# ---- block 1 ----
block_1/ff_map.png
Other sequential cells in the stronger gray, the rest of the logic in the fainter gray.
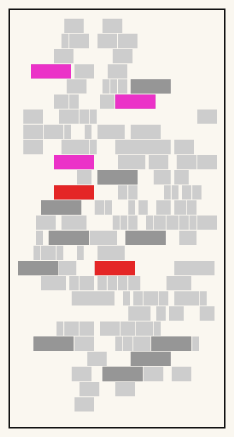

**config.mk**
```make
export PLATFORM = sky130hd
export DESIGN_NAME = zyx_write_arbiter
export DESIGN_NICKNAME = d
export VERILOG_FILES = /design/src/rtl/zyx_write_arbiter.sv
export SDC_FILE = /design/constraint.sdc
export NUM_CORES = 1
export LEC_CHECK = 0
export CAP_MARGIN = 20
export CORE_ASPECT_RATIO = 2
export CORE_UTILIZATION = 35
export DETAILED_ROUTE_END_ITERATION = 12
export PLACE_DENSITY = 0.64
export SYNTH_ARGS = -nofsm -noshare
export SYNTH_HDL_FRONTEND = slang
export SYNTH_SLANG_ARGS = --single-unit
```
**constraint.sdc**
```tcl
create_clock -name i_clk -period 4.5 [get_ports i_clk]
set_clock_uncertainty 0.05 [all_clocks]
set_input_delay 1.125 -clock i_clk [delete_from_list [all_inputs] [get_ports i_clk]]
set_output_delay 1.125 -clock i_clk [all_outputs]
set_load 0.02 [all_outputs]
```
**src/rtl/zyx_write_arbiter.sv**
```systemverilog
// Round-robin write arbiter that is the sole owner of the shared {z, y, x} bundle.
// Grants one requester at a time, optionally locked for up to MAX_HOLD writes.
module zyx_write_arbiter #(
    parameter int         N_REQ     = 3,
    parameter int         MAX_HOLD  = 4,
    parameter logic [2:0] RESET_ZYX = 3'b000
) (
    input  logic               i_clk,
    input  logic               i_srst,
    input  logic [N_REQ-1:0]   i_req,
    input  logic [N_REQ-1:0]   i_lock,
    input  logic [3*N_REQ-1:0] i_wdata,
    output logic [N_REQ-1:0]   o_gnt,
    output logic               o_z,
    output logic               o_y,
    output logic               o_x,
    output logic               o_wr_valid,
    output logic               o_busy
);

    localparam int IW = $clog2(N_REQ);
    localparam int HW = $clog2(MAX_HOLD + 1);

    typedef enum logic {
        ST_IDLE  = 1'b0,
        ST_OWNED = 1'b1
    } state_t;

    state_t           state_reg, state_next;
    logic [IW-1:0]    owner_reg, owner_next;
    logic [IW-1:0]    ptr_reg, ptr_next;
    logic [HW-1:0]    hold_reg, hold_next;
    logic [N_REQ-1:0] gnt_reg, gnt_next;
    logic [2:0]       zyx_reg, zyx_next;
    logic             wr_valid_reg, wr_valid_next;
    logic             busy_reg, busy_next;

    logic [2:0]       wdata_arr [N_REQ];
    logic [N_REQ-1:0] owner_onehot;

    generate
        for (genvar gi = 0; gi < N_REQ; gi++) begin : g_req
            assign wdata_arr[gi]    = i_wdata[3*gi +: 3];
            assign owner_onehot[gi] = (owner_next == IW'(gi));
        end
    endgenerate

    // Round-robin search: rotate requests so the pointer position lands on bit 0.
    logic [2*N_REQ-1:0] req_dbl;
    logic [2*N_REQ-1:0] req_shift;
    logic [N_REQ-1:0]   req_rot;
    logic [IW:0]        win_off;
    logic [IW:0]        win_sum;
    logic [IW-1:0]      win_idx;
    logic [IW-1:0]      win_ptr;
    logic               any_req;

    assign req_dbl   = {i_req, i_req};
    assign req_shift = req_dbl >> ptr_reg;
    assign req_rot   = req_shift[N_REQ-1:0];
    assign any_req   = |i_req;

    always_comb begin
        win_off = '0;
        for (int i = N_REQ - 1; i >= 0; i--) begin
            if (req_rot[i]) begin
                win_off = (IW+1)'(i);
            end
        end
    end

    assign win_sum = {1'b0, ptr_reg} + win_off;
    assign win_idx = (win_sum >= (IW+1)'(N_REQ)) ? IW'(win_sum - (IW+1)'(N_REQ))
                                                 : IW'(win_sum);
    assign win_ptr = (win_idx == IW'(N_REQ - 1)) ? '0 : win_idx + IW'(1);

    logic owner_req;
    logic owner_lock;
    logic last_write;
    logic wr_en;
    logic release_grant;

    assign owner_req     = i_req[owner_reg];
    assign owner_lock    = i_lock[owner_reg];
    assign last_write    = (hold_reg == HW'(MAX_HOLD - 1));
    assign wr_en         = (state_reg == ST_OWNED) && owner_req;
    assign release_grant = (state_reg == ST_OWNED) &&
                           (!owner_req || !owner_lock || last_write);

    // State register
    always_ff @(posedge i_clk) begin
        if (i_srst) begin
            state_reg    <= ST_IDLE;
            owner_reg    <= '0;
            ptr_reg      <= '0;
            hold_reg     <= '0;
            gnt_reg      <= '0;
            zyx_reg      <= RESET_ZYX;
            wr_valid_reg <= 1'b0;
            busy_reg     <= 1'b0;
        end else begin
            state_reg    <= state_next;
            owner_reg    <= owner_next;
            ptr_reg      <= ptr_next;
            hold_reg     <= hold_next;
            gnt_reg      <= gnt_next;
            zyx_reg      <= zyx_next;
            wr_valid_reg <= wr_valid_next;
            busy_reg     <= busy_next;
        end
    end

    // Next-state logic
    always_comb begin
        state_next = state_reg;
        owner_next = owner_reg;
        ptr_next   = ptr_reg;
        hold_next  = hold_reg;
        case (state_reg)
            ST_IDLE: begin
                if (any_req) begin
                    state_next = ST_OWNED;
                    owner_next = win_idx;
                    ptr_next   = win_ptr;
                    hold_next  = '0;
                end
            end
            ST_OWNED: begin
                if (release_grant) begin
                    hold_next = '0;
                    if (any_req) begin
                        owner_next = win_idx;
                        ptr_next   = win_ptr;
                    end else begin
                        state_next = ST_IDLE;
                    end
                end else if (wr_en) begin
                    hold_next = hold_reg + HW'(1);
                end
            end
            default: begin
                state_next = ST_IDLE;
            end
        endcase
    end

    // Output logic: values registered next cycle so every output comes from a flop
    always_comb begin
        gnt_next      = '0;
        busy_next     = 1'b0;
        wr_valid_next = wr_en;
        zyx_next      = zyx_reg;
        if (state_next == ST_OWNED) begin
            gnt_next  = owner_onehot;
            busy_next = 1'b1;
        end
        if (wr_en) begin
            zyx_next = wdata_arr[owner_reg];
        end
    end

    assign o_gnt      = gnt_reg;
    assign o_z        = zyx_reg[2];
    assign o_y        = zyx_reg[1];
    assign o_x        = zyx_reg[0];
    assign o_wr_valid = wr_valid_reg;
    assign o_busy     = busy_reg;

endmodule

```
# ---- block 2 ----
===== config.mk =====
export PLATFORM = sky130hd
export DESIGN_NAME = syncram_dp_flat
export DESIGN_NICKNAME = d
export VERILOG_FILES = /design/src/rtl/syncram_pkg.sv /design/src/rtl/syncram_dp_if.sv /design/src/rtl/syncram_dp_core.sv /design/src/rtl/syncram_dp.sv /design/src/flat_wrapper.sv
export SDC_FILE = /design/constraint.sdc
export NUM_CORES = 1
export LEC_CHECK = 0
export ABC_AREA = 1
export CAP_MARGIN = 10
export CORE_ASPECT_RATIO = 1.75
export CORE_MARGIN = 3
export CORE_UTILIZATION = 50
export CTS_BUF_LIST = sky130_fd_sc_hd__clkbuf_4
export CTS_CLUSTER_DIAMETER = 60
export DETAILED_ROUTE_END_ITERATION = 7
export PLACE_DENSITY_LB_ADDON = 0.3
export SYNTH_ARGS = -nofsm -noshare
export SYNTH_HDL_FRONTEND = slang
export SYNTH_SLANG_ARGS = --single-unit

===== constraint.sdc =====
create_clock -name clk -period 2.28 [get_ports clk]
set_clock_uncertainty 0.15 [all_clocks]
set_input_delay 0.684 -clock clk [delete_from_list [all_inputs] [get_ports clk]]
set_output_delay 0.684 -clock clk [all_outputs]
set_load 0.01 [all_outputs]

===== src/rtl/syncram_pkg.sv =====
// Shared types and helpers for the syncram_dp simple-dual-port RAM.
package syncram_pkg;

  typedef enum logic [0:0] {
    ST_CLEAR,
    ST_READY
  } syncram_state_t;

  // Lane count; callers pair this with an elaboration-time divisibility check.
  function automatic int unsigned calc_nlanes(input int unsigned dwidth,
                                              input int unsigned lwidth);
    return dwidth / lwidth;
  endfunction

endpackage


===== src/rtl/syncram_dp_if.sv =====
// Port bundle for syncram_dp: user write/read/clear controls and read results.
interface syncram_dp_if
  import syncram_pkg::*;
#(
  parameter int unsigned DWIDTH = 16,
  parameter int unsigned AWIDTH = 3,
  parameter int unsigned LWIDTH = 8
);

  localparam int unsigned NLANES = calc_nlanes(DWIDTH, LWIDTH);

  logic              clr;
  logic              busy;
  logic              we;
  logic [AWIDTH-1:0] waddr;
  logic [NLANES-1:0] wbe;
  logic [DWIDTH-1:0] wdata;
  logic              re;
  logic [AWIDTH-1:0] raddr;
  logic [DWIDTH-1:0] rdata;
  logic              rvalid;

  modport master (
    output clr, we, waddr, wbe, wdata, re, raddr,
    input  busy, rdata, rvalid
  );

  modport slave (
    input  clr, we, waddr, wbe, wdata, re, raddr,
    output busy, rdata, rvalid
  );

endinterface


===== src/rtl/syncram_dp_core.sv =====
// Bare storage array: lane-masked write, registered read-first output, no reset.
module syncram_dp_core
  import syncram_pkg::*;
#(
  parameter int unsigned DWIDTH = 16,
  parameter int unsigned AWIDTH = 3,
  parameter int unsigned LWIDTH = 8
) (
  input  logic                                     clk_i,
  input  logic                                     we_i,
  input  logic [AWIDTH-1:0]                        waddr_i,
  input  logic [calc_nlanes(DWIDTH, LWIDTH)-1:0]   wbe_i,
  input  logic [DWIDTH-1:0]                        wdata_i,
  input  logic                                     re_i,
  input  logic [AWIDTH-1:0]                        raddr_i,
  output logic [DWIDTH-1:0]                        rdata_o
);

  localparam int unsigned NLANES = calc_nlanes(DWIDTH, LWIDTH);
  localparam int unsigned DEPTH  = 2 ** AWIDTH;

  logic [DWIDTH-1:0] mem_q [DEPTH];
  logic [DWIDTH-1:0] rdata_q;

  always_ff @(posedge clk_i) begin
    if (we_i) begin
      for (int unsigned l = 0; l < NLANES; l++) begin
        if (wbe_i[l]) begin
          mem_q[waddr_i][l*LWIDTH +: LWIDTH] <= wdata_i[l*LWIDTH +: LWIDTH];
        end
      end
    end
    if (re_i) begin
      rdata_q <= mem_q[raddr_i];
    end
  end

  assign rdata_o = rdata_q;

endmodule


===== src/rtl/syncram_dp.sv =====
// Simple-dual-port synchronous RAM with clear sequencer and registered read.
// Define SYNCRAM_DP_BYPASS_EN for write-first same-address behaviour (default read-first).
module syncram_dp
  import syncram_pkg::*;
#(
  parameter int unsigned DWIDTH = 16,
  parameter int unsigned AWIDTH = 3,
  parameter int unsigned LWIDTH = 8
) (
  input  logic        clk,
  input  logic        reset_n,
  syncram_dp_if.slave bus
);

  localparam int unsigned NLANES = calc_nlanes(DWIDTH, LWIDTH);
  localparam logic [AWIDTH-1:0] LAST_ADDR = '1;

  if ((DWIDTH % LWIDTH) != 0) begin : g_lane_check
    $error("syncram_dp: DWIDTH must be a multiple of LWIDTH");
  end

  syncram_state_t    state_q, state_d;
  logic [AWIDTH-1:0] cnt_q, cnt_d;
  logic              rvalid_q, rvalid_d;
  logic              loaded_q, loaded_d;

  logic              busy;
  logic              user_acc;
  logic              wr_acc;
  logic              rd_acc;

  logic              core_we;
  logic [AWIDTH-1:0] core_waddr;
  logic [NLANES-1:0] core_wbe;
  logic [DWIDTH-1:0] core_wdata;
  logic [DWIDTH-1:0] core_rdata;
  logic [DWIDTH-1:0] merged;

  always_comb begin
    state_d  = state_q;
    cnt_d    = cnt_q;
    busy     = 1'b0;
    user_acc = 1'b0;
    case (state_q)
      ST_CLEAR: begin
        busy  = 1'b1;
        cnt_d = cnt_q + AWIDTH'(1);
        if (cnt_q == LAST_ADDR) begin
          state_d = ST_READY;
        end
      end
      ST_READY: begin
        if (bus.clr) begin
          state_d = ST_CLEAR;
          cnt_d   = '0;
        end else begin
          user_acc = 1'b1;
        end
      end
      default: begin
        state_d = ST_CLEAR;
        cnt_d   = '0;
      end
    endcase
  end

  assign wr_acc = user_acc & bus.we;
  assign rd_acc = user_acc & bus.re;

  // Clear sequencer owns the write port while busy.
  always_comb begin
    core_we    = busy | wr_acc;
    core_waddr = busy ? cnt_q : bus.waddr;
    core_wbe   = busy ? '1 : bus.wbe;
    core_wdata = busy ? '0 : bus.wdata;
  end

  always_comb begin
    rvalid_d = rd_acc;
    loaded_d = loaded_q | rd_acc;
  end

  always_ff @(posedge clk or negedge reset_n) begin
    if (!reset_n) begin
      state_q  <= ST_CLEAR;
      cnt_q    <= '0;
      rvalid_q <= 1'b0;
      loaded_q <= 1'b0;
    end else begin
      state_q  <= state_d;
      cnt_q    <= cnt_d;
      rvalid_q <= rvalid_d;
      loaded_q <= loaded_d;
    end
  end

  syncram_dp_core #(
    .DWIDTH (DWIDTH),
    .AWIDTH (AWIDTH),
    .LWIDTH (LWIDTH)
  ) u_core (
    .clk_i   (clk),
    .we_i    (core_we),
    .waddr_i (core_waddr),
    .wbe_i   (core_wbe),
    .wdata_i (core_wdata),
    .re_i    (rd_acc),
    .raddr_i (bus.raddr),
    .rdata_o (core_rdata)
  );

`ifdef SYNCRAM_DP_BYPASS_EN
  // Core returns old contents; written lanes of a colliding write are patched in after the register.
  logic [NLANES-1:0] byp_mask_q, byp_mask_d;
  logic [DWIDTH-1:0] byp_data_q, byp_data_d;

  always_comb begin
    byp_mask_d = byp_mask_q;
    byp_data_d = byp_data_q;
    if (rd_acc) begin
      byp_mask_d = (wr_acc && (bus.waddr == bus.raddr)) ? bus.wbe : '0;
      byp_data_d = bus.wdata;
    end
  end

  always_ff @(posedge clk or negedge reset_n) begin
    if (!reset_n) begin
      byp_mask_q <= '0;
      byp_data_q <= '0;
    end else begin
      byp_mask_q <= byp_mask_d;
      byp_data_q <= byp_data_d;
    end
  end

  always_comb begin
    merged = core_rdata;
    for (int unsigned l = 0; l < NLANES; l++) begin
      if (byp_mask_q[l]) begin
        merged[l*LWIDTH +: LWIDTH] = byp_data_q[l*LWIDTH +: LWIDTH];
      end
    end
  end
`else
  always_comb begin
    merged = core_rdata;
  end
`endif

  // The core register has no reset, so rdata reads as zero until the first accepted read.
  assign bus.rdata  = loaded_q ? merged : '0;
  assign bus.rvalid = rvalid_q;
  assign bus.busy   = busy;

endmodule


===== src/flat_wrapper.sv =====
// flat-port wrapper written by rule: the top's interface ports become plain ports
module syncram_dp_flat import syncram_pkg::*;
#(
  parameter int unsigned DWIDTH = 16,
  parameter int unsigned AWIDTH = 3,
  parameter int unsigned LWIDTH = 8
)
  (clk, reset_n, bus_clr, bus_we, bus_waddr, bus_wbe, bus_wdata, bus_re, bus_raddr, bus_busy, bus_rdata, bus_rvalid);
  syncram_dp_if #(.DWIDTH(DWIDTH), .AWIDTH(AWIDTH), .LWIDTH(LWIDTH)) bus_i ();
  input  logic clk;
  input  logic reset_n;
  input wire logic [$bits(bus_i.clr)-1:0] bus_clr;
  input wire logic [$bits(bus_i.we)-1:0] bus_we;
  input wire logic [$bits(bus_i.waddr)-1:0] bus_waddr;
  input wire logic [$bits(bus_i.wbe)-1:0] bus_wbe;
  input wire logic [$bits(bus_i.wdata)-1:0] bus_wdata;
  input wire logic [$bits(bus_i.re)-1:0] bus_re;
  input wire logic [$bits(bus_i.raddr)-1:0] bus_raddr;
  output wire logic [$bits(bus_i.busy)-1:0] bus_busy;
  output wire logic [$bits(bus_i.rdata)-1:0] bus_rdata;
  output wire logic [$bits(bus_i.rvalid)-1:0] bus_rvalid;
  assign bus_i.clr = bus_clr;
  assign bus_i.we = bus_we;
  assign bus_i.waddr = bus_waddr;
  assign bus_i.wbe = bus_wbe;
  assign bus_i.wdata = bus_wdata;
  assign bus_i.re = bus_re;
  assign bus_i.raddr = bus_raddr;
  assign bus_busy = bus_i.busy;
  assign bus_rdata = bus_i.rdata;
  assign bus_rvalid = bus_i.rvalid;
  syncram_dp #(.DWIDTH(DWIDTH), .AWIDTH(AWIDTH), .LWIDTH(LWIDTH)) u_core (.clk(clk), .reset_n(reset_n), .bus(bus_i));
endmodule

block_2/class_map.png
Scale bar: 20 µm.
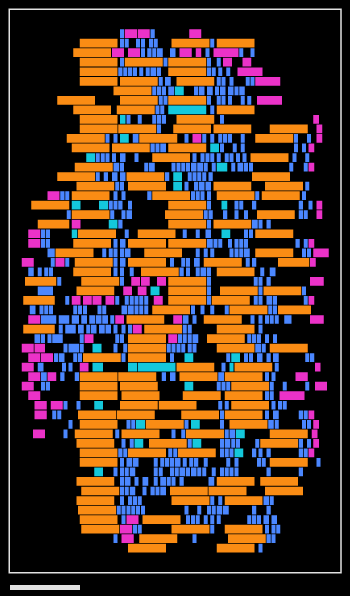
Key: registers = orange [cells 150]; remaining logic cells = blue [cells 527]; clock drivers and dummy loads = cyan [cells 32]; remaining buffers and delay cells = magenta [cells 75]

==> run notes, block 2 <==
yosys + openroad results -> switch share 33.04%, CP top delay family flip-flops, Core Area 13140 µm², yosys aoi share 0.8079%, vias in the first global route 4558, Top non-seq family simple AND/OR/NAND/NOR gates, Leak 3.800 nW, most numerous logic cell after layout nand2_1, outcome completed, tool warnings 26, global routing usage on met2 33.67%, most frequent cells in the layout nand2_1 (252), inv_1 (170), edfxtp_1 (144), R2R Setup Slk 0.26 ns, area fraction in and, or, nand and nor cells 20.44%, Iter 0 DRT Violations 313
block_1/class_map.png
Scale bar: 10 µm.
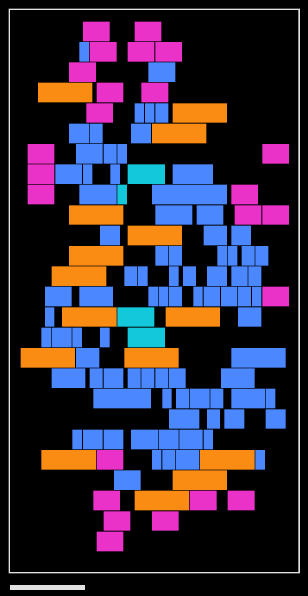
Key: registers = orange [cells 15]; remaining buffers and delay cells = magenta [cells 24]; clock drivers and dummy loads = cyan [cells 4]; remaining logic cells = blue [cells 84]

## Picture notes: block_1/ff_map.png
Key: `owner_reg` = red [flops 2]; `zyx_reg` = magenta [flops 3]
Another 10 sequential cells are not colored.

==> run notes, block 1 <==
yosys + openroad results -> flops out of synthesis 15, Final clock-cell share 3.692%, Buffers, non-clock 24, P_seq 0.220 mW, final hold vios 0, met3 Usage GRT 1.770%, Leak 0.4381 nW, post-synth top area share 32.26%, fin util 48.08%, switch share 41.01%, Buf/Inv on CP 3, Async SR Flop Fraction 0%, tool warnings 26, hold_buf cts 0, Flop area 300.3 µm², Slowest-stage cell, CP clkdlybuf4s50_1, outcome completed, distinct lib cells 35, Worst Reg-to-Reg Cells 12

# ---- block 3 ----
$ cat src/rtl/matrix_scan_ctrl.sv
// matrix_scan_ctrl: 6x6 LED matrix row scanner with a double-buffered frame store.
// Each row is preceded by a blanking interval, then driven for a dwell period.
// A new frame handed over via fb_valid/fb_ready waits in a pending buffer and
// becomes visible only at the frame boundary (last drive cycle of row 5).
module matrix_scan_ctrl #(
  parameter int unsigned DWELL_CYCLES = 2000,
  parameter int unsigned BLANK_CYCLES = 16
) (
  input  logic        clk,
  input  logic        rst_n,
  input  logic        en,
  input  logic [35:0] fb_data,
  input  logic        fb_valid,
  output logic        fb_ready,
  output logic [5:0]  row,
  output logic [5:0]  col,
  output logic        frame_done
);

  localparam int unsigned MAXC = (DWELL_CYCLES > BLANK_CYCLES) ? DWELL_CYCLES : BLANK_CYCLES;
  localparam int unsigned CW   = (MAXC > 1) ? $clog2(MAXC) : 1;
  localparam logic [CW-1:0] DWELL_LAST = CW'(DWELL_CYCLES - 1);
  localparam logic [CW-1:0] BLANK_LAST = CW'(BLANK_CYCLES - 1);
  localparam logic [2:0]    LAST_ROW   = 3'd5;

  typedef enum logic {
    ST_BLANK = 1'b0,
    ST_DRIVE = 1'b1
  } state_t;

  state_t        state_q, state_d;
  logic [2:0]    idx_q, idx_d;
  logic [CW-1:0] cnt_q, cnt_d;
  logic [35:0]   active_q, active_d;
  logic [35:0]   pending_q, pending_d;
  logic          pfull_q, pfull_d;
  logic [5:0]    row_q, row_d;
  logic [5:0]    col_q, col_d;
  logic          fdone_q, fdone_d;

  logic          boundary;
  logic          xfer;

  assign fb_ready   = ~pfull_q;
  assign row        = row_q;
  assign col        = col_q;
  assign frame_done = fdone_q;

  assign xfer = fb_valid & ~pfull_q;

  // Scan sequencer: BLANK -> DRIVE per row, advancing the row index on DRIVE exit.
  always_comb begin
    state_d  = state_q;
    idx_d    = idx_q;
    cnt_d    = cnt_q;
    boundary = 1'b0;
    if (!en) begin
      state_d = ST_BLANK;
      idx_d   = '0;
      cnt_d   = '0;
    end else begin
      unique case (state_q)
        ST_BLANK: begin
          if (cnt_q == BLANK_LAST) begin
            state_d = ST_DRIVE;
            cnt_d   = '0;
          end else begin
            cnt_d = cnt_q + CW'(1);
          end
        end
        ST_DRIVE: begin
          if (cnt_q == DWELL_LAST) begin
            state_d = ST_BLANK;
            cnt_d   = '0;
            if (idx_q == LAST_ROW) begin
              idx_d    = '0;
              boundary = 1'b1;
            end else begin
              idx_d = idx_q + 3'd1;
            end
          end else begin
            cnt_d = cnt_q + CW'(1);
          end
        end
        default: begin
          state_d = ST_BLANK;
          idx_d   = '0;
          cnt_d   = '0;
        end
      endcase
    end
  end

  // Frame buffers: accept into pending when free, promote to active at the frame boundary.
  // A swap needs pfull_q=1 and a transfer needs pfull_q=0, so the two never collide.
  always_comb begin
    active_d  = active_q;
    pending_d = pending_q;
    pfull_d   = pfull_q;
    if (boundary && pfull_q) begin
      active_d = pending_q;
      pfull_d  = 1'b0;
    end
    if (xfer) begin
      pending_d = fb_data;
      pfull_d   = 1'b1;
    end
  end

  // Output decode from next state so the registered outputs line up with the state registers.
  always_comb begin
    row_d   = '0;
    col_d   = '1;
    fdone_d = boundary;
    if (state_d == ST_DRIVE) begin
      row_d = 6'd1 << idx_d;
      unique case (idx_d)
        3'd0:    col_d = ~active_d[5:0];
        3'd1:    col_d = ~active_d[11:6];
        3'd2:    col_d = ~active_d[17:12];
        3'd3:    col_d = ~active_d[23:18];
        3'd4:    col_d = ~active_d[29:24];
        3'd5:    col_d = ~active_d[35:30];
        default: begin
          row_d = '0;
          col_d = '1;
        end
      endcase
    end
  end

  // State, buffer and output registers with synchronous active-low reset.
  always_ff @(posedge clk) begin
    if (!rst_n) begin
      state_q   <= ST_BLANK;
      idx_q     <= '0;
      cnt_q     <= '0;
      active_q  <= '0;
      pending_q <= '0;
      pfull_q   <= 1'b0;
      row_q     <= '0;
      col_q     <= '1;
      fdone_q   <= 1'b0;
    end else begin
      state_q   <= state_d;
      idx_q     <= idx_d;
      cnt_q     <= cnt_d;
      active_q  <= active_d;
      pending_q <= pending_d;
      pfull_q   <= pfull_d;
      row_q     <= row_d;
      col_q     <= col_d;
      fdone_q   <= fdone_d;
    end
  end

endmodule

$ cat config.mk
export PLATFORM = sky130hd
export DESIGN_NAME = matrix_scan_ctrl
export DESIGN_NICKNAME = d
export VERILOG_FILES = /design/src/rtl/matrix_scan_ctrl.sv
export SDC_FILE = /design/constraint.sdc
export NUM_CORES = 1
export LEC_CHECK = 0
export ABC_AREA = 1
export CAP_MARGIN = 20
export CORE_MARGIN = 5
export CORE_UTILIZATION = 55
export CTS_CLUSTER_SIZE = 10
export DETAILED_ROUTE_END_ITERATION = 16
export PLACE_DENSITY = 0.78
export SKIP_CTS_REPAIR_TIMING = 1
export SYNTH_ARGS = -nofsm -noshare
export SYNTH_HDL_FRONTEND = slang
export SYNTH_SLANG_ARGS = --single-unit
export TNS_END_PERCENT = 30
$ cat constraint.sdc
create_clock -name clk -period 2 [get_ports clk]
set_input_delay 0.4 -clock clk [delete_from_list [all_inputs] [get_ports clk]]
set_output_delay 0.4 -clock clk [all_outputs]
set_load 0.01 [all_outputs]
# ---- block 4 ----
`src/rtl/memwb_writeback_stage.sv`:
```
// MEM/WB pipeline register plus register-file write-data select; 1-cycle latency.
// No stall or backpressure: the register loads every cycle and the select is combinational from it.
module memwb_writeback_stage #(
    parameter int DATA_W = 32,
    parameter int REG_AW = 5
) (
    input  logic              CLK,
    input  logic              RESET,
    input  logic [4:0]        WB_MEM,
    input  logic [DATA_W-1:0] MEM_ALU_RESULT,
    input  logic [DATA_W-1:0] MEM_RD_DATA,
    input  logic [REG_AW-1:0] MEM_RD,
    input  logic [DATA_W-1:0] MEM_PC_4,
    output logic [2:0]        WB,
    output logic [DATA_W-1:0] WB_ALU_RESULT,
    output logic [DATA_W-1:0] WB_RD_Data,
    output logic [REG_AW-1:0] WB_RD,
    output logic [DATA_W-1:0] WB_PC_4,
    output logic [DATA_W-1:0] WB_RD_DATA
);

    logic [2:0]        wb_d,  wb_q;
    logic [DATA_W-1:0] alu_d, alu_q;
    logic [DATA_W-1:0] mrd_d, mrd_q;
    logic [REG_AW-1:0] rd_d,  rd_q;
    logic [DATA_W-1:0] pc4_d, pc4_q;
    logic [1:0]        unused_mem_ctrl;

    // MEM-stage-only controls stop at this boundary.
    assign unused_mem_ctrl = WB_MEM[1:0];

    assign wb_d  = WB_MEM[4:2];
    assign alu_d = MEM_ALU_RESULT;
    assign mrd_d = MEM_RD_DATA;
    assign rd_d  = MEM_RD;
    assign pc4_d = MEM_PC_4;

    always_ff @(posedge CLK or negedge RESET) begin
        if (!RESET) begin
            wb_q  <= '0;
            alu_q <= '0;
            mrd_q <= '0;
            rd_q  <= '0;
            pc4_q <= '0;
        end else begin
            wb_q  <= wb_d;
            alu_q <= alu_d;
            mrd_q <= mrd_d;
            rd_q  <= rd_d;
            pc4_q <= pc4_d;
        end
    end

    // Select depends only on registered state, so MEM inputs never reach the write port mid-cycle.
    always_comb begin
        WB_RD_DATA = '0;
        unique case (wb_q[2:1])
            2'b00:   WB_RD_DATA = alu_q;
            2'b01:   WB_RD_DATA = mrd_q;
            2'b10:   WB_RD_DATA = pc4_q;
            default: WB_RD_DATA = '0;
        endcase
    end

    assign WB            = wb_q;
    assign WB_ALU_RESULT = alu_q;
    assign WB_RD_Data    = mrd_q;
    assign WB_RD         = rd_q;
    assign WB_PC_4       = pc4_q;

endmodule

```
`config.mk`:
```
export PLATFORM = sky130hd
export DESIGN_NAME = memwb_writeback_stage
export DESIGN_NICKNAME = d
export VERILOG_FILES = /design/src/rtl/memwb_writeback_stage.sv
export SDC_FILE = /design/constraint.sdc
export NUM_CORES = 1
export LEC_CHECK = 0
export ABC_AREA = 0
export ABC_CLOCK_PERIOD_IN_PS = 1400
export CAP_MARGIN = 40
export CORE_ASPECT_RATIO = 0.6
export CORE_UTILIZATION = 31
export CTS_CLUSTER_DIAMETER = 60
export CTS_CLUSTER_SIZE = 8
export DETAILED_ROUTE_END_ITERATION = 6
export PLACE_DENSITY_LB_ADDON = 0.2
export SYNTH_ARGS = -nofsm -noshare
export SYNTH_HDL_FRONTEND = slang
export SYNTH_SLANG_ARGS = --single-unit
```
`constraint.sdc`:
```
create_clock -name CLK -period 1.4 [get_ports CLK]
set_clock_uncertainty 0.2 [all_clocks]
set_input_delay 0.28 -clock CLK [delete_from_list [all_inputs] [get_ports CLK]]
set_output_delay 0.28 -clock CLK [all_outputs]
set_load 0.01 [all_outputs]
```
block_4/congestion_map.png
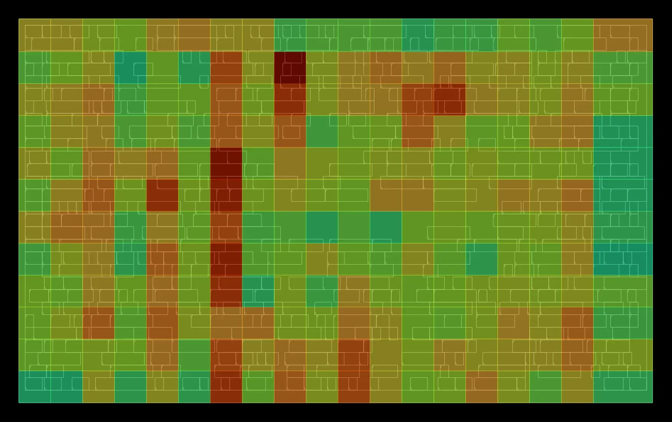
routed wire length per instance: 17.77 µm
Top Usage Layer GRT: met2

==> run notes, block 4 <==
yosys + openroad results -> outcome finished, violations left, violated checks negative setup slack, final instance area 6968 µm², fmax 482.1 MHz, Synth mux share 9.450%, final-report setup violation count 81, Top non-seq family AND-OR/OR-AND gates, share of cells above drive strength 1 55.93%, CTS tree done, setup ws final -0.6741 ns, switch share 25.24%, M1 WL 4561 µm, post-CTS setup buffer count 34, Iter 0 DRT Violations 52, Total Power 7.006 mW, CP top delay family buffers and inverters, Seq share, synth 76.78%, Pint 5.237 mW, fin crit share 148.1%
block_3/ff_map.png
Other sequential cells in the stronger gray, the rest of the logic in the fainter gray.
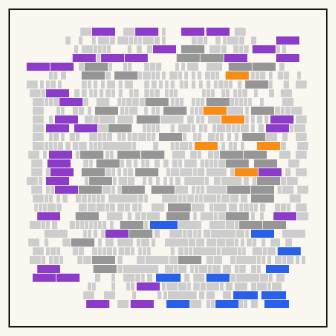
Key: `cnt_q` = blue [flops 11]; `col` = orange [flops 6]; `pending_q` = purple [flops 36, where all over the die]
Another 48 sequential cells are not colored.

block_3/clock_wires.png
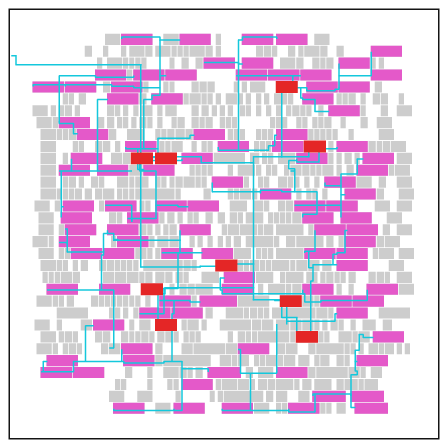
Key: clock wires = cyan [length 1140 µm]; flip-flops = magenta [count 101]; clock-net drivers = red [count 9]
There are 10 routed clock nets.

==> run notes, block 3 <==
yosys + openroad results -> outcome completed, worst-path maximum fanout 7, Top non-seq family simple AND/OR/NAND/NOR gates, syn nets 639, Arr. time, crit path 2.23 ns, Switch Pwr 0.8867 mW, met3 wire len 650 µm, Seq share, synth 47.66%, reg2reg end cnt_q[7], Sink Count 101, critical path startpoint cnt_q[0], Synth Cell Area 4243 µm², Worst EP required 2.26 ns, Mapped Avg Cell Area 7.095 µm², Commonest flop dfxtp_1, critical path capture point type flop, skew final 0.009672 ns, number of fill cells 581, HP Start pending_q[3], Post-Synthesis Cells 598, logic area 1972 µm², Top Usage Layer GRT met2

# ---- block 5 ----
block_5/congestion_map.png
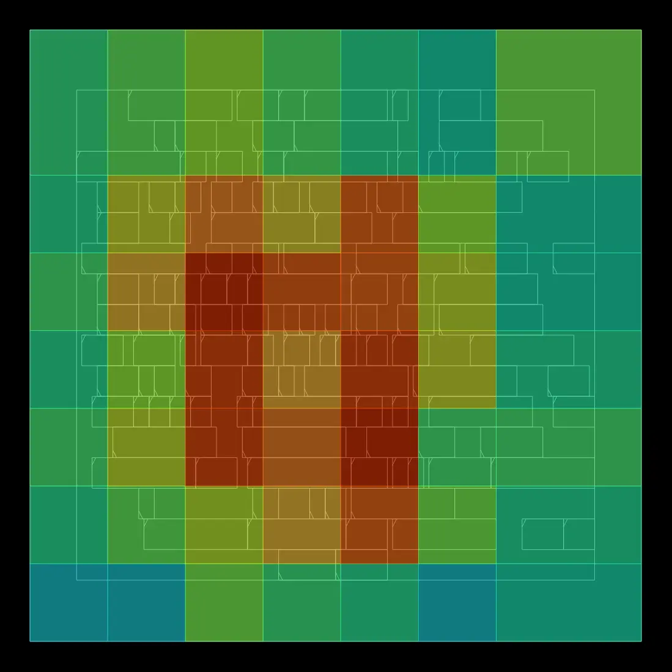

**src/rtl/serial_sum_splitter.sv**
```systemverilog
// Bit-serial inverse of the half-adder-chain adder: recovers b = r - a, LSB first.
// Optional macro SPLIT_RECHECK_EN adds a 'match' output that re-adds a + b and compares it with r.
module serial_sum_splitter #(
  parameter int WIDTH = 4
) (
  input  logic             clk,
  input  logic             rst_n,
  input  logic             start,
  input  logic [WIDTH:0]   r,
  input  logic [WIDTH-1:0] a,
  output logic             busy,
  output logic             done,
  output logic [WIDTH-1:0] b,
`ifdef SPLIT_RECHECK_EN
  output logic             match,
`endif
  output logic             err
);

  localparam int CW = $clog2(WIDTH + 1);

  typedef enum logic [1:0] {
    IDLE = 2'd0,
    RUN  = 2'd1,
    DONE = 2'd2
  } state_t;

  state_t         state;
  logic [CW-1:0]  cnt;
  logic           borrow;
  logic [WIDTH:0] r_sh;
  logic [WIDTH:0] a_sh;
  logic [WIDTH:0] d_reg;

  logic           hs1_d;
  logic           hs1_b;
  logic           hs2_d;
  logic           hs2_b;
  logic           borrow_next;
  logic [WIDTH:0] diff_next;

  // Two cascaded half subtractors, the mirror image of the adder's half-adder pair.
  always_comb begin
    hs1_d       = r_sh[0] ^ a_sh[0];
    hs1_b       = ~r_sh[0] & a_sh[0];
    hs2_d       = hs1_d ^ borrow;
    hs2_b       = ~hs1_d & borrow;
    borrow_next = hs1_b | hs2_b;
    diff_next   = {hs2_d, d_reg[WIDTH:1]};
  end

`ifdef SPLIT_RECHECK_EN
  logic [WIDTH:0]   r_lat;
  logic [WIDTH-1:0] a_lat;
  logic [WIDTH-1:0] resum;
  logic             recarry;
  logic             ha1_s;
  logic             ha1_c;
  logic             ha2_c;

  // Recheck adder fed from the final difference so match lands in the same cycle as done.
  always_comb begin
    resum   = '0;
    recarry = 1'b0;
    ha1_s   = 1'b0;
    ha1_c   = 1'b0;
    ha2_c   = 1'b0;
    for (int i = 0; i < WIDTH; i++) begin
      ha1_s    = a_lat[i] ^ diff_next[i];
      ha1_c    = a_lat[i] & diff_next[i];
      resum[i] = ha1_s ^ recarry;
      ha2_c    = ha1_s & recarry;
      recarry  = ha1_c | ha2_c;
    end
  end
`endif

  always_ff @(posedge clk or negedge rst_n) begin
    if (!rst_n) begin
      state  <= IDLE;
      cnt    <= '0;
      borrow <= 1'b0;
      r_sh   <= '0;
      a_sh   <= '0;
      d_reg  <= '0;
      b      <= '0;
      err    <= 1'b0;
      busy   <= 1'b0;
      done   <= 1'b0;
`ifdef SPLIT_RECHECK_EN
      r_lat  <= '0;
      a_lat  <= '0;
      match  <= 1'b0;
`endif
    end else begin
      case (state)
        IDLE: begin
          done <= 1'b0;
          busy <= 1'b0;
          if (start) begin
            r_sh   <= r;
            a_sh   <= {1'b0, a};
            borrow <= 1'b0;
            cnt    <= '0;
            d_reg  <= '0;
            busy   <= 1'b1;
            state  <= RUN;
`ifdef SPLIT_RECHECK_EN
            r_lat  <= r;
            a_lat  <= a;
            match  <= 1'b0;
`endif
          end
        end

        RUN: begin
          borrow <= borrow_next;
          d_reg  <= diff_next;
          r_sh   <= r_sh >> 1;
          a_sh   <= a_sh >> 1;
          cnt    <= cnt + CW'(1);
          if (cnt == CW'(WIDTH)) begin
            state <= DONE;
            done  <= 1'b1;
            b     <= diff_next[WIDTH-1:0];
            err   <= borrow_next | diff_next[WIDTH];
`ifdef SPLIT_RECHECK_EN
            match <= ({recarry, resum} == r_lat) & ~(borrow_next | diff_next[WIDTH]);
`endif
          end
        end

        DONE: begin
          done  <= 1'b0;
          busy  <= 1'b0;
          state <= IDLE;
        end

        default: begin
          done  <= 1'b0;
          busy  <= 1'b0;
          state <= IDLE;
        end
      endcase
    end
  end

endmodule

```
**config.mk**
```make
export PLATFORM = sky130hd
export DESIGN_NAME = serial_sum_splitter
export DESIGN_NICKNAME = d
export VERILOG_FILES = /design/src/rtl/serial_sum_splitter.sv
export SDC_FILE = /design/constraint.sdc
export NUM_CORES = 1
export LEC_CHECK = 0
export CAP_MARGIN = 10
export CORE_MARGIN = 4
export CORE_UTILIZATION = 54
export CTS_BUF_LIST = sky130_fd_sc_hd__clkbuf_8
export DETAILED_ROUTE_END_ITERATION = 12
export HOLD_SLACK_MARGIN = 0.02
export PLACE_DENSITY = 0.82
export SLEW_MARGIN = 40
export SYNTH_ARGS = -nofsm -noshare
export SYNTH_HDL_FRONTEND = slang
export SYNTH_SLANG_ARGS = --single-unit
```
**constraint.sdc**
```tcl
create_clock -name clk -period 1.7 [get_ports clk]
set_input_delay 0.255 -clock clk [delete_from_list [all_inputs] [get_ports clk]]
set_output_delay 0.255 -clock clk [all_outputs]
set_load 0.005 [all_outputs]
```
# ---- block 6 ----
### config.mk
export PLATFORM = sky130hd
export DESIGN_NAME = rv32i_program_loader_flat
export DESIGN_NICKNAME = d
export VERILOG_FILES = /design/src/rtl/rv32i_pkg.sv /design/src/rtl/rv32i_program_loader_if.sv /design/src/rtl/rv32i_instr_encoder.sv /design/src/rtl/rv32i_program_loader.sv /design/src/flat_wrapper.sv
export SDC_FILE = /design/constraint.sdc
export NUM_CORES = 1
export LEC_CHECK = 0
export CAP_MARGIN = 20
export CORE_ASPECT_RATIO = 1.2
export CORE_MARGIN = 10
export CORE_UTILIZATION = 40
export DETAILED_ROUTE_END_ITERATION = 16
export PLACE_DENSITY = 0.78
export SYNTH_ARGS = -nofsm -noshare
export SYNTH_HDL_FRONTEND = slang
export SYNTH_SLANG_ARGS = --single-unit
### constraint.sdc
create_clock -name clk -period 2.5 [get_ports clk]
set_clock_uncertainty 0.2 [all_clocks]
set_input_delay 0.25 -clock clk [delete_from_list [all_inputs] [get_ports clk]]
set_output_delay 0.25 -clock clk [all_outputs]
set_load 0.01 [all_outputs]
### src/rtl/rv32i_pkg.sv
// rv32i_pkg: format codes, opcodes and loader state encoding
// shared by the RV32I program loader and its instruction encoder.
package rv32i_pkg;

  localparam logic [2:0] FMT_I = 3'd0;
  localparam logic [2:0] FMT_S = 3'd1;
  localparam logic [2:0] FMT_B = 3'd2;
  localparam logic [2:0] FMT_J = 3'd3;
  localparam logic [2:0] FMT_U = 3'd4;
  localparam logic [2:0] FMT_R = 3'd5;

  localparam logic [6:0] OP_RTYPE  = 7'b0110011;
  localparam logic [6:0] OP_ITYPE  = 7'b0010011;
  localparam logic [6:0] OP_LOAD   = 7'b0000011;
  localparam logic [6:0] OP_STORE  = 7'b0100011;
  localparam logic [6:0] OP_BRANCH = 7'b1100011;
  localparam logic [6:0] OP_JAL    = 7'b1101111;
  localparam logic [6:0] OP_LUI    = 7'b0110111;

  localparam logic [31:0] NOP_WORD = 32'h0000_0013;

  typedef enum logic [1:0] {
    ST_IDLE,
    ST_ACCEPT,
    ST_WRITE,
    ST_VERIFY
  } ld_state_e;

  // True when v[31:msb] are all equal, i.e. v fits as a signed field.
  function automatic logic sext_ok(
    input logic [31:0] v,
    input int unsigned msb
  );
    logic [31:0] m;
    m = 32'hFFFF_FFFF << msb;
    return ((v & m) == m) || ((v & m) == 32'h0);
  endfunction

endpackage

### src/rtl/rv32i_program_loader_if.sv
// rv32i_program_loader_if: instruction-field request channel
// with valid/ready handshake; master drives requests, slave is the loader.
interface rv32i_program_loader_if;
  logic        req_valid;
  logic        req_ready;
  logic        req_last;
  logic [2:0]  fmt;
  logic [6:0]  op;
  logic [2:0]  funct3;
  logic        funct7b5;
  logic [4:0]  rd;
  logic [4:0]  rs1;
  logic [4:0]  rs2;
  logic [31:0] imm;

  modport master (
    output req_valid, req_last, fmt, op, funct3,
    output funct7b5, rd, rs1, rs2, imm,
    input  req_ready
  );

  modport slave (
    input  req_valid, req_last, fmt, op, funct3,
    input  funct7b5, rd, rs1, rs2, imm,
    output req_ready
  );
endinterface

### src/rtl/rv32i_instr_encoder.sv
// rv32i_instr_encoder: packs RV32I fields into a 32-bit word and
// flags immediates that do not fit the selected format.
module rv32i_instr_encoder
  import rv32i_pkg::*;
(
  input  logic [2:0]  fmt_i,
  input  logic [6:0]  op_i,
  input  logic [2:0]  funct3_i,
  input  logic        funct7b5_i,
  input  logic [4:0]  rd_i,
  input  logic [4:0]  rs1_i,
  input  logic [4:0]  rs2_i,
  input  logic [31:0] imm_i,
  output logic [31:0] word_o,
  output logic        err_o
);

  logic is_shift;
  assign is_shift = (op_i == OP_ITYPE)
                 && (funct3_i[1:0] == 2'b01);

  always_comb begin
    word_o = NOP_WORD;
    err_o  = 1'b0;
    unique case (fmt_i)
      FMT_I: begin
        word_o = {imm_i[11:0], rs1_i, funct3_i,
                  rd_i, op_i};
        // shift-immediates carry funct7 in the top bits
        if (is_shift)
          word_o[31:25] = {1'b0, funct7b5_i, 5'b0};
        err_o = !sext_ok(imm_i, 11);
      end
      FMT_S: begin
        word_o = {imm_i[11:5], rs2_i, rs1_i,
                  funct3_i, imm_i[4:0], op_i};
        err_o = !sext_ok(imm_i, 11);
      end
      FMT_B: begin
        word_o = {imm_i[12], imm_i[10:5], rs2_i,
                  rs1_i, funct3_i, imm_i[4:1],
                  imm_i[11], op_i};
        err_o = !sext_ok(imm_i, 12) || imm_i[0];
      end
      FMT_J: begin
        word_o = {imm_i[20], imm_i[10:1], imm_i[11],
                  imm_i[19:12], rd_i, op_i};
        err_o = !sext_ok(imm_i, 20) || imm_i[0];
      end
      FMT_U: begin
        word_o = {imm_i[31:12], rd_i, op_i};
        err_o  = |imm_i[11:0];
      end
      FMT_R: begin
        word_o = {1'b0, funct7b5_i, 5'b0, rs2_i,
                  rs1_i, funct3_i, rd_i, op_i};
      end
      default: err_o = 1'b1;
    endcase
  end

endmodule

### src/rtl/rv32i_program_loader.sv
// rv32i_program_loader: encodes field requests and writes them to IMEM.
// Define LOADER_VERIFY_EN to read back and compare each word after writing.
module rv32i_program_loader
  import rv32i_pkg::*;
#(
  parameter logic [31:0] BASE_ADDR = 32'h0000_0000,
  parameter int unsigned DEPTH     = 64
) (
  input  logic        clk,
  input  logic        reset,
  input  logic        start,
  rv32i_program_loader_if.slave req,
  output logic        im_we,
  output logic [31:0] im_addr,
  output logic [31:0] im_wdata,
  input  logic [31:0] im_rdata,
  output logic        busy,
  output logic        done,
  output logic [7:0]  count,
  output logic        err
);

  ld_state_e   state_q;
  logic        we_q;
  logic        ready_q;
  logic        busy_q;
  logic        done_q;
  logic        last_q;
  logic        err_q;
  logic [7:0]  count_q;
  logic [7:0]  count_d;
  logic [31:0] addr_q;
  logic [31:0] addr_d;
  logic [31:0] wdata_q;
  logic [31:0] enc_word;
  logic        enc_err;
  logic        sess_end;

  rv32i_instr_encoder u_enc (
    .fmt_i      (req.fmt),
    .op_i       (req.op),
    .funct3_i   (req.funct3),
    .funct7b5_i (req.funct7b5),
    .rd_i       (req.rd),
    .rs1_i      (req.rs1),
    .rs2_i      (req.rs2),
    .imm_i      (req.imm),
    .word_o     (enc_word),
    .err_o      (enc_err)
  );

  assign count_d = count_q + 8'd1;
  assign addr_d  = addr_q + 32'd4;

`ifdef LOADER_VERIFY_EN
  // checked in VERIFY, after count has already advanced
  assign sess_end = last_q
                 || (count_q == 8'(DEPTH));
`else
  assign sess_end = last_q
                 || (count_q == 8'(DEPTH - 1));
  logic unused_rdata;
  assign unused_rdata = ^im_rdata;
`endif

  always_ff @(posedge clk or posedge reset) begin
    if (reset) begin
      state_q <= ST_IDLE;
      we_q    <= 1'b0;
      ready_q <= 1'b0;
      busy_q  <= 1'b0;
      done_q  <= 1'b0;
      last_q  <= 1'b0;
      err_q   <= 1'b0;
      count_q <= 8'd0;
      addr_q  <= BASE_ADDR;
      wdata_q <= 32'h0;
    end else begin
      done_q <= 1'b0;
      unique case (state_q)
        ST_IDLE: begin
          if (start) begin
            state_q <= ST_ACCEPT;
            ready_q <= 1'b1;
            busy_q  <= 1'b1;
            count_q <= 8'd0;
            err_q   <= 1'b0;
            addr_q  <= BASE_ADDR;
          end
        end
        ST_ACCEPT: begin
          if (req.req_valid) begin
            state_q <= ST_WRITE;
            ready_q <= 1'b0;
            we_q    <= 1'b1;
            wdata_q <= enc_word;
            last_q  <= req.req_last;
            err_q   <= err_q | enc_err;
          end
        end
        ST_WRITE: begin
          we_q    <= 1'b0;
          count_q <= count_d;
`ifdef LOADER_VERIFY_EN
          state_q <= ST_VERIFY;
`else
          if (sess_end) begin
            state_q <= ST_IDLE;
            busy_q  <= 1'b0;
            done_q  <= 1'b1;
          end else begin
            state_q <= ST_ACCEPT;
            ready_q <= 1'b1;
            addr_q  <= addr_d;
          end
`endif
        end
`ifdef LOADER_VERIFY_EN
        ST_VERIFY: begin
          if (im_rdata != wdata_q)
            err_q <= 1'b1;
          if (sess_end) begin
            state_q <= ST_IDLE;
            busy_q  <= 1'b0;
            done_q  <= 1'b1;
          end else begin
            state_q <= ST_ACCEPT;
            ready_q <= 1'b1;
            addr_q  <= addr_d;
          end
        end
`endif
        default: state_q <= ST_IDLE;
      endcase
    end
  end

  assign req.req_ready = ready_q;
  assign im_we         = we_q;
  assign im_addr       = addr_q;
  assign im_wdata      = wdata_q;
  assign busy          = busy_q;
  assign done          = done_q;
  assign count         = count_q;
  assign err           = err_q;

endmodule

### src/flat_wrapper.sv
// flat-port wrapper written by rule: the top's interface ports become plain ports
module rv32i_program_loader_flat import rv32i_pkg::*;
#(
  parameter logic [31:0] BASE_ADDR = 32'h0000_0000,
  parameter int unsigned DEPTH     = 64
)
  (clk, reset, start, im_we, im_addr, im_wdata, im_rdata, busy, done, count, err, req_req_valid, req_req_last, req_fmt, req_op, req_funct3, req_funct7b5, req_rd, req_rs1, req_rs2, req_imm, req_req_ready);
  rv32i_program_loader_if req_i ();
  input  logic clk;
  input  logic reset;
  input  logic start;
  output logic im_we;
  output logic [31:0] im_addr;
  output logic [31:0] im_wdata;
  input  logic [31:0] im_rdata;
  output logic busy;
  output logic done;
  output logic [7:0] count;
  output logic err;
  input wire logic [$bits(req_i.req_valid)-1:0] req_req_valid;
  input wire logic [$bits(req_i.req_last)-1:0] req_req_last;
  input wire logic [$bits(req_i.fmt)-1:0] req_fmt;
  input wire logic [$bits(req_i.op)-1:0] req_op;
  input wire logic [$bits(req_i.funct3)-1:0] req_funct3;
  input wire logic [$bits(req_i.funct7b5)-1:0] req_funct7b5;
  input wire logic [$bits(req_i.rd)-1:0] req_rd;
  input wire logic [$bits(req_i.rs1)-1:0] req_rs1;
  input wire logic [$bits(req_i.rs2)-1:0] req_rs2;
  input wire logic [$bits(req_i.imm)-1:0] req_imm;
  output wire logic [$bits(req_i.req_ready)-1:0] req_req_ready;
  assign req_i.req_valid = req_req_valid;
  assign req_i.req_last = req_req_last;
  assign req_i.fmt = req_fmt;
  assign req_i.op = req_op;
  assign req_i.funct3 = req_funct3;
  assign req_i.funct7b5 = req_funct7b5;
  assign req_i.rd = req_rd;
  assign req_i.rs1 = req_rs1;
  assign req_i.rs2 = req_rs2;
  assign req_i.imm = req_imm;
  assign req_req_ready = req_i.req_ready;
  rv32i_program_loader #(.BASE_ADDR(BASE_ADDR), .DEPTH(DEPTH)) u_core (.clk(clk), .reset(reset), .start(start), .req(req_i), .im_we(im_we), .im_addr(im_addr), .im_wdata(im_wdata), .im_rdata(im_rdata), .busy(busy), .done(done), .count(count), .err(err));
endmodule
block_6/ff_map.png
Other sequential cells in the stronger gray, the rest of the logic in the fainter gray.
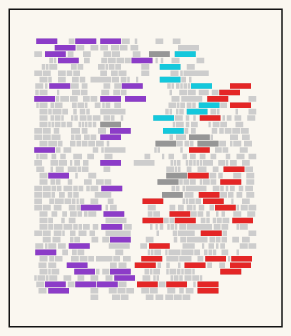
Key: `u_core.im_addr` = red [flops 30]; `u_core.count` = cyan [flops 8]; `u_core.im_wdata` = purple [flops 32]
Another 8 sequential cells are not colored.

block_6/class_map.png
Scale bar: 20 µm.
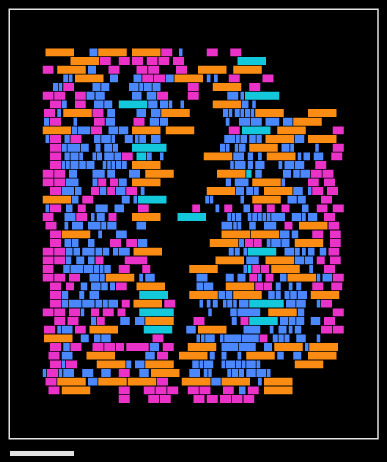
Key: clock drivers and dummy loads = cyan [cells 16]; remaining buffers and delay cells = magenta [cells 173]; remaining logic cells = blue [cells 348]; registers = orange [cells 78]

==> run notes, block 6 <==
yosys + openroad results -> Final clock-cell share 5.629%, Switch Pwr 1.661 mW, DP Area 6083 µm², hpwl dp 11110 µm, most numerous logic cell after layout clkdlybuf4s50_1, outcome completed, critical path startpoint u_core.count[0], Top pwr grp combinational logic, GPL Wtd Cong 0.9180, logic area 2231 µm², P_comb 1.93 mW, I/O pin cnt 175, Largest register FFs 32, Power Clock 1.60 mW, clock tree buffer depth 2, met1 usage 19.44%, crit path cell chain ha_1 -> and3_1 -> a21o_1 -> a211o_1 -> or4_1 -> nand2_1
block_5/ff_map.png
Other sequential cells in the stronger gray, the rest of the logic in the fainter gray.
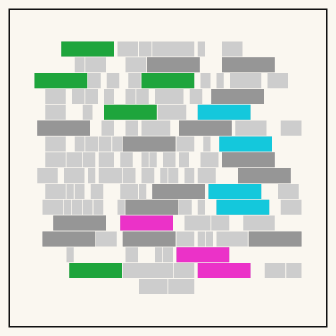
Key: `d_reg` = cyan [flops 4, where right middle]; `r_sh` = green [flops 5]; `cnt` = magenta [flops 3]
Another 14 sequential cells are not colored.

Notes on block_5/congestion_map.png above:
routed wire length per instance: 16.02 µm
Top Usage Layer GRT: met2
met1 usage: 23.89%
met3 Usage GRT: 3.270%
fin util: 70.19%

==> run notes, block 5 <==
yosys + openroad results -> Non-clock buffer share 13.89%, outcome completed, post-CTS setup buffer count 0, Synth mux share 6.054%, tool warnings 27, final-report setup violation count 0, routed vias/inst 5.959, net total in the final layout 134, yosys xor share 0%, Power Clock 0.391 mW, Worst EP required 1.86 ns, flops out of synthesis 26, Least-Margin Pin Slew 0.3969 ns, Top non-seq family AND-OR/OR-AND gates, largest register by flop count r_sh, number of fill cells 155, maximum VDD drop 0.9760 mV, distinct lib cells 24, Inserted Clock Buffers 3, Clk pin slew, worst setup/hold paths 0.09 ns, Yosys Instances 99, Switch Pwr 0.9187 mW, CTS tree done

==> gallery <==
Clock network drawn from the DEF.
image #1
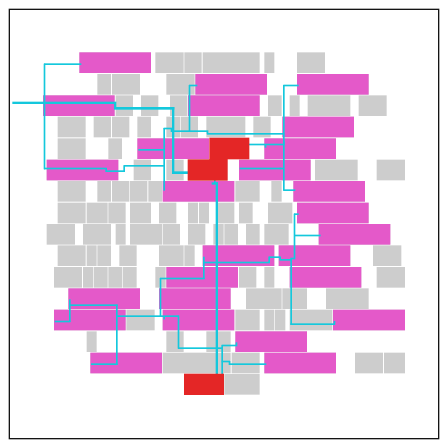
image #2
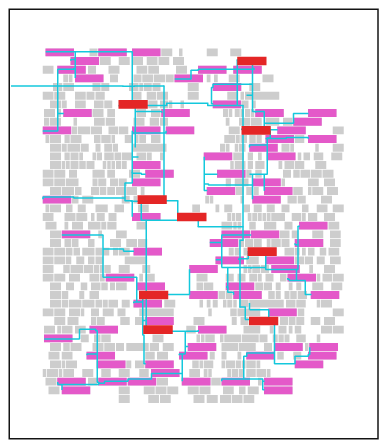
Image #1 is block 5.
Image #2 is block 6.
The one with the most sequential cells is image #2.


# ---- block 7 ----
block_7/congestion_map.png
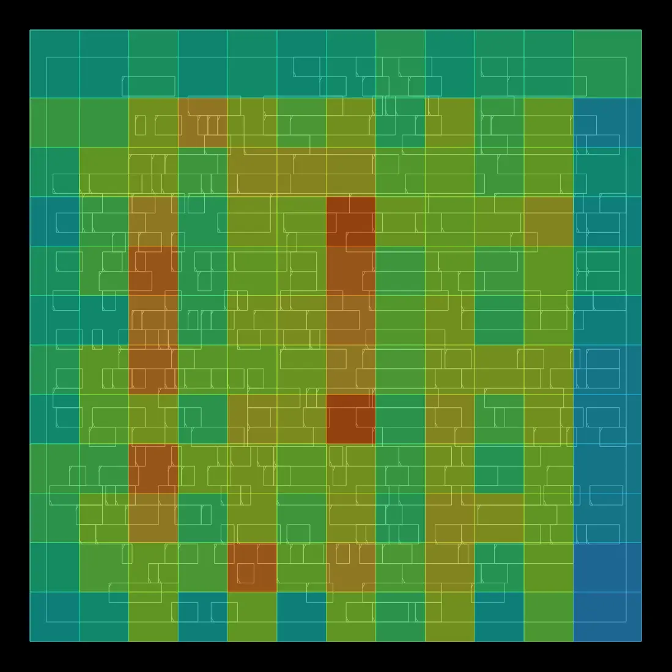

## src/rtl/instruction_fetch_if.sv

```systemverilog
// Fetch-unit bus bundle: program-memory read port plus the decoder-side
// valid/ready instruction stream. The fetch unit is the master of both.
interface instruction_fetch_if #(
  parameter int PC_W    = 8,
  parameter int INSTR_W = 8
);
  logic               mem_req;
  logic [PC_W-1:0]    mem_addr;
  logic               mem_ack;
  logic [INSTR_W-1:0] mem_rdata;
  logic               instr_valid;
  logic [INSTR_W-1:0] instr_data;
  logic [PC_W-1:0]    instr_addr;
  logic               instr_ready;

  modport master (
    output mem_req, mem_addr, instr_valid, instr_data, instr_addr,
    input  mem_ack, mem_rdata, instr_ready
  );

  modport slave (
    input  mem_req, mem_addr, instr_valid, instr_data, instr_addr,
    output mem_ack, mem_rdata, instr_ready
  );
endinterface

```

## src/rtl/instruction_fetch.sv

```systemverilog
// Instruction fetch unit: one-outstanding-request reader of program memory
// feeding a small prefetch FIFO that the decoder drains with valid/ready.
// A redirect flushes the FIFO and restarts fetching at redirect_addr; a
// response still in flight at that moment is discarded when it returns.
// Optional feature macro IFETCH_STATS_EN adds stat_discards, a saturating
// count of responses dropped because of a redirect.
module instruction_fetch #(
  parameter int PC_W    = 8,
  parameter int INSTR_W = 8,
  parameter int DEPTH   = 2
) (
  input  logic            clk,
  input  logic            reset,
  input  logic            redirect,
  input  logic [PC_W-1:0] redirect_addr,
  instruction_fetch_if.master bus
`ifdef IFETCH_STATS_EN
  ,
  output logic [7:0]      stat_discards
`endif
);

  localparam int PTR_W = (DEPTH > 1) ? $clog2(DEPTH) : 1;
  localparam int CNT_W = PTR_W + 1;

  typedef enum logic [1:0] {
    IDLE    = 2'd0,
    WAIT    = 2'd1,
    DISCARD = 2'd2
  } state_t;

  state_t             state;
  logic               mem_req;
  logic [PC_W-1:0]    mem_addr;
  logic [PC_W-1:0]    fetch_addr;

  logic [INSTR_W-1:0] data_mem [DEPTH];
  logic [PC_W-1:0]    addr_mem [DEPTH];
  logic [PTR_W-1:0]   wr_ptr;
  logic [PTR_W-1:0]   rd_ptr;
  logic [CNT_W-1:0]   count;

  logic               head_valid;
  logic               pop;
  logic               push;
  logic [CNT_W-1:0]   count_after_pop;
  logic               can_issue;

  assign head_valid      = (count != '0);
  assign pop             = head_valid && bus.instr_ready;
  // A response is kept only if it lands in WAIT with no redirect beside it.
  assign push            = (state == WAIT) && bus.mem_ack && !redirect;
  // Gate issue on occupancy after this cycle's pop so the FIFO cannot overflow.
  assign count_after_pop = count - CNT_W'(pop);
  assign can_issue       = count_after_pop < CNT_W'(DEPTH);

  assign bus.mem_req     = mem_req;
  assign bus.mem_addr    = mem_addr;
  assign bus.instr_valid = head_valid;
  // Head outputs read as zero while the FIFO is empty (including in reset).
  assign bus.instr_data  = head_valid ? data_mem[rd_ptr] : '0;
  assign bus.instr_addr  = head_valid ? addr_mem[rd_ptr] : '0;

  // Request FSM: issue, wait for ack (or discard it after a redirect), track PC.
  always_ff @(posedge clk) begin
    if (reset) begin
      state      <= IDLE;
      mem_req    <= 1'b0;
      mem_addr   <= '0;
      fetch_addr <= '0;
    end else begin
      case (state)
        IDLE: begin
          if (!redirect && can_issue) begin
            mem_req  <= 1'b1;
            mem_addr <= fetch_addr;
            state    <= WAIT;
          end
        end
        WAIT: begin
          if (bus.mem_ack) begin
            mem_req <= 1'b0;
            state   <= IDLE;
          end else if (redirect) begin
            state <= DISCARD;
          end
        end
        DISCARD: begin
          if (bus.mem_ack) begin
            mem_req <= 1'b0;
            state   <= IDLE;
          end
        end
        default: state <= IDLE;
      endcase
      if (redirect)
        fetch_addr <= redirect_addr;
      else if (push)
        fetch_addr <= fetch_addr + PC_W'(1);
    end
  end

  // FIFO control: pointers and occupancy; redirect flushes ahead of push/pop.
  always_ff @(posedge clk) begin
    if (reset || redirect) begin
      wr_ptr <= '0;
      rd_ptr <= '0;
      count  <= '0;
    end else begin
      if (push)
        wr_ptr <= wr_ptr + PTR_W'(1);
      if (pop)
        rd_ptr <= rd_ptr + PTR_W'(1);
      case ({push, pop})
        2'b10:   count <= count + CNT_W'(1);
        2'b01:   count <= count - CNT_W'(1);
        default: count <= count;
      endcase
    end
  end

  // FIFO storage: written on accepted responses only, no reset needed.
  always_ff @(posedge clk) begin
    if (push) begin
      data_mem[wr_ptr] <= bus.mem_rdata;
      addr_mem[wr_ptr] <= mem_addr;
    end
  end

`ifdef IFETCH_STATS_EN
  logic drop;
  assign drop = bus.mem_ack && ((state == DISCARD) || ((state == WAIT) && redirect));

  // Saturating count of responses thrown away because of a redirect.
  always_ff @(posedge clk) begin
    if (reset)
      stat_discards <= 8'h00;
    else if (drop && (stat_discards != 8'hFF))
      stat_discards <= stat_discards + 8'h01;
  end
`endif

endmodule

```

## src/flat_wrapper.sv

```systemverilog
// flat-port wrapper written by rule: the top's interface ports become plain ports
module instruction_fetch_flat 
#(
  parameter int PC_W    = 8,
  parameter int INSTR_W = 8,
  parameter int DEPTH   = 2
)
  (clk, reset, redirect, redirect_addr, bus_mem_req, bus_mem_addr, bus_instr_valid, bus_instr_data, bus_instr_addr, bus_mem_ack, bus_mem_rdata, bus_instr_ready);
  instruction_fetch_if #(.PC_W(PC_W), .INSTR_W(INSTR_W)) bus_i ();
  input  logic clk;
  input  logic reset;
  input  logic redirect;
  input  logic [PC_W-1:0] redirect_addr;
  output wire logic [$bits(bus_i.mem_req)-1:0] bus_mem_req;
  output wire logic [$bits(bus_i.mem_addr)-1:0] bus_mem_addr;
  output wire logic [$bits(bus_i.instr_valid)-1:0] bus_instr_valid;
  output wire logic [$bits(bus_i.instr_data)-1:0] bus_instr_data;
  output wire logic [$bits(bus_i.instr_addr)-1:0] bus_instr_addr;
  input wire logic [$bits(bus_i.mem_ack)-1:0] bus_mem_ack;
  input wire logic [$bits(bus_i.mem_rdata)-1:0] bus_mem_rdata;
  input wire logic [$bits(bus_i.instr_ready)-1:0] bus_instr_ready;
  assign bus_mem_req = bus_i.mem_req;
  assign bus_mem_addr = bus_i.mem_addr;
  assign bus_instr_valid = bus_i.instr_valid;
  assign bus_instr_data = bus_i.instr_data;
  assign bus_instr_addr = bus_i.instr_addr;
  assign bus_i.mem_ack = bus_mem_ack;
  assign bus_i.mem_rdata = bus_mem_rdata;
  assign bus_i.instr_ready = bus_instr_ready;
  instruction_fetch #(.PC_W(PC_W), .INSTR_W(INSTR_W), .DEPTH(DEPTH)) u_core (.clk(clk), .reset(reset), .redirect(redirect), .redirect_addr(redirect_addr), .bus(bus_i));
endmodule
```

## config.mk

```make
export PLATFORM = sky130hd
export DESIGN_NAME = instruction_fetch_flat
export DESIGN_NICKNAME = d
export VERILOG_FILES = /design/src/rtl/instruction_fetch_if.sv /design/src/rtl/instruction_fetch.sv /design/src/flat_wrapper.sv
export SDC_FILE = /design/constraint.sdc
export NUM_CORES = 1
export LEC_CHECK = 0
export CAP_MARGIN = 10
export CELL_PAD_IN_SITES_DETAIL_PLACEMENT = 0
export CELL_PAD_IN_SITES_GLOBAL_PLACEMENT = 1
export CORE_MARGIN = 2
export CORE_UTILIZATION = 36
export CTS_BUF_LIST = sky130_fd_sc_hd__clkbuf_16
export DETAILED_ROUTE_END_ITERATION = 12
export MAX_ROUTING_LAYER = met4
export PLACE_DENSITY_LB_ADDON = 0.1
export SETUP_SLACK_MARGIN = 0.15
export SLEW_MARGIN = 10
export SYNTH_ARGS = -nofsm -noshare
export SYNTH_HDL_FRONTEND = slang
export SYNTH_SLANG_ARGS = --single-unit
export TNS_END_PERCENT = 5
```

## constraint.sdc

```tcl
create_clock -name clk -period 2.1 [get_ports clk]
set_input_delay 0.42 -clock clk [delete_from_list [all_inputs] [get_ports clk]]
set_output_delay 0.42 -clock clk [all_outputs]
set_load 0.02 [all_outputs]
```

# ---- block 8 ----
===== config.mk =====
export PLATFORM = sky130hd
export DESIGN_NAME = retire_trace_buf_flat
export DESIGN_NICKNAME = d
export VERILOG_FILES = /design/src/rtl/trace_pkg.sv /design/src/rtl/retire_trace_buf_if.sv /design/src/rtl/trace_ram.sv /design/src/rtl/retire_trace_buf.sv /design/src/flat_wrapper.sv
export SDC_FILE = /design/constraint.sdc
export NUM_CORES = 2
export LEC_CHECK = 0
export CELL_PAD_IN_SITES_DETAIL_PLACEMENT = 1
export CELL_PAD_IN_SITES_GLOBAL_PLACEMENT = 2
export CORE_UTILIZATION = 25
export CTS_CLUSTER_SIZE = 12
export DETAILED_ROUTE_END_ITERATION = 10
export PLACE_DENSITY_LB_ADDON = 0.1
export SYNTH_ARGS = -nofsm -noshare
export SYNTH_HDL_FRONTEND = slang
export SYNTH_SLANG_ARGS = --single-unit
export TNS_END_PERCENT = 50

===== constraint.sdc =====
create_clock -name clock -period 13.6 [get_ports clock]
set_clock_uncertainty 0.1 [all_clocks]
set_input_delay 1.36 -clock clock [delete_from_list [all_inputs] [get_ports clock]]
set_output_delay 1.36 -clock clock [all_outputs]
set_load 0.02 [all_outputs]

===== src/rtl/trace_pkg.sv =====
// Shared types and helpers for the retire trace capture buffer.
package trace_pkg;

  localparam int SEQ_W_DEF  = 32;
  localparam int MAX_RETIRE = 8;

  typedef struct packed {
    logic [31:0]          inst;
    logic [31:0]          pc;
    logic [SEQ_W_DEF-1:0] seq;
  } trace_entry_t;

  // Number of set bits in a retire mask (callers zero-extend to MAX_RETIRE).
  function automatic logic [3:0] popcount(input logic [MAX_RETIRE-1:0] mask);
    logic [3:0] n;
    n = '0;
    for (int i = 0; i < MAX_RETIRE; i++) n = n + {3'b000, mask[i]};
    return n;
  endfunction

endpackage


===== src/rtl/retire_trace_buf_if.sv =====
// Retire-side strobes and trace-side valid/ready bundle for retire_trace_buf.
interface retire_trace_buf_if #(
  parameter int NUM_RETIRE = 2,
  parameter int SEQ_W      = 32
);
  logic [NUM_RETIRE-1:0]       ret_valid;
  logic [NUM_RETIRE-1:0][31:0] ret_inst;
  logic [NUM_RETIRE-1:0][31:0] ret_pc;
  logic                        trc_valid;
  logic                        trc_ready;
  logic [31:0]                 trc_inst;
  logic [31:0]                 trc_pc;
  logic [SEQ_W-1:0]            trc_seq;

  modport master (
    output ret_valid, ret_inst, ret_pc, trc_ready,
    input  trc_valid, trc_inst, trc_pc, trc_seq
  );

  modport slave (
    input  ret_valid, ret_inst, ret_pc, trc_ready,
    output trc_valid, trc_inst, trc_pc, trc_seq
  );
endinterface


===== src/rtl/trace_ram.sv =====
// Trace entry storage: several write ports, one asynchronous read port, no reset.
module trace_ram
  import trace_pkg::*;
#(
  parameter int DEPTH  = 16,
  parameter int NUM_WR = 2
) (
  input  logic                                    clk_i,
  input  logic [NUM_WR-1:0]                       we_i,
  input  logic [NUM_WR-1:0][$clog2(DEPTH)-1:0]    waddr_i,
  input  trace_entry_t [NUM_WR-1:0]               wdata_i,
  input  logic [$clog2(DEPTH)-1:0]                raddr_i,
  output trace_entry_t                            rdata_o
);

  trace_entry_t mem_q [DEPTH];

  // Enabled write addresses within one cycle are always distinct.
  always_ff @(posedge clk_i) begin
    for (int i = 0; i < NUM_WR; i++) begin
      if (we_i[i]) mem_q[waddr_i[i]] <= wdata_i[i];
    end
  end

  assign rdata_o = mem_q[raddr_i];

endmodule


===== src/rtl/retire_trace_buf.sv =====
// Show-ahead capture FIFO between retire and the trace printer; drops (never stalls) when full.
module retire_trace_buf
  import trace_pkg::*;
#(
  parameter int DEPTH      = 16,
  parameter int NUM_RETIRE = 2,
  parameter int SEQ_W      = SEQ_W_DEF
) (
  input  logic                     clock,
  input  logic                     reset,
  input  logic                     capture_en,
  input  logic                     flush,
  retire_trace_buf_if.slave        bus,
  output logic [$clog2(DEPTH):0]   occupancy,
  output logic [SEQ_W-1:0]         dropped_cnt,
  output logic                     overflow
);

  localparam int AW = $clog2(DEPTH);
  localparam int PW = AW + 1;

  logic [PW-1:0]    wr_q, wr_d, rd_q, rd_d, occ_q, occ_d;
  logic [SEQ_W-1:0] seq_q, seq_d, drop_q, drop_d;
  logic             ovf_q, ovf_d;

  logic [PW-1:0]                   free, k, n_push, n_drop;
  logic                            pop;
  logic [NUM_RETIRE-1:0]           we;
  logic [NUM_RETIRE-1:0][AW-1:0]   waddr;
  trace_entry_t [NUM_RETIRE-1:0]   wdata;
  trace_entry_t                    head;

  function automatic logic [SEQ_W-1:0] sat_add(input logic [SEQ_W-1:0] a,
                                                input logic [PW-1:0]    b);
    logic [SEQ_W:0] sum;
    sum = {1'b0, a} + (SEQ_W+1)'(b);
    return sum[SEQ_W] ? '1 : sum[SEQ_W-1:0];
  endfunction

  always_comb begin
    free   = PW'(DEPTH) - occ_q;
    pop    = (occ_q != '0) && bus.trc_ready && !flush;
    we     = '0;
    waddr  = '0;
    wdata  = '0;
    k      = '0;
    n_push = '0;
    n_drop = '0;
    // k walks the valid slots so seq numbers and write addresses stay compacted.
    for (int s = 0; s < NUM_RETIRE; s++) begin
      wdata[s].inst = bus.ret_inst[s];
      wdata[s].pc   = bus.ret_pc[s];
      wdata[s].seq  = seq_q + SEQ_W'(k);
      waddr[s]      = wr_q[AW-1:0] + k[AW-1:0];
      if (bus.ret_valid[s]) begin
        if (capture_en && !flush) begin
          if (k < free) begin
            we[s]  = 1'b1;
            n_push = n_push + PW'(1);
          end else begin
            n_drop = n_drop + PW'(1);
          end
        end
        k = k + PW'(1);
      end
    end

    seq_d  = seq_q + SEQ_W'(popcount(MAX_RETIRE'(bus.ret_valid)));
    drop_d = sat_add(drop_q, n_drop);
    ovf_d  = ovf_q | (n_drop != '0);
    if (flush) begin
      wr_d  = '0;
      rd_d  = '0;
      occ_d = '0;
    end else begin
      wr_d  = wr_q + n_push;
      rd_d  = rd_q + PW'(pop);
      occ_d = occ_q + n_push - PW'(pop);
    end
  end

  always_ff @(posedge clock or posedge reset) begin
    if (reset) begin
      wr_q   <= '0;
      rd_q   <= '0;
      occ_q  <= '0;
      seq_q  <= '0;
      drop_q <= '0;
      ovf_q  <= 1'b0;
    end else begin
      wr_q   <= wr_d;
      rd_q   <= rd_d;
      occ_q  <= occ_d;
      seq_q  <= seq_d;
      drop_q <= drop_d;
      ovf_q  <= ovf_d;
    end
  end

  trace_ram #(.DEPTH(DEPTH), .NUM_WR(NUM_RETIRE)) u_ram (
    .clk_i   (clock),
    .we_i    (we),
    .waddr_i (waddr),
    .wdata_i (wdata),
    .raddr_i (rd_q[AW-1:0]),
    .rdata_o (head)
  );

  // Stale storage is masked so an empty buffer always presents zeros.
  assign bus.trc_valid = (occ_q != '0);
  assign bus.trc_inst  = bus.trc_valid ? head.inst : '0;
  assign bus.trc_pc    = bus.trc_valid ? head.pc   : '0;
  assign bus.trc_seq   = bus.trc_valid ? SEQ_W'(head.seq) : '0;
  assign occupancy     = occ_q;
  assign dropped_cnt   = drop_q;
  assign overflow      = ovf_q;

  a_occ_bound : assert property (@(posedge clock) disable iff (reset)
    occ_q <= PW'(DEPTH));

  a_head_stable : assert property (@(posedge clock) disable iff (reset)
    (bus.trc_valid && !bus.trc_ready && !flush)
      |=> $stable({bus.trc_inst, bus.trc_pc, bus.trc_seq}));

endmodule


===== src/flat_wrapper.sv =====
// flat-port wrapper written by rule: the top's interface ports become plain ports
module retire_trace_buf_flat import trace_pkg::*;
#(
  parameter int DEPTH      = 16,
  parameter int NUM_RETIRE = 2,
  parameter int SEQ_W      = SEQ_W_DEF
)
  (clock, reset, capture_en, flush, occupancy, dropped_cnt, overflow, bus_ret_valid, bus_ret_inst, bus_ret_pc, bus_trc_ready, bus_trc_valid, bus_trc_inst, bus_trc_pc, bus_trc_seq);
  retire_trace_buf_if #(.NUM_RETIRE(NUM_RETIRE), .SEQ_W(SEQ_W)) bus_i ();
  input  logic clock;
  input  logic reset;
  input  logic capture_en;
  input  logic flush;
  output logic [$clog2(DEPTH):0] occupancy;
  output logic [SEQ_W-1:0] dropped_cnt;
  output logic overflow;
  input wire logic [$bits(bus_i.ret_valid)-1:0] bus_ret_valid;
  input wire logic [$bits(bus_i.ret_inst)-1:0] bus_ret_inst;
  input wire logic [$bits(bus_i.ret_pc)-1:0] bus_ret_pc;
  input wire logic [$bits(bus_i.trc_ready)-1:0] bus_trc_ready;
  output wire logic [$bits(bus_i.trc_valid)-1:0] bus_trc_valid;
  output wire logic [$bits(bus_i.trc_inst)-1:0] bus_trc_inst;
  output wire logic [$bits(bus_i.trc_pc)-1:0] bus_trc_pc;
  output wire logic [$bits(bus_i.trc_seq)-1:0] bus_trc_seq;
  assign bus_i.ret_valid = bus_ret_valid;
  assign bus_i.ret_inst = bus_ret_inst;
  assign bus_i.ret_pc = bus_ret_pc;
  assign bus_i.trc_ready = bus_trc_ready;
  assign bus_trc_valid = bus_i.trc_valid;
  assign bus_trc_inst = bus_i.trc_inst;
  assign bus_trc_pc = bus_i.trc_pc;
  assign bus_trc_seq = bus_i.trc_seq;
  retire_trace_buf #(.DEPTH(DEPTH), .NUM_RETIRE(NUM_RETIRE), .SEQ_W(SEQ_W)) u_core (.clock(clock), .reset(reset), .capture_en(capture_en), .flush(flush), .bus(bus_i), .occupancy(occupancy), .dropped_cnt(dropped_cnt), .overflow(overflow));
endmodule


## Gallery

Sequential cells grouped by signal name.
Other sequential cells in the stronger gray, the rest of the logic in the fainter gray.
shot_01.png
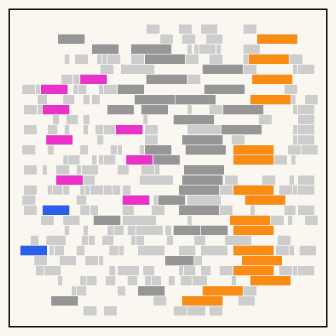
shot_02.png
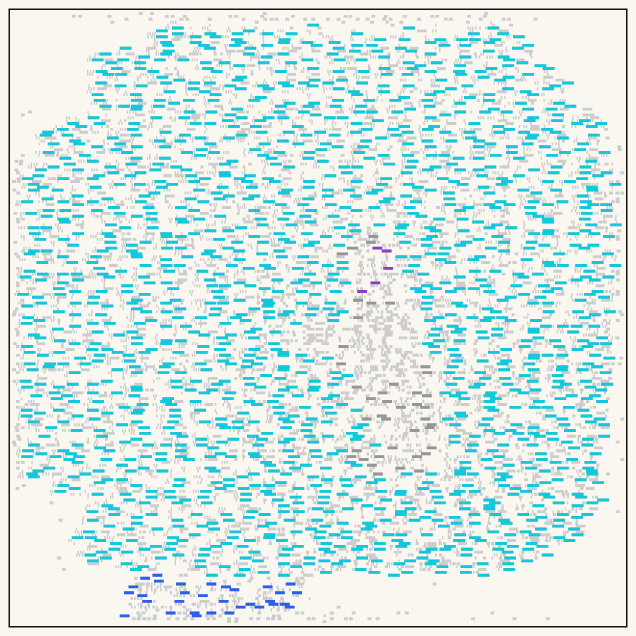
block 8: shot_02.png
block 7: shot_01.png
- most sequential cells: shot_02.png
- most cells: shot_02.png

Key to shot_02.png:
Key: `u_core.dropped_cnt` = blue [flops 32]; `u_core.u_ram.mem_q` = cyan [flops 1536, where all over the die]; `u_core.occupancy` = purple [flops 5, where middle]
Another 41 sequential cells are not colored.

block_8/class_map.png
Scale bar: 200 µm.
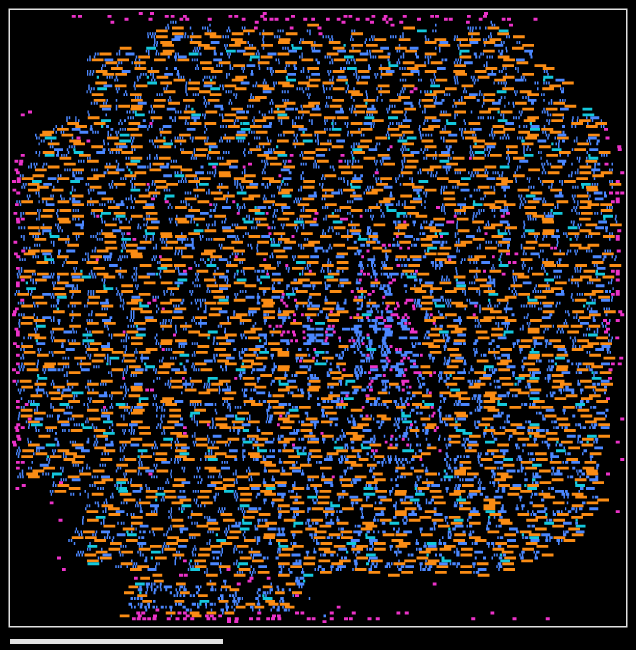
Key: remaining buffers and delay cells = magenta [cells 447]; clock drivers and dummy loads = cyan [cells 384]; registers = orange [cells 1614]; remaining logic cells = blue [cells 5285]

==> run notes, block 8 <==
yosys + openroad results -> final instance area 96430 µm², maximum VDD drop 0.1694 mV, Final clock-cell share 6.615%, chip area 334800 µm², Layout area overhead 16.03%, Tap Count 4366, crit start category flop, P_seq 5.74 mW, Die Span Y 578.6 µm, final setup TNS 0 ns, Commonest flop edfxtp_1, Power Clock 5.40 mW, most frequent cells after synthesis nand2_1 (3348), edfxtp_1 (1536), clkbuf_1 (423), outcome completed, hold_ws 0.4031 ns, worst-path maximum fanout 56, Pint 9.809 mW, Reg power frac 40.0%, logic area 32220 µm², Worst EP required 12.14 ns
block_7/clock_wires.png
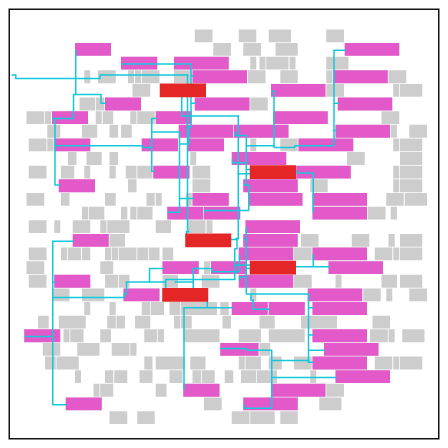
Key: flip-flops = magenta [count 56]; clock wires = cyan [length 629 µm]; clock-net drivers = red [count 5]
Position of the flops: all over the die. There are 6 routed clock nets.

Notes on block_7/congestion_map.png above:
met1 usage: 16.50%
met3 Usage GRT: 2.821%
Top Usage Layer GRT: met2
global routing usage on met2: 20.24%

==> run notes, block 7 <==
yosys + openroad results -> switch share 22.98%, syn nets 228, inverter count 5, sequential cell area share 44.71%, FF-to-FF Start u_core.state[1], Leading cell kind flip-flops and latches, R2R Setup Slk 0.34 ns, hpwl dp 3078 µm, Inserted Clock Buffers 5, met3 wire len 208 µm, first-pass GRT wire length 7224 µm, final-report setup violation count 0, drc violations 0, fmax 555.5 MHz, reg2reg end u_core.count[1], flops out of synthesis 56, routed wire length per instance 13.07 µm, skew final 0.003724 ns, Slowest-stage cell, CP dfxtp_1, Iter 0 DRT Violations 61, outcome completed, max-cap violation count 0, max incr delay on CP 0.35 ns, I/O pin cnt 47, HP Start u_core.bus.mem_req, fin crit share 85.72%, Worst Reg-to-Reg Cells 8, Buffers, non-clock 57, met2 WL 2019 µm

# ---- block 9 ----
[src/rtl/audio_voice_sequencer_if.sv]
// Config write port and mixed-sample output of the voice sequencer.
// The master side drives ticks/writes; the slave side is the sequencer.
interface audio_voice_sequencer_if #(
    parameter int VOICES   = 4,
    parameter int BITDEPTH = 14
);
    localparam int VW      = $clog2(VOICES);
    localparam int MIXBITS = BITDEPTH + VW;

    logic               sample_tick;
    logic               reg_wr;
    logic [VW-1:0]      reg_addr;
    logic [31:0]        reg_wdata;
    logic [MIXBITS-1:0] sample_out;
    logic               sample_valid;
    logic               busy;
    logic               overrun;

    modport master (
        output sample_tick, reg_wr, reg_addr, reg_wdata,
        input  sample_out, sample_valid, busy, overrun
    );

    modport slave (
        input  sample_tick, reg_wr, reg_addr, reg_wdata,
        output sample_out, sample_valid, busy, overrun
    );
endinterface

[src/rtl/audio_voice_sequencer.sv]
// Time-multiplexed voice engine: one phase adder, waveform generator and gain
// stage shared by all voices, summed into one unsigned mixed sample per tick.
module audio_voice_sequencer #(
    parameter int VOICES      = 4,
    parameter int BITDEPTH    = 14,
    parameter int BITFRACTION = 6
) (
    input  logic                  clk,
    input  logic                  rst,
    audio_voice_sequencer_if.slave bus
);
    localparam int PW      = BITDEPTH + BITFRACTION;
    localparam int VW      = $clog2(VOICES);
    localparam int MIXBITS = BITDEPTH + VW;
    localparam logic [VW-1:0]       LAST = VW'(VOICES - 1);
    localparam logic [BITDEPTH-1:0] PWID = BITDEPTH'(2 ** (BITDEPTH - 4));

    typedef struct packed {
        logic        en;
        logic [3:0]  vol;
        logic [1:0]  wave;
        logic [15:0] inc;
    } cfg_t;

    typedef enum logic [2:0] {S_IDLE, S_PHASE, S_WAVE, S_SCALE, S_DONE} state_t;

    state_t state, state_nxt;

    cfg_t               shadow [VOICES];
    cfg_t               active [VOICES];
    logic [PW-1:0]      acc    [VOICES];
    logic [VOICES-1:0]  sub;
    logic [VW-1:0]      v;
    logic [BITDEPTH:0]  ph;       // pre-add phase: MSB plus the BITDEPTH bits below it
    logic               ph_sub;
    logic [BITDEPTH-1:0] wave;
    logic [MIXBITS-1:0] mix;
    logic [MIXBITS-1:0] sample_q;
    logic               valid_q;
    logic               overrun_q;

    cfg_t                cur;
    logic [PW:0]         sum;
    logic [BITDEPTH-1:0] top, tri_src, wave_nxt;
    logic                pulse;
    logic [4:0]          gain;
    logic [BITDEPTH+4:0] prod;
    logic [MIXBITS-1:0]  mix_nxt;

    always_comb begin
        cur      = active[v];
        sum      = {1'b0, acc[v]} + {{(PW + 1 - 16){1'b0}}, cur.inc};
        top      = ph[BITDEPTH:1];
        tri_src  = ph[BITDEPTH-1:0];
        pulse    = (top < PWID);
        wave_nxt = '0;
        if (cur.en) begin
            case (cur.wave)
                2'd0:    wave_nxt = top;
                2'd1:    wave_nxt = ph[BITDEPTH] ? ~tri_src : tri_src;
                2'd2:    wave_nxt = pulse ? '1 : '0;
                default: wave_nxt = (pulse == ph_sub) ? '1 : '0;
            endcase
        end
        gain    = {1'b0, cur.vol} + 5'd1;
        prod    = {5'b0, wave} * {{BITDEPTH{1'b0}}, gain};
        mix_nxt = mix + MIXBITS'(BITDEPTH'(prod >> 4));
    end

    always_ff @(posedge clk) begin
        if (rst) state <= S_IDLE;
        else     state <= state_nxt;
    end

    always_comb begin
        state_nxt = state;
        case (state)
            S_IDLE:  if (bus.sample_tick) state_nxt = S_PHASE;
            S_PHASE: state_nxt = S_WAVE;
            S_WAVE:  state_nxt = S_SCALE;
            S_SCALE: state_nxt = (v == LAST) ? S_DONE : S_PHASE;
            S_DONE:  state_nxt = S_IDLE;
            default: state_nxt = S_IDLE;
        endcase
    end

    always_ff @(posedge clk) begin
        if (rst) begin
            for (int i = 0; i < VOICES; i++) begin
                shadow[i] <= '0;
                active[i] <= '0;
                acc[i]    <= '0;
            end
            sub       <= '0;
            v         <= '0;
            ph        <= '0;
            ph_sub    <= 1'b0;
            wave      <= '0;
            mix       <= '0;
            sample_q  <= '0;
            valid_q   <= 1'b0;
            overrun_q <= 1'b0;
        end else begin
            valid_q <= 1'b0;
            if (bus.sample_tick && state != S_IDLE) overrun_q <= 1'b1;
            if (bus.reg_wr) shadow[bus.reg_addr] <= cfg_t'(bus.reg_wdata[22:0]);
            case (state)
                S_IDLE: if (bus.sample_tick) begin
                    // old shadow value is copied; a same-cycle write lands next tick
                    active <= shadow;
                    mix    <= '0;
                    v      <= '0;
                end
                S_PHASE: begin
                    ph     <= acc[v][PW-1 -: BITDEPTH+1];
                    ph_sub <= sub[v];
                    if (cur.en) begin
                        acc[v] <= sum[PW-1:0];
                        if (sum[PW]) sub[v] <= ~sub[v];
                    end else begin
                        acc[v] <= '0;
                        sub[v] <= 1'b0;
                    end
                end
                S_WAVE: wave <= wave_nxt;
                S_SCALE: begin
                    mix <= mix_nxt;
                    v   <= v + 1'b1;
                    if (v == LAST) begin
                        sample_q <= mix_nxt;
                        valid_q  <= 1'b1;
                    end
                end
                default: ;
            endcase
        end
    end

    assign bus.sample_out   = sample_q;
    assign bus.sample_valid = valid_q;
    assign bus.busy         = (state != S_IDLE);
    assign bus.overrun      = overrun_q;
endmodule

[src/flat_wrapper.sv]
// flat-port wrapper written by rule: the top's interface ports become plain ports
module audio_voice_sequencer_flat 
#(
    parameter int VOICES      = 4,
    parameter int BITDEPTH    = 14,
    parameter int BITFRACTION = 6
)
  (clk, rst, bus_sample_tick, bus_reg_wr, bus_reg_addr, bus_reg_wdata, bus_sample_out, bus_sample_valid, bus_busy, bus_overrun);
  audio_voice_sequencer_if #(.VOICES(VOICES), .BITDEPTH(BITDEPTH)) bus_i ();
  input  logic clk;
  input  logic rst;
  input wire logic [$bits(bus_i.sample_tick)-1:0] bus_sample_tick;
  input wire logic [$bits(bus_i.reg_wr)-1:0] bus_reg_wr;
  input wire logic [$bits(bus_i.reg_addr)-1:0] bus_reg_addr;
  input wire logic [$bits(bus_i.reg_wdata)-1:0] bus_reg_wdata;
  output wire logic [$bits(bus_i.sample_out)-1:0] bus_sample_out;
  output wire logic [$bits(bus_i.sample_valid)-1:0] bus_sample_valid;
  output wire logic [$bits(bus_i.busy)-1:0] bus_busy;
  output wire logic [$bits(bus_i.overrun)-1:0] bus_overrun;
  assign bus_i.sample_tick = bus_sample_tick;
  assign bus_i.reg_wr = bus_reg_wr;
  assign bus_i.reg_addr = bus_reg_addr;
  assign bus_i.reg_wdata = bus_reg_wdata;
  assign bus_sample_out = bus_i.sample_out;
  assign bus_sample_valid = bus_i.sample_valid;
  assign bus_busy = bus_i.busy;
  assign bus_overrun = bus_i.overrun;
  audio_voice_sequencer #(.VOICES(VOICES), .BITDEPTH(BITDEPTH), .BITFRACTION(BITFRACTION)) u_core (.clk(clk), .rst(rst), .bus(bus_i));
endmodule
[config.mk]
export PLATFORM = sky130hd
export DESIGN_NAME = audio_voice_sequencer_flat
export DESIGN_NICKNAME = d
export VERILOG_FILES = /design/src/rtl/audio_voice_sequencer_if.sv /design/src/rtl/audio_voice_sequencer.sv /design/src/flat_wrapper.sv
export SDC_FILE = /design/constraint.sdc
export NUM_CORES = 1
export LEC_CHECK = 0
export CAP_MARGIN = 20
export CORE_MARGIN = 2
export CORE_UTILIZATION = 46
export DETAILED_ROUTE_END_ITERATION = 10
export PLACE_DENSITY = 0.72
export SLEW_MARGIN = 20
export SYNTH_ARGS = -nofsm -noshare
export SYNTH_HDL_FRONTEND = slang
export SYNTH_SLANG_ARGS = --single-unit
[constraint.sdc]
create_clock -name clk -period 7.2 [get_ports clk]
set_input_delay 1.44 -clock clk [delete_from_list [all_inputs] [get_ports clk]]
set_output_delay 1.44 -clock clk [all_outputs]
set_load 0.02 [all_outputs]
# ---- block 10 ----
File: config.mk
export PLATFORM = sky130hd
export DESIGN_NAME = usb_ep0_setup_ctrl_flat
export DESIGN_NICKNAME = d
export VERILOG_FILES = /design/src/rtl/usb_ep0_setup_ctrl_if.sv /design/src/rtl/usb_ep0_setup_ctrl.sv /design/src/flat_wrapper.sv
export SDC_FILE = /design/constraint.sdc
export NUM_CORES = 1
export LEC_CHECK = 0
export CAP_MARGIN = 20
export CORE_MARGIN = 8
export CORE_UTILIZATION = 55
export CTS_BUF_LIST = sky130_fd_sc_hd__clkbuf_8
export DETAILED_ROUTE_END_ITERATION = 16
export PLACE_DENSITY = 0.87
export SKIP_CTS_REPAIR_TIMING = 1
export SYNTH_ARGS = -nofsm -noshare
export SYNTH_HDL_FRONTEND = slang
export SYNTH_SLANG_ARGS = --single-unit
File: constraint.sdc
create_clock -name clk -period 3.84 [get_ports clk]
set_input_delay 0.384 -clock clk [delete_from_list [all_inputs] [get_ports clk]]
set_output_delay 0.384 -clock clk [all_outputs]
set_load 0.02 [all_outputs]
File: src/rtl/usb_ep0_setup_ctrl_if.sv
// Bus between usb_handshake_multiplexer and the EP0 setup controller.
// The master modport is the multiplexer side; the slave modport is the controller.
interface usb_ep0_setup_ctrl_if;
  logic [23:0] token_in;
  logic        token_in_strb;
  logic [7:0]  data_in;
  logic        data_in_strb;
  logic        data_in_end;
  logic        data_in_fail;
  logic [7:0]  pid;
  logic [7:0]  data_o;
  logic        data_o_start_stop;
  logic        data_o_strb;
  logic        data_o_fail;
  logic [6:0]  dev_addr;
  logic        configured;
  logic        setup_valid;
  logic        req_unsupported;
  logic [7:0]  bm_request_type;
  logic [7:0]  b_request;
  logic [15:0] w_value;
  logic [15:0] w_index;
  logic [15:0] w_length;

  modport slave (
    input  token_in, token_in_strb, data_in, data_in_strb, data_in_end,
           data_in_fail, pid, data_o_fail,
    output data_o, data_o_start_stop, data_o_strb, dev_addr, configured,
           setup_valid, req_unsupported, bm_request_type, b_request,
           w_value, w_index, w_length
  );

  modport master (
    output token_in, token_in_strb, data_in, data_in_strb, data_in_end,
           data_in_fail, pid, data_o_fail,
    input  data_o, data_o_start_stop, data_o_strb, dev_addr, configured,
           setup_valid, req_unsupported, bm_request_type, b_request,
           w_value, w_index, w_length
  );
endinterface

File: src/rtl/usb_ep0_setup_ctrl.sv
// EP0 control stage: captures SETUP packets, decodes the request and answers
// SET_ADDRESS / SET_CONFIGURATION with a zero-length DATA1 status packet.
module usb_ep0_setup_ctrl #(
  parameter logic [3:0]  ENDP           = 4'd0,
  parameter logic [15:0] STATUS_TIMEOUT = 16'd60000
) (
  input logic                 clk,
  input logic                 rst,
  usb_ep0_setup_ctrl_if.slave bus
);

  localparam logic [7:0] PID_SETUP = 8'h2D;
  localparam logic [7:0] PID_IN    = 8'h69;
  localparam logic [7:0] PID_DATA0 = 8'hC3;
  localparam logic [7:0] PID_DATA1 = 8'h4B;

  typedef enum logic [1:0] {IDLE, SETUP_RX, STATUS_IN, TX_END} state_t;
  typedef enum logic [1:0] {REQ_NONE, REQ_ADDR, REQ_CONF} req_t;

  state_t      state_q, state_d;
  req_t        pend_q, pend_d;
  logic [3:0]  byteCnt_q, byteCnt_d;
  logic [63:0] stage_q, stage_d;
  logic        bad_q, bad_d;
  logic [15:0] timer_q, timer_d;
  logic        txPhase_q, txPhase_d;
  logic [7:0]  dataO_q, dataO_d;
  logic        startStop_q, startStop_d;
  logic [6:0]  devAddr_q, devAddr_d;
  logic        configured_q, configured_d;
  logic        setupValid_q, setupValid_d;
  logic        reqUnsup_q, reqUnsup_d;
  logic [7:0]  bmReqType_q, bmReqType_d;
  logic [7:0]  bReq_q, bReq_d;
  logic [15:0] wValue_q, wValue_d;
  logic [15:0] wIndex_q, wIndex_d;
  logic [15:0] wLength_q, wLength_d;

  logic        tokMatch;
  logic [7:0]  tokPid;
  logic [7:0]  stReqType, stReq;
  logic [15:0] stValue, stIndex, stLength;
  logic        stNoData;
  logic        unused_crc;

  // The CRC5 has already been checked upstream.
  assign unused_crc = ^bus.token_in[23:19];

  assign tokPid   = bus.token_in[7:0];
  assign tokMatch = bus.token_in_strb && (bus.token_in[14:8] == devAddr_q)
                    && (bus.token_in[18:15] == ENDP);

  assign stReqType = stage_q[7:0];
  assign stReq     = stage_q[15:8];
  assign stValue   = {stage_q[31:24], stage_q[23:16]};
  assign stIndex   = {stage_q[47:40], stage_q[39:32]};
  assign stLength  = {stage_q[63:56], stage_q[55:48]};
  assign stNoData  = (stReqType == 8'd0) && (stLength == 16'd0);

  always_ff @(posedge clk) begin
    if (rst) begin
      state_q      <= IDLE;
      pend_q       <= REQ_NONE;
      byteCnt_q    <= '0;
      stage_q      <= '0;
      bad_q        <= 1'b0;
      timer_q      <= '0;
      txPhase_q    <= 1'b0;
      dataO_q      <= '0;
      startStop_q  <= 1'b0;
      devAddr_q    <= '0;
      configured_q <= 1'b0;
      setupValid_q <= 1'b0;
      reqUnsup_q   <= 1'b0;
      bmReqType_q  <= '0;
      bReq_q       <= '0;
      wValue_q     <= '0;
      wIndex_q     <= '0;
      wLength_q    <= '0;
    end else begin
      state_q      <= state_d;
      pend_q       <= pend_d;
      byteCnt_q    <= byteCnt_d;
      stage_q      <= stage_d;
      bad_q        <= bad_d;
      timer_q      <= timer_d;
      txPhase_q    <= txPhase_d;
      dataO_q      <= dataO_d;
      startStop_q  <= startStop_d;
      devAddr_q    <= devAddr_d;
      configured_q <= configured_d;
      setupValid_q <= setupValid_d;
      reqUnsup_q   <= reqUnsup_d;
      bmReqType_q  <= bmReqType_d;
      bReq_q       <= bReq_d;
      wValue_q     <= wValue_d;
      wIndex_q     <= wIndex_d;
      wLength_q    <= wLength_d;
    end
  end

  always_comb begin
    state_d      = state_q;
    pend_d       = pend_q;
    byteCnt_d    = byteCnt_q;
    stage_d      = stage_q;
    bad_d        = bad_q;
    timer_d      = timer_q;
    txPhase_d    = txPhase_q;
    dataO_d      = 8'd0;
    startStop_d  = 1'b0;
    devAddr_d    = devAddr_q;
    configured_d = configured_q;
    setupValid_d = 1'b0;
    reqUnsup_d   = 1'b0;
    bmReqType_d  = bmReqType_q;
    bReq_d       = bReq_q;
    wValue_d     = wValue_q;
    wIndex_d     = wIndex_q;
    wLength_d    = wLength_q;

    // A SETUP for us restarts capture from any state and abandons a pending request.
    if (tokMatch && tokPid == PID_SETUP) begin
      state_d   = SETUP_RX;
      pend_d    = REQ_NONE;
      byteCnt_d = '0;
      stage_d   = '0;
      bad_d     = 1'b0;
      timer_d   = '0;
      txPhase_d = 1'b0;
    end else begin
      case (state_q)
        SETUP_RX: begin
          if (bus.data_in_fail) begin
            state_d = IDLE;
          end else if (bus.data_in_end) begin
            state_d = IDLE;
            if (byteCnt_q == 4'd8 && !bad_q) begin
              bmReqType_d  = stReqType;
              bReq_d       = stReq;
              wValue_d     = stValue;
              wIndex_d     = stIndex;
              wLength_d    = stLength;
              setupValid_d = 1'b1;
              timer_d      = '0;
              if (stNoData && stReq == 8'd5) begin
                pend_d  = REQ_ADDR;
                state_d = STATUS_IN;
              end else if (stNoData && stReq == 8'd9) begin
                pend_d  = REQ_CONF;
                state_d = STATUS_IN;
              end else begin
                reqUnsup_d = 1'b1;
              end
            end
          end else if (bus.data_in_strb) begin
            if (byteCnt_q < 4'd8)
              stage_d[{byteCnt_q[2:0], 3'b000} +: 8] = bus.data_in;
            if (byteCnt_q == 4'd0 && bus.pid != PID_DATA0)
              bad_d = 1'b1;
            if (byteCnt_q != 4'd9)
              byteCnt_d = byteCnt_q + 4'd1;
          end
        end
        STATUS_IN: begin
          if (tokMatch && tokPid == PID_IN) begin
            startStop_d = 1'b1;
            dataO_d     = PID_DATA1;
            txPhase_d   = 1'b0;
            state_d     = TX_END;
          end else if (timer_q == STATUS_TIMEOUT - 16'd1) begin
            state_d = IDLE;
            pend_d  = REQ_NONE;
          end else begin
            timer_d = timer_q + 16'd1;
          end
        end
        TX_END: begin
          // The new address only takes effect once the ZLP has gone out cleanly.
          if (bus.data_o_fail) begin
            state_d = STATUS_IN;
            timer_d = '0;
          end else if (!txPhase_q) begin
            startStop_d = 1'b1;
            txPhase_d   = 1'b1;
          end else begin
            state_d = IDLE;
            pend_d  = REQ_NONE;
            if (pend_q == REQ_ADDR)
              devAddr_d = wValue_q[6:0];
            else if (pend_q == REQ_CONF)
              configured_d = (wValue_q[7:0] != 8'd0);
          end
        end
        default: ;
      endcase
    end
  end

  assign bus.data_o            = dataO_q;
  assign bus.data_o_start_stop = startStop_q;
  assign bus.data_o_strb       = 1'b0;
  assign bus.dev_addr          = devAddr_q;
  assign bus.configured        = configured_q;
  assign bus.setup_valid       = setupValid_q;
  assign bus.req_unsupported   = reqUnsup_q;
  assign bus.bm_request_type   = bmReqType_q;
  assign bus.b_request         = bReq_q;
  assign bus.w_value           = wValue_q;
  assign bus.w_index           = wIndex_q;
  assign bus.w_length          = wLength_q;

endmodule

File: src/flat_wrapper.sv
// flat-port wrapper written by rule: the top's interface ports become plain ports
module usb_ep0_setup_ctrl_flat 
#(
  parameter logic [3:0]  ENDP           = 4'd0,
  parameter logic [15:0] STATUS_TIMEOUT = 16'd60000
)
  (clk, rst, bus_token_in, bus_token_in_strb, bus_data_in, bus_data_in_strb, bus_data_in_end, bus_data_in_fail, bus_pid, bus_data_o_fail, bus_data_o, bus_data_o_start_stop, bus_data_o_strb, bus_dev_addr, bus_configured, bus_setup_valid, bus_req_unsupported, bus_bm_request_type, bus_b_request, bus_w_value, bus_w_index, bus_w_length);
  usb_ep0_setup_ctrl_if bus_i ();
  input logic clk;
  input logic rst;
  input wire logic [$bits(bus_i.token_in)-1:0] bus_token_in;
  input wire logic [$bits(bus_i.token_in_strb)-1:0] bus_token_in_strb;
  input wire logic [$bits(bus_i.data_in)-1:0] bus_data_in;
  input wire logic [$bits(bus_i.data_in_strb)-1:0] bus_data_in_strb;
  input wire logic [$bits(bus_i.data_in_end)-1:0] bus_data_in_end;
  input wire logic [$bits(bus_i.data_in_fail)-1:0] bus_data_in_fail;
  input wire logic [$bits(bus_i.pid)-1:0] bus_pid;
  input wire logic [$bits(bus_i.data_o_fail)-1:0] bus_data_o_fail;
  output wire logic [$bits(bus_i.data_o)-1:0] bus_data_o;
  output wire logic [$bits(bus_i.data_o_start_stop)-1:0] bus_data_o_start_stop;
  output wire logic [$bits(bus_i.data_o_strb)-1:0] bus_data_o_strb;
  output wire logic [$bits(bus_i.dev_addr)-1:0] bus_dev_addr;
  output wire logic [$bits(bus_i.configured)-1:0] bus_configured;
  output wire logic [$bits(bus_i.setup_valid)-1:0] bus_setup_valid;
  output wire logic [$bits(bus_i.req_unsupported)-1:0] bus_req_unsupported;
  output wire logic [$bits(bus_i.bm_request_type)-1:0] bus_bm_request_type;
  output wire logic [$bits(bus_i.b_request)-1:0] bus_b_request;
  output wire logic [$bits(bus_i.w_value)-1:0] bus_w_value;
  output wire logic [$bits(bus_i.w_index)-1:0] bus_w_index;
  output wire logic [$bits(bus_i.w_length)-1:0] bus_w_length;
  assign bus_i.token_in = bus_token_in;
  assign bus_i.token_in_strb = bus_token_in_strb;
  assign bus_i.data_in = bus_data_in;
  assign bus_i.data_in_strb = bus_data_in_strb;
  assign bus_i.data_in_end = bus_data_in_end;
  assign bus_i.data_in_fail = bus_data_in_fail;
  assign bus_i.pid = bus_pid;
  assign bus_i.data_o_fail = bus_data_o_fail;
  assign bus_data_o = bus_i.data_o;
  assign bus_data_o_start_stop = bus_i.data_o_start_stop;
  assign bus_data_o_strb = bus_i.data_o_strb;
  assign bus_dev_addr = bus_i.dev_addr;
  assign bus_configured = bus_i.configured;
  assign bus_setup_valid = bus_i.setup_valid;
  assign bus_req_unsupported = bus_i.req_unsupported;
  assign bus_bm_request_type = bus_i.bm_request_type;
  assign bus_b_request = bus_i.b_request;
  assign bus_w_value = bus_i.w_value;
  assign bus_w_index = bus_i.w_index;
  assign bus_w_length = bus_i.w_length;
  usb_ep0_setup_ctrl #(.ENDP(ENDP), .STATUS_TIMEOUT(STATUS_TIMEOUT)) u_core (.clk(clk), .rst(rst), .bus(bus_i));
endmodule
# ---- block 11 ----
`config.mk`:
```
export PLATFORM = sky130hd
export DESIGN_NAME = elevator_motion_scheduler
export DESIGN_NICKNAME = d
export VERILOG_FILES = /design/src/rtl/elevator_motion_scheduler.sv
export SDC_FILE = /design/constraint.sdc
export NUM_CORES = 1
export LEC_CHECK = 0
export CAP_MARGIN = 30
export CORE_MARGIN = 2
export CORE_UTILIZATION = 58
export DETAILED_ROUTE_END_ITERATION = 8
export PLACE_DENSITY = 0.91
export SETUP_SLACK_MARGIN = 0.15
export SYNTH_ARGS = -nofsm -noshare
export SYNTH_HDL_FRONTEND = slang
export SYNTH_SLANG_ARGS = --single-unit
```
`constraint.sdc`:
```
create_clock -name clk -period 5.2 [get_ports clk]
set_input_delay 0.78 -clock clk [delete_from_list [all_inputs] [get_ports clk]]
set_output_delay 0.78 -clock clk [all_outputs]
set_load 0.03 [all_outputs]
```
`src/rtl/elevator_motion_scheduler.sv`:
```
// -----------------------------------------------------------------------------
// elevator_motion_scheduler
//
// Schedules car motion and door timing against a once-per-second tick pulse.
// Floor calls are latched into a pending set. Travel direction follows SCAN:
// the car keeps its direction while calls remain ahead of it, and turns
// around only when nothing is left in that direction. The car is always in
// one of three phases: IDLE, MOVE or DOOR. MOVE and DOOR are timed by
// counting tick pulses, so clock cycles without a tick do not advance timing.
//
// Ports
//   clk            in   1         system clock, the only clock
//   rst            in   1         synchronous, active-high reset
//   tick           in   1         one-clk pulse per time-base period
//   call_req       in   N_FLOORS  per-floor call, level or pulse, sampled every clk
//   current_floor  out  FLOOR_W   floor the car is at
//   moving_up      out  1         motor up command
//   moving_down    out  1         motor down command
//   door_open      out  1         door open command
//   pending        out  N_FLOORS  latched calls that have not been served
//   busy           out  1         car not idle, or calls pending
// All outputs are registered.
// -----------------------------------------------------------------------------
module elevator_motion_scheduler #(
    parameter int N_FLOORS     = 4,
    parameter int FLOOR_W      = 2,
    parameter int TRAVEL_TICKS = 2,
    parameter int DOOR_TICKS   = 4
) (
    input  logic                clk,
    input  logic                rst,
    input  logic                tick,
    input  logic [N_FLOORS-1:0] call_req,
    output logic [FLOOR_W-1:0]  current_floor,
    output logic                moving_up,
    output logic                moving_down,
    output logic                door_open,
    output logic [N_FLOORS-1:0] pending,
    output logic                busy
);

    localparam int MAX_TICKS = (TRAVEL_TICKS > DOOR_TICKS) ? TRAVEL_TICKS : DOOR_TICKS;
    localparam int CNT_W     = (MAX_TICKS > 1) ? $clog2(MAX_TICKS) : 1;

    localparam logic [CNT_W-1:0]    TRAVEL_LAST = CNT_W'(TRAVEL_TICKS - 1);
    localparam logic [CNT_W-1:0]    DOOR_LAST   = CNT_W'(DOOR_TICKS - 1);
    localparam logic [FLOOR_W-1:0]  TOP_FLOOR   = FLOOR_W'(N_FLOORS - 1);
    localparam logic [N_FLOORS-1:0] ONE_HOT0    = N_FLOORS'(1);

    typedef enum logic [1:0] {
        ST_IDLE = 2'd0,
        ST_MOVE = 2'd1,
        ST_DOOR = 2'd2
    } state_e;

    // dir: 1 = up, 0 = down
    state_e                state_q, state_d;
    logic                  dir_q, dir_d;
    logic [CNT_W-1:0]      cnt_q, cnt_d;
    logic [FLOOR_W-1:0]    floor_q, floor_d;
    logic [N_FLOORS-1:0]   pend_q, pend_d;
    logic                  up_q, up_d;
    logic                  down_q, down_d;
    logic                  door_q, door_d;
    logic                  busy_q, busy_d;

    logic [N_FLOORS-1:0]   cur_oh_s;
    logic [N_FLOORS-1:0]   next_oh_s;
    logic [N_FLOORS-1:0]   req_s;
    logic [FLOOR_W-1:0]    next_floor_s;

    // Floors strictly beyond flr in the given direction.
    function automatic logic [N_FLOORS-1:0] ahead_mask(input logic [FLOOR_W-1:0] flr,
                                                       input logic               up);
        logic [N_FLOORS-1:0] m;
        m = '0;
        for (int i = 0; i < N_FLOORS; i++) begin
            if (up) begin
                m[i] = (i > int'(flr));
            end else begin
                m[i] = (i < int'(flr));
            end
        end
        return m;
    endfunction

    // Request view, one-hot floor masks and the neighbouring floor in dir.
    always_comb begin
        cur_oh_s = ONE_HOT0 << floor_q;
        // While the door is open, a call at this floor only re-opens the door.
        if (state_q == ST_DOOR) begin
            req_s = pend_q | (call_req & ~cur_oh_s);
        end else begin
            req_s = pend_q | call_req;
        end
        // Saturate at the shaft ends so the floor index never leaves range.
        if (dir_q) begin
            if (floor_q < TOP_FLOOR) begin
                next_floor_s = floor_q + FLOOR_W'(1);
            end else begin
                next_floor_s = floor_q;
            end
        end else begin
            if (floor_q != FLOOR_W'(0)) begin
                next_floor_s = floor_q - FLOOR_W'(1);
            end else begin
                next_floor_s = floor_q;
            end
        end
        next_oh_s = ONE_HOT0 << next_floor_s;
    end

    // Phase sequencing, SCAN direction choice and pending-call bookkeeping.
    always_comb begin
        state_d = state_q;
        dir_d   = dir_q;
        cnt_d   = cnt_q;
        floor_d = floor_q;
        pend_d  = req_s;
        case (state_q)
            ST_IDLE: begin
                if (|(req_s & cur_oh_s)) begin
                    state_d = ST_DOOR;
                    cnt_d   = CNT_W'(0);
                    pend_d  = req_s & ~cur_oh_s;
                end else if (|(req_s & ahead_mask(floor_q, dir_q))) begin
                    state_d = ST_MOVE;
                    cnt_d   = CNT_W'(0);
                end else if (|(req_s & ahead_mask(floor_q, ~dir_q))) begin
                    dir_d   = ~dir_q;
                    state_d = ST_MOVE;
                    cnt_d   = CNT_W'(0);
                end else begin
                    state_d = ST_IDLE;
                end
            end
            ST_MOVE: begin
                if (tick) begin
                    if (cnt_q == TRAVEL_LAST) begin
                        // Arrival: a call raised on this very clk is included.
                        floor_d = next_floor_s;
                        cnt_d   = CNT_W'(0);
                        if (|(req_s & next_oh_s)) begin
                            state_d = ST_DOOR;
                            pend_d  = req_s & ~next_oh_s;
                        end else if (|(req_s & ahead_mask(next_floor_s, dir_q))) begin
                            state_d = ST_MOVE;
                        end else begin
                            state_d = ST_IDLE;
                        end
                    end else begin
                        cnt_d = cnt_q + CNT_W'(1);
                    end
                end else begin
                    cnt_d = cnt_q;
                end
            end
            ST_DOOR: begin
                if (|(call_req & cur_oh_s)) begin
                    // Re-open: restart the dwell, takes priority over a tick.
                    cnt_d = CNT_W'(0);
                end else if (tick) begin
                    if (cnt_q == DOOR_LAST) begin
                        state_d = ST_IDLE;
                        cnt_d   = CNT_W'(0);
                    end else begin
                        cnt_d = cnt_q + CNT_W'(1);
                    end
                end else begin
                    cnt_d = cnt_q;
                end
            end
            default: begin
                state_d = ST_IDLE;
                cnt_d   = CNT_W'(0);
            end
        endcase
        // Outputs follow the next phase so they line up with the state change.
        up_d   = (state_d == ST_MOVE) && dir_d;
        down_d = (state_d == ST_MOVE) && !dir_d;
        door_d = (state_d == ST_DOOR);
        busy_d = (state_d != ST_IDLE) || (|pend_d);
    end

    // State and registered-output update with synchronous reset.
    always_ff @(posedge clk) begin
        if (rst) begin
            state_q <= ST_IDLE;
            dir_q   <= 1'b1;
            cnt_q   <= CNT_W'(0);
            floor_q <= FLOOR_W'(0);
            pend_q  <= '0;
            up_q    <= 1'b0;
            down_q  <= 1'b0;
            door_q  <= 1'b0;
            busy_q  <= 1'b0;
        end else begin
            state_q <= state_d;
            dir_q   <= dir_d;
            cnt_q   <= cnt_d;
            floor_q <= floor_d;
            pend_q  <= pend_d;
            up_q    <= up_d;
            down_q  <= down_d;
            door_q  <= door_d;
            busy_q  <= busy_d;
        end
    end

    assign current_floor = floor_q;
    assign moving_up     = up_q;
    assign moving_down   = down_q;
    assign door_open     = door_q;
    assign pending       = pend_q;
    assign busy          = busy_q;

endmodule

```
# ---- block 12 ----
$ cat src/rtl/ifetch_responder.sv
// Instruction-fetch responder: reads one 64-bit SRAM beat per aligned fetch and returns the selected 32-bit word.
// Define IFETCH_LINE_BUF_EN to add a one-entry line buffer and the ibuf_flush input.
module ifetch_responder #(
    parameter int AW      = 64,
    parameter int IW      = 32,
    parameter int MW      = 64,
    parameter int LATENCY = 1
) (
    input  logic          clk,
    input  logic          rst,
    input  logic          fetch_en,
    input  logic [AW-1:0] pc,
    output logic [IW-1:0] instr_out,
    output logic          instr_en,
    output logic          instr_fault,
    output logic          overrun,
    output logic          busy,
    output logic          mem_rd_en,
    output logic [AW-1:0] mem_addr,
`ifdef IFETCH_LINE_BUF_EN
    input  logic          ibuf_flush,
`endif
    input  logic [MW-1:0] mem_rdata
);

    if (LATENCY < 1 || LATENCY > 15) begin : g_bad_latency
        $fatal(1, "ifetch_responder: LATENCY must be in 1..15");
    end
    if (MW != 2 * IW) begin : g_bad_width
        $fatal(1, "ifetch_responder: MW must equal 2*IW");
    end

    localparam logic [3:0] LAT_CNT = 4'(LATENCY);

    typedef enum logic [1:0] {
        IDLE,
        WAIT_MEM,
        RESP
    } state_e;

    state_e        state_q;
    logic [3:0]    cnt_q;
    logic          lane_q;
    logic [IW-1:0] instr_out_q;
    logic          instr_en_q;
    logic          instr_fault_q;
    logic          overrun_q;
    logic          busy_q;
    logic          mem_rd_en_q;
    logic [AW-1:0] mem_addr_q;

    logic [IW-1:0] rd_word_d;
    logic          rd_done_d;
    logic          buf_hit_d;
    logic [IW-1:0] buf_word_d;

    // The memory beat carries two instructions; pc[2] picks the upper one.
    assign rd_word_d = lane_q ? mem_rdata[MW-1:IW] : mem_rdata[IW-1:0];
    assign rd_done_d = (state_q == WAIT_MEM) && (cnt_q == 4'd0);

`ifdef IFETCH_LINE_BUF_EN
    logic                buf_valid_q;
    logic [AW-4:0]       buf_tag_q;
    logic [MW-1:0]       buf_data_q;

    // A flush in the same cycle as a lookup must not be bypassed by stale data.
    assign buf_hit_d  = buf_valid_q && !ibuf_flush && (buf_tag_q == pc[AW-1:3]);
    assign buf_word_d = pc[2] ? buf_data_q[MW-1:IW] : buf_data_q[IW-1:0];

    always_ff @(posedge clk) begin
        if (rst) begin
            buf_valid_q <= 1'b0;
        end else if (ibuf_flush) begin
            buf_valid_q <= 1'b0;
        end else if (rd_done_d) begin
            buf_valid_q <= 1'b1;
        end
    end

    // NOTE: tag and data storage carry no reset; the valid bit alone guards them.
    always_ff @(posedge clk) begin
        if (rd_done_d) begin
            buf_tag_q  <= mem_addr_q[AW-1:3];
            buf_data_q <= mem_rdata;
        end
    end
`else
    assign buf_hit_d  = 1'b0;
    assign buf_word_d = '0;
`endif

    // NOTE: every state register uses <= so all updates see pre-edge values.
    always_ff @(posedge clk) begin
        if (rst) begin
            state_q       <= IDLE;
            cnt_q         <= 4'd0;
            lane_q        <= 1'b0;
            instr_out_q   <= '0;
            instr_en_q    <= 1'b0;
            instr_fault_q <= 1'b0;
            overrun_q     <= 1'b0;
            busy_q        <= 1'b0;
            mem_rd_en_q   <= 1'b0;
            mem_addr_q    <= '0;
        end else begin
            instr_en_q  <= 1'b0;
            mem_rd_en_q <= 1'b0;
            overrun_q   <= fetch_en && (state_q != IDLE);
            case (state_q)
                IDLE: begin
                    if (fetch_en) begin
                        busy_q <= 1'b1;
                        if (pc[1:0] != 2'b00) begin
                            instr_out_q   <= '0;
                            instr_fault_q <= 1'b1;
                            instr_en_q    <= 1'b1;
                            state_q       <= RESP;
                        end else if (buf_hit_d) begin
                            instr_out_q   <= buf_word_d;
                            instr_fault_q <= 1'b0;
                            instr_en_q    <= 1'b1;
                            state_q       <= RESP;
                        end else begin
                            lane_q      <= pc[2];
                            mem_addr_q  <= {pc[AW-1:3], 3'b000};
                            mem_rd_en_q <= 1'b1;
                            cnt_q       <= LAT_CNT;
                            state_q     <= WAIT_MEM;
                        end
                    end
                end
                WAIT_MEM: begin
                    if (cnt_q == 4'd0) begin
                        instr_out_q   <= rd_word_d;
                        instr_fault_q <= 1'b0;
                        instr_en_q    <= 1'b1;
                        state_q       <= RESP;
                    end else begin
                        cnt_q <= cnt_q - 4'd1;
                    end
                end
                RESP: begin
                    state_q <= IDLE;
                    busy_q  <= 1'b0;
                end
                default: begin
                    state_q <= IDLE;
                    busy_q  <= 1'b0;
                end
            endcase
        end
    end

    assign instr_out   = instr_out_q;
    assign instr_en    = instr_en_q;
    assign instr_fault = instr_fault_q;
    assign overrun     = overrun_q;
    assign busy        = busy_q;
    assign mem_rd_en   = mem_rd_en_q;
    assign mem_addr    = mem_addr_q;

endmodule
$ cat config.mk
export PLATFORM = sky130hd
export DESIGN_NAME = ifetch_responder
export DESIGN_NICKNAME = d
export VERILOG_FILES = /design/src/rtl/ifetch_responder.sv
export SDC_FILE = /design/constraint.sdc
export NUM_CORES = 1
export LEC_CHECK = 0
export CORE_ASPECT_RATIO = 2
export CORE_MARGIN = 2
export CORE_UTILIZATION = 41
export DETAILED_ROUTE_END_ITERATION = 6
export PLACE_DENSITY_LB_ADDON = 0.2
export SLEW_MARGIN = 0
export SYNTH_ARGS = -nofsm -noshare
export SYNTH_HDL_FRONTEND = slang
export SYNTH_SLANG_ARGS = --single-unit
$ cat constraint.sdc
create_clock -name clk -period 2.7 [get_ports clk]
set_input_delay 0.81 -clock clk [delete_from_list [all_inputs] [get_ports clk]]
set_output_delay 0.81 -clock clk [all_outputs]
set_load 0.1 [all_outputs]
block_10/ff_map.png
Other sequential cells in the stronger gray, the rest of the logic in the fainter gray.
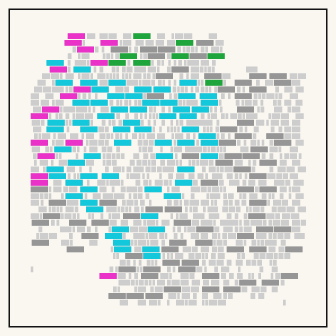
Key: `u_core.bus.b_request` = green [flops 8, where top middle]; `u_core.bus.w_index` = magenta [flops 16]; `u_core.stage_q` = cyan [flops 64]
Another 78 sequential cells are not colored.

==> run notes, block 10 <==
yosys + openroad results -> synth top area cells dfxtp_1 (47%), nand2_1 (11%), a21oi_1 (7.3%), Top Usage Layer GRT met2, maximum VDD drop 0.3360 mV, max incr delay on CP 0.61 ns, first drt pass iteration count 5, number of fill cells 1007, I/O pin cnt 131, Leak 3.132 nW, max_slew headroom 55.94%, final instance area 8666 µm², P_comb 0.105 mW, Setup CP Type reg2reg, Final clock-cell share 4.404%, crit start category flop, Root Buffer clkbuf_8, total wire length 18310 µm, top-count cell post-synth nand2_1, P_seq 1.72 mW, CLK BUF 19, fin util 68.95%, Clk network pwr share 39.9%, die outline width 129 µm, fmax 343.1 MHz, Pint 2.322 mW, vias in the first global route 6116, Arr. time, crit path 3.28 ns, clk ins delay skew pair 0.46 ns, met2 WL 8748 µm, outcome completed
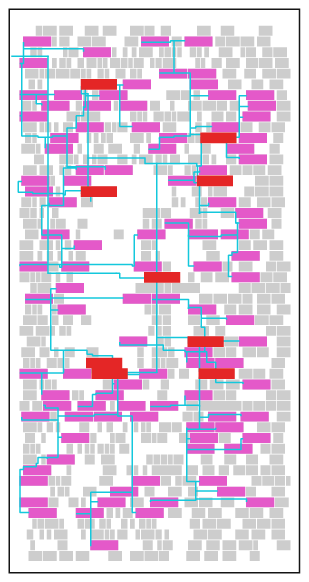
block_12/clock_wires.png
Key: clock-net drivers = red [count 9]; clock wires = cyan [length 1150 µm]; flip-flops = magenta [count 105]
There are 10 routed clock nets.

block_12/ff_map.png
Other sequential cells in the stronger gray, the rest of the logic in the fainter gray.
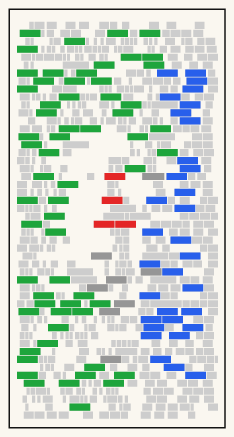
Key: `cnt_q` = red [flops 4, where middle]; `mem_addr` = green [flops 61]; `instr_out` = blue [flops 32]
Another 8 sequential cells are not colored.

==> run notes, block 12 <==
yosys + openroad results -> outcome completed, Root Buffer clkbuf_16, Pint 2.626 mW, share of cells above drive strength 1 19.57%, Commonest flop dfxtp_1, Clk pin slew, worst setup/hold paths 0.07 ns, Leak 2.449 nW, crit start category input port, Hold Path End mem_addr[5], switch share 29.36%, number of cells on the critical path 6, number of enable flip-flop cells 0, Top non-seq family AND-OR/OR-AND gates, max-cap violation count 0, top-count cell post-synth nand2_1, setup ws final 0.5425 ns, GPL Wtd Cong 0.7902, area fraction in and, or, nand and nor cells 15.72%, first-pass GRT wire length 17620 µm, final-report setup violation count 0, tool warnings 26, Reg power frac 43.7%, most frequent cells in the layout clkdlybuf4s50_1 (129), nand2_1 (126), dfxtp_1 (104), buf_4 (104), a21oi_1 (69), met3 wire len 750 µm, number of fill cells 832, hold_ws 0.4546 ns, Buffers, non-clock 236, I/O pin cnt 232, Total Power 3.717 mW
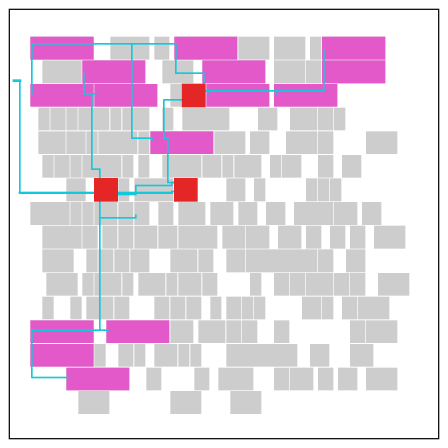
block_11/clock_wires.png
Key: flip-flops = magenta [count 15]; clock wires = cyan [length 178 µm]; clock-net drivers = red [count 3]
Position of the flops: all over the die.

==> run notes, block 11 <==
yosys + openroad results -> most frequent cells after synthesis nor2_1 (16), dfxtp_1 (15), o21ai_0 (14), clk ins delay skew pair 0.28 ns, total wire length 3103 µm, number of multi-input logic gates 125, final setup TNS 0 ns, yosys aoi share 29.47%, top layer in use met4, Power Clock 0.0653 mW, HP Start cnt_q[1], Non-clock buffer share 11.68%, Least-Margin Pin Slew 0.7340 ns, outcome completed, Layout area overhead 15.37%, RSZ-0062 raised after global routing no, hold_buf cts 0, flip-flops 15
block_9/class_map.png
Scale bar: 50 µm.
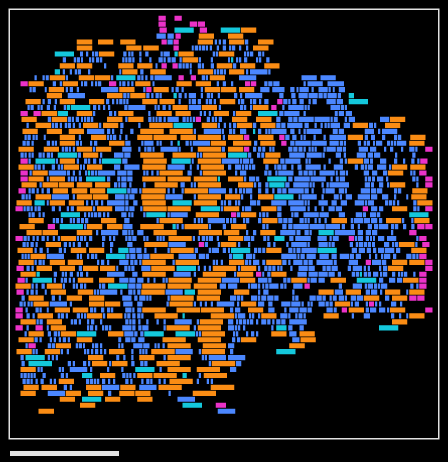
Key: registers = orange [cells 339]; remaining logic cells = blue [cells 1442]; remaining buffers and delay cells = magenta [cells 74]; clock drivers and dummy loads = cyan [cells 65]

==> run notes, block 9 <==
yosys + openroad results -> top layer in use met4, I/O pin cnt 57, vias in the first global route 12840, inverter count 69, flip-flops 339, Non-clock buffer share 3.567%, reg2reg end u_core.mix[14], Inserted Clock Buffers 36, CTS tree done, outcome completed, GPL Wtd Cong 0.8697, M1 WL 16370 µm, min-delay worst type reg2reg, final-report setup violation count 0, die outline width 195.5 µm

==> notes/layouts.md <==
Pictures saved along the way, in no particular order.

Routing congestion map.
Plate I
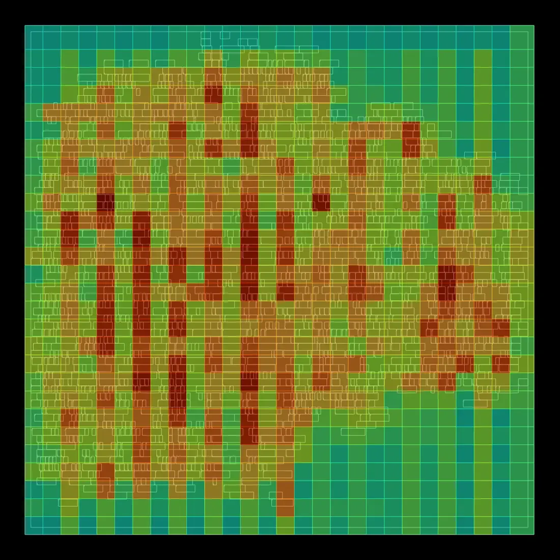
Plate II
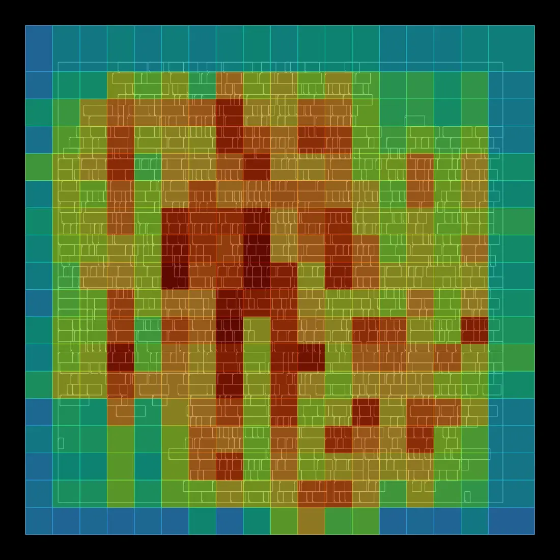
Plate III
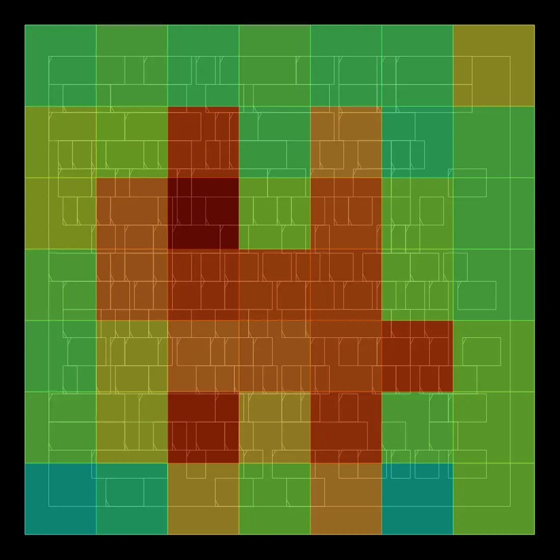
Plate IV
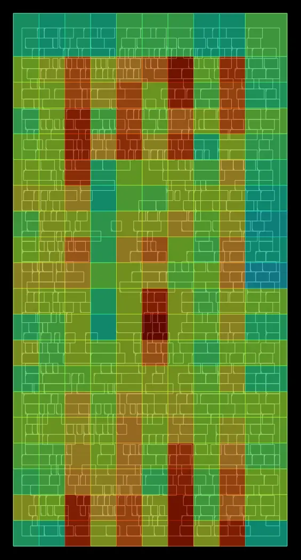
The one with the lowest utilization is Plate I.
The one with the highest track usage is Plate III.
- Plate I = block 9
- Plate III = block 11
- Plate II = block 10
- Plate IV = block 12



## Gallery

Clock network drawn from the DEF.
panel A
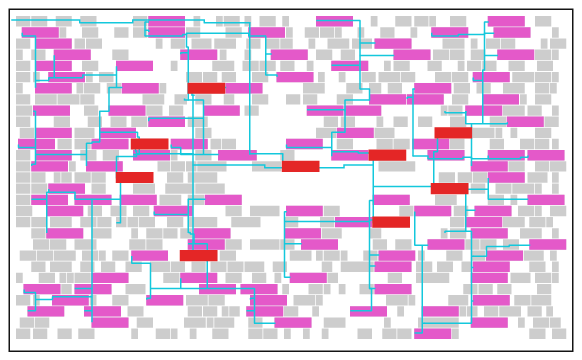
panel B
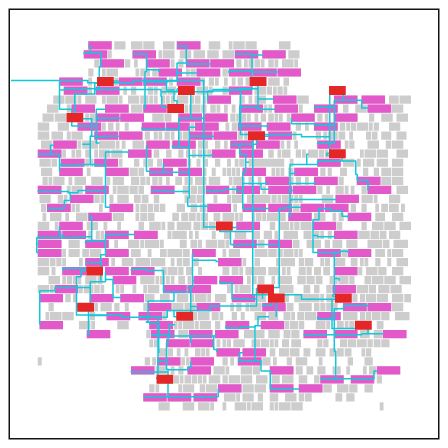
panel C
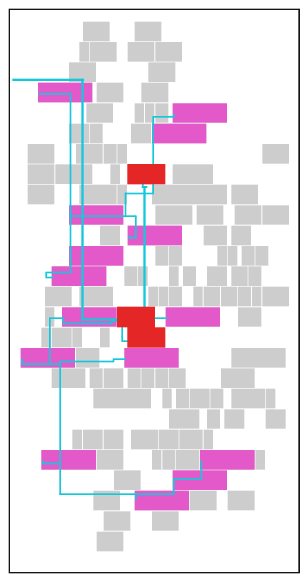
panel D
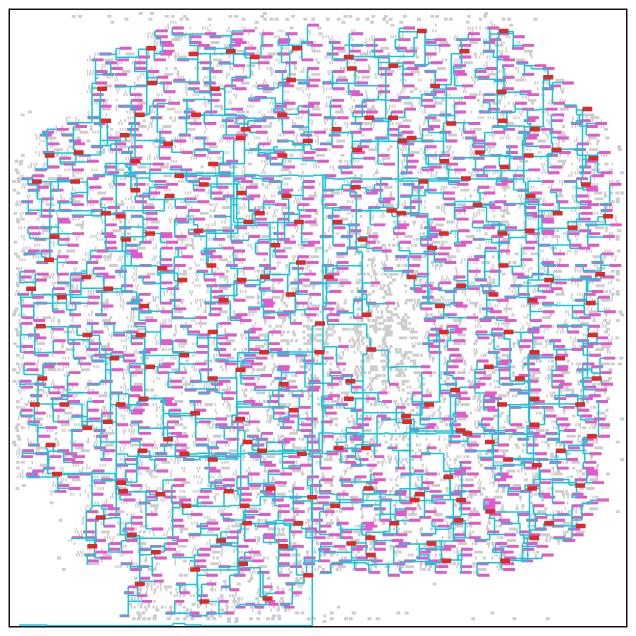
panel E
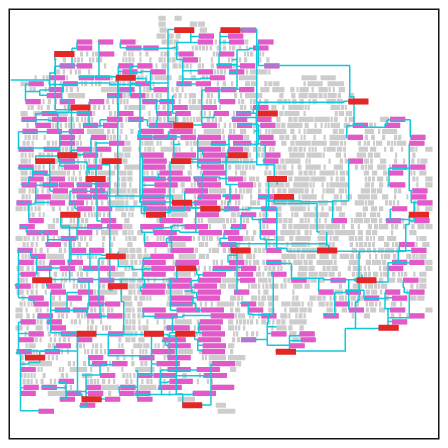
panel F
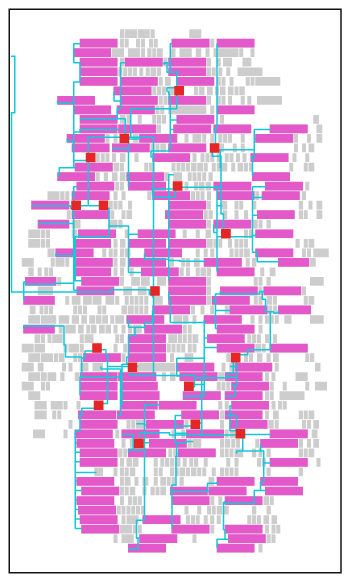
For block 9, see panel E.
For block 4, see panel A.
For block 10, see panel B.
For block 2, see panel F.
For block 8, see panel D.
For block 1, see panel C.
The one with the most sequential cells is panel D.
The one with the fewest sequential cells is panel C.

Key to panel B:
Key: flip-flops = magenta [count 166]; clock wires = cyan [length 1810 µm]; clock-net drivers = red [count 17]
Position of the flops: all over the die. There are 18 routed clock nets.


==> layout pictures side by side <==
Cells colored by class.
picture 1
Scale bar: 10 µm.
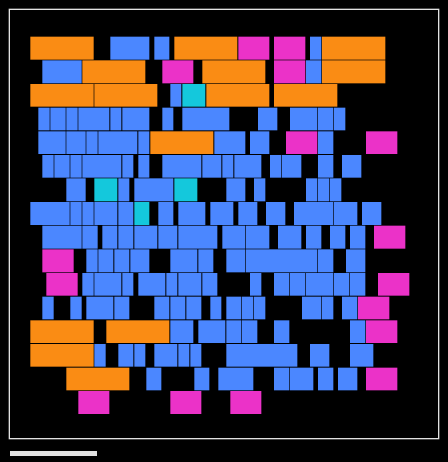
picture 2
Scale bar: 20 µm.
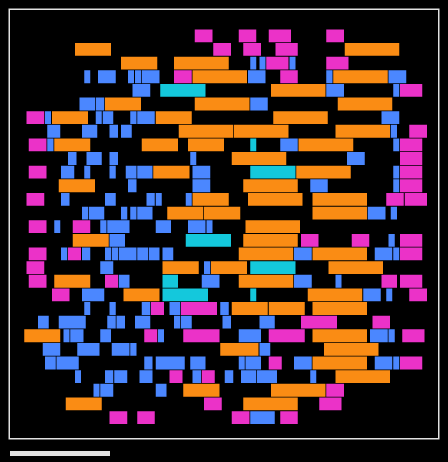
picture 3
Scale bar: 20 µm.
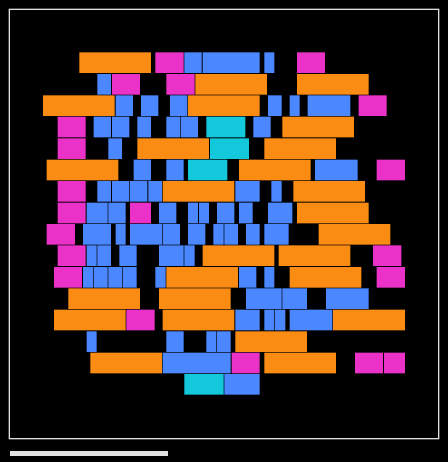
picture 4
Scale bar: 20 µm.
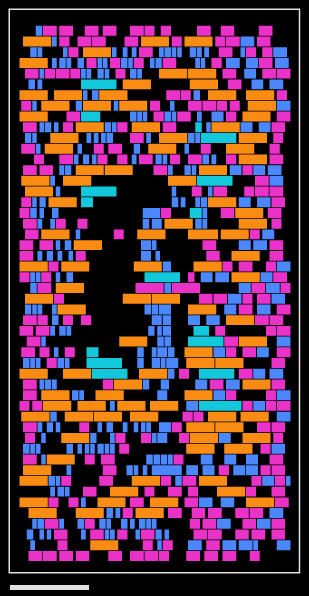
picture 5
Scale bar: 50 µm.
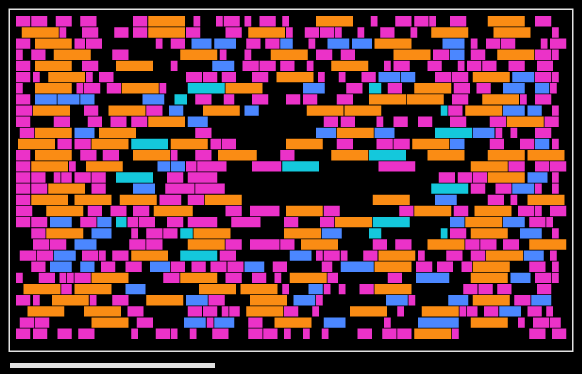
picture 6
Scale bar: 50 µm.
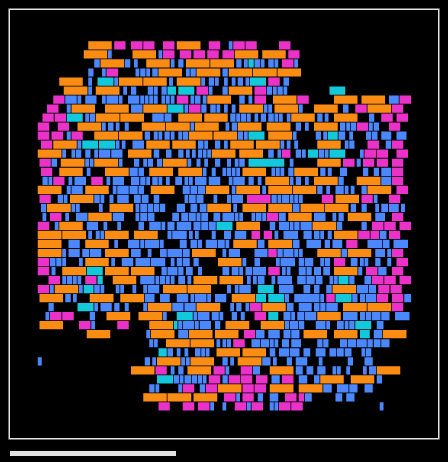
Picture 3 is block 5.
Picture 1 is block 11.
Picture 2 is block 7.
Picture 5 is block 4.
Picture 6 is block 10.
Picture 4 is block 12.
Of these, fewest cells: picture 3

Power figures rest on the tool's default switching activity, not on a simulated workload.
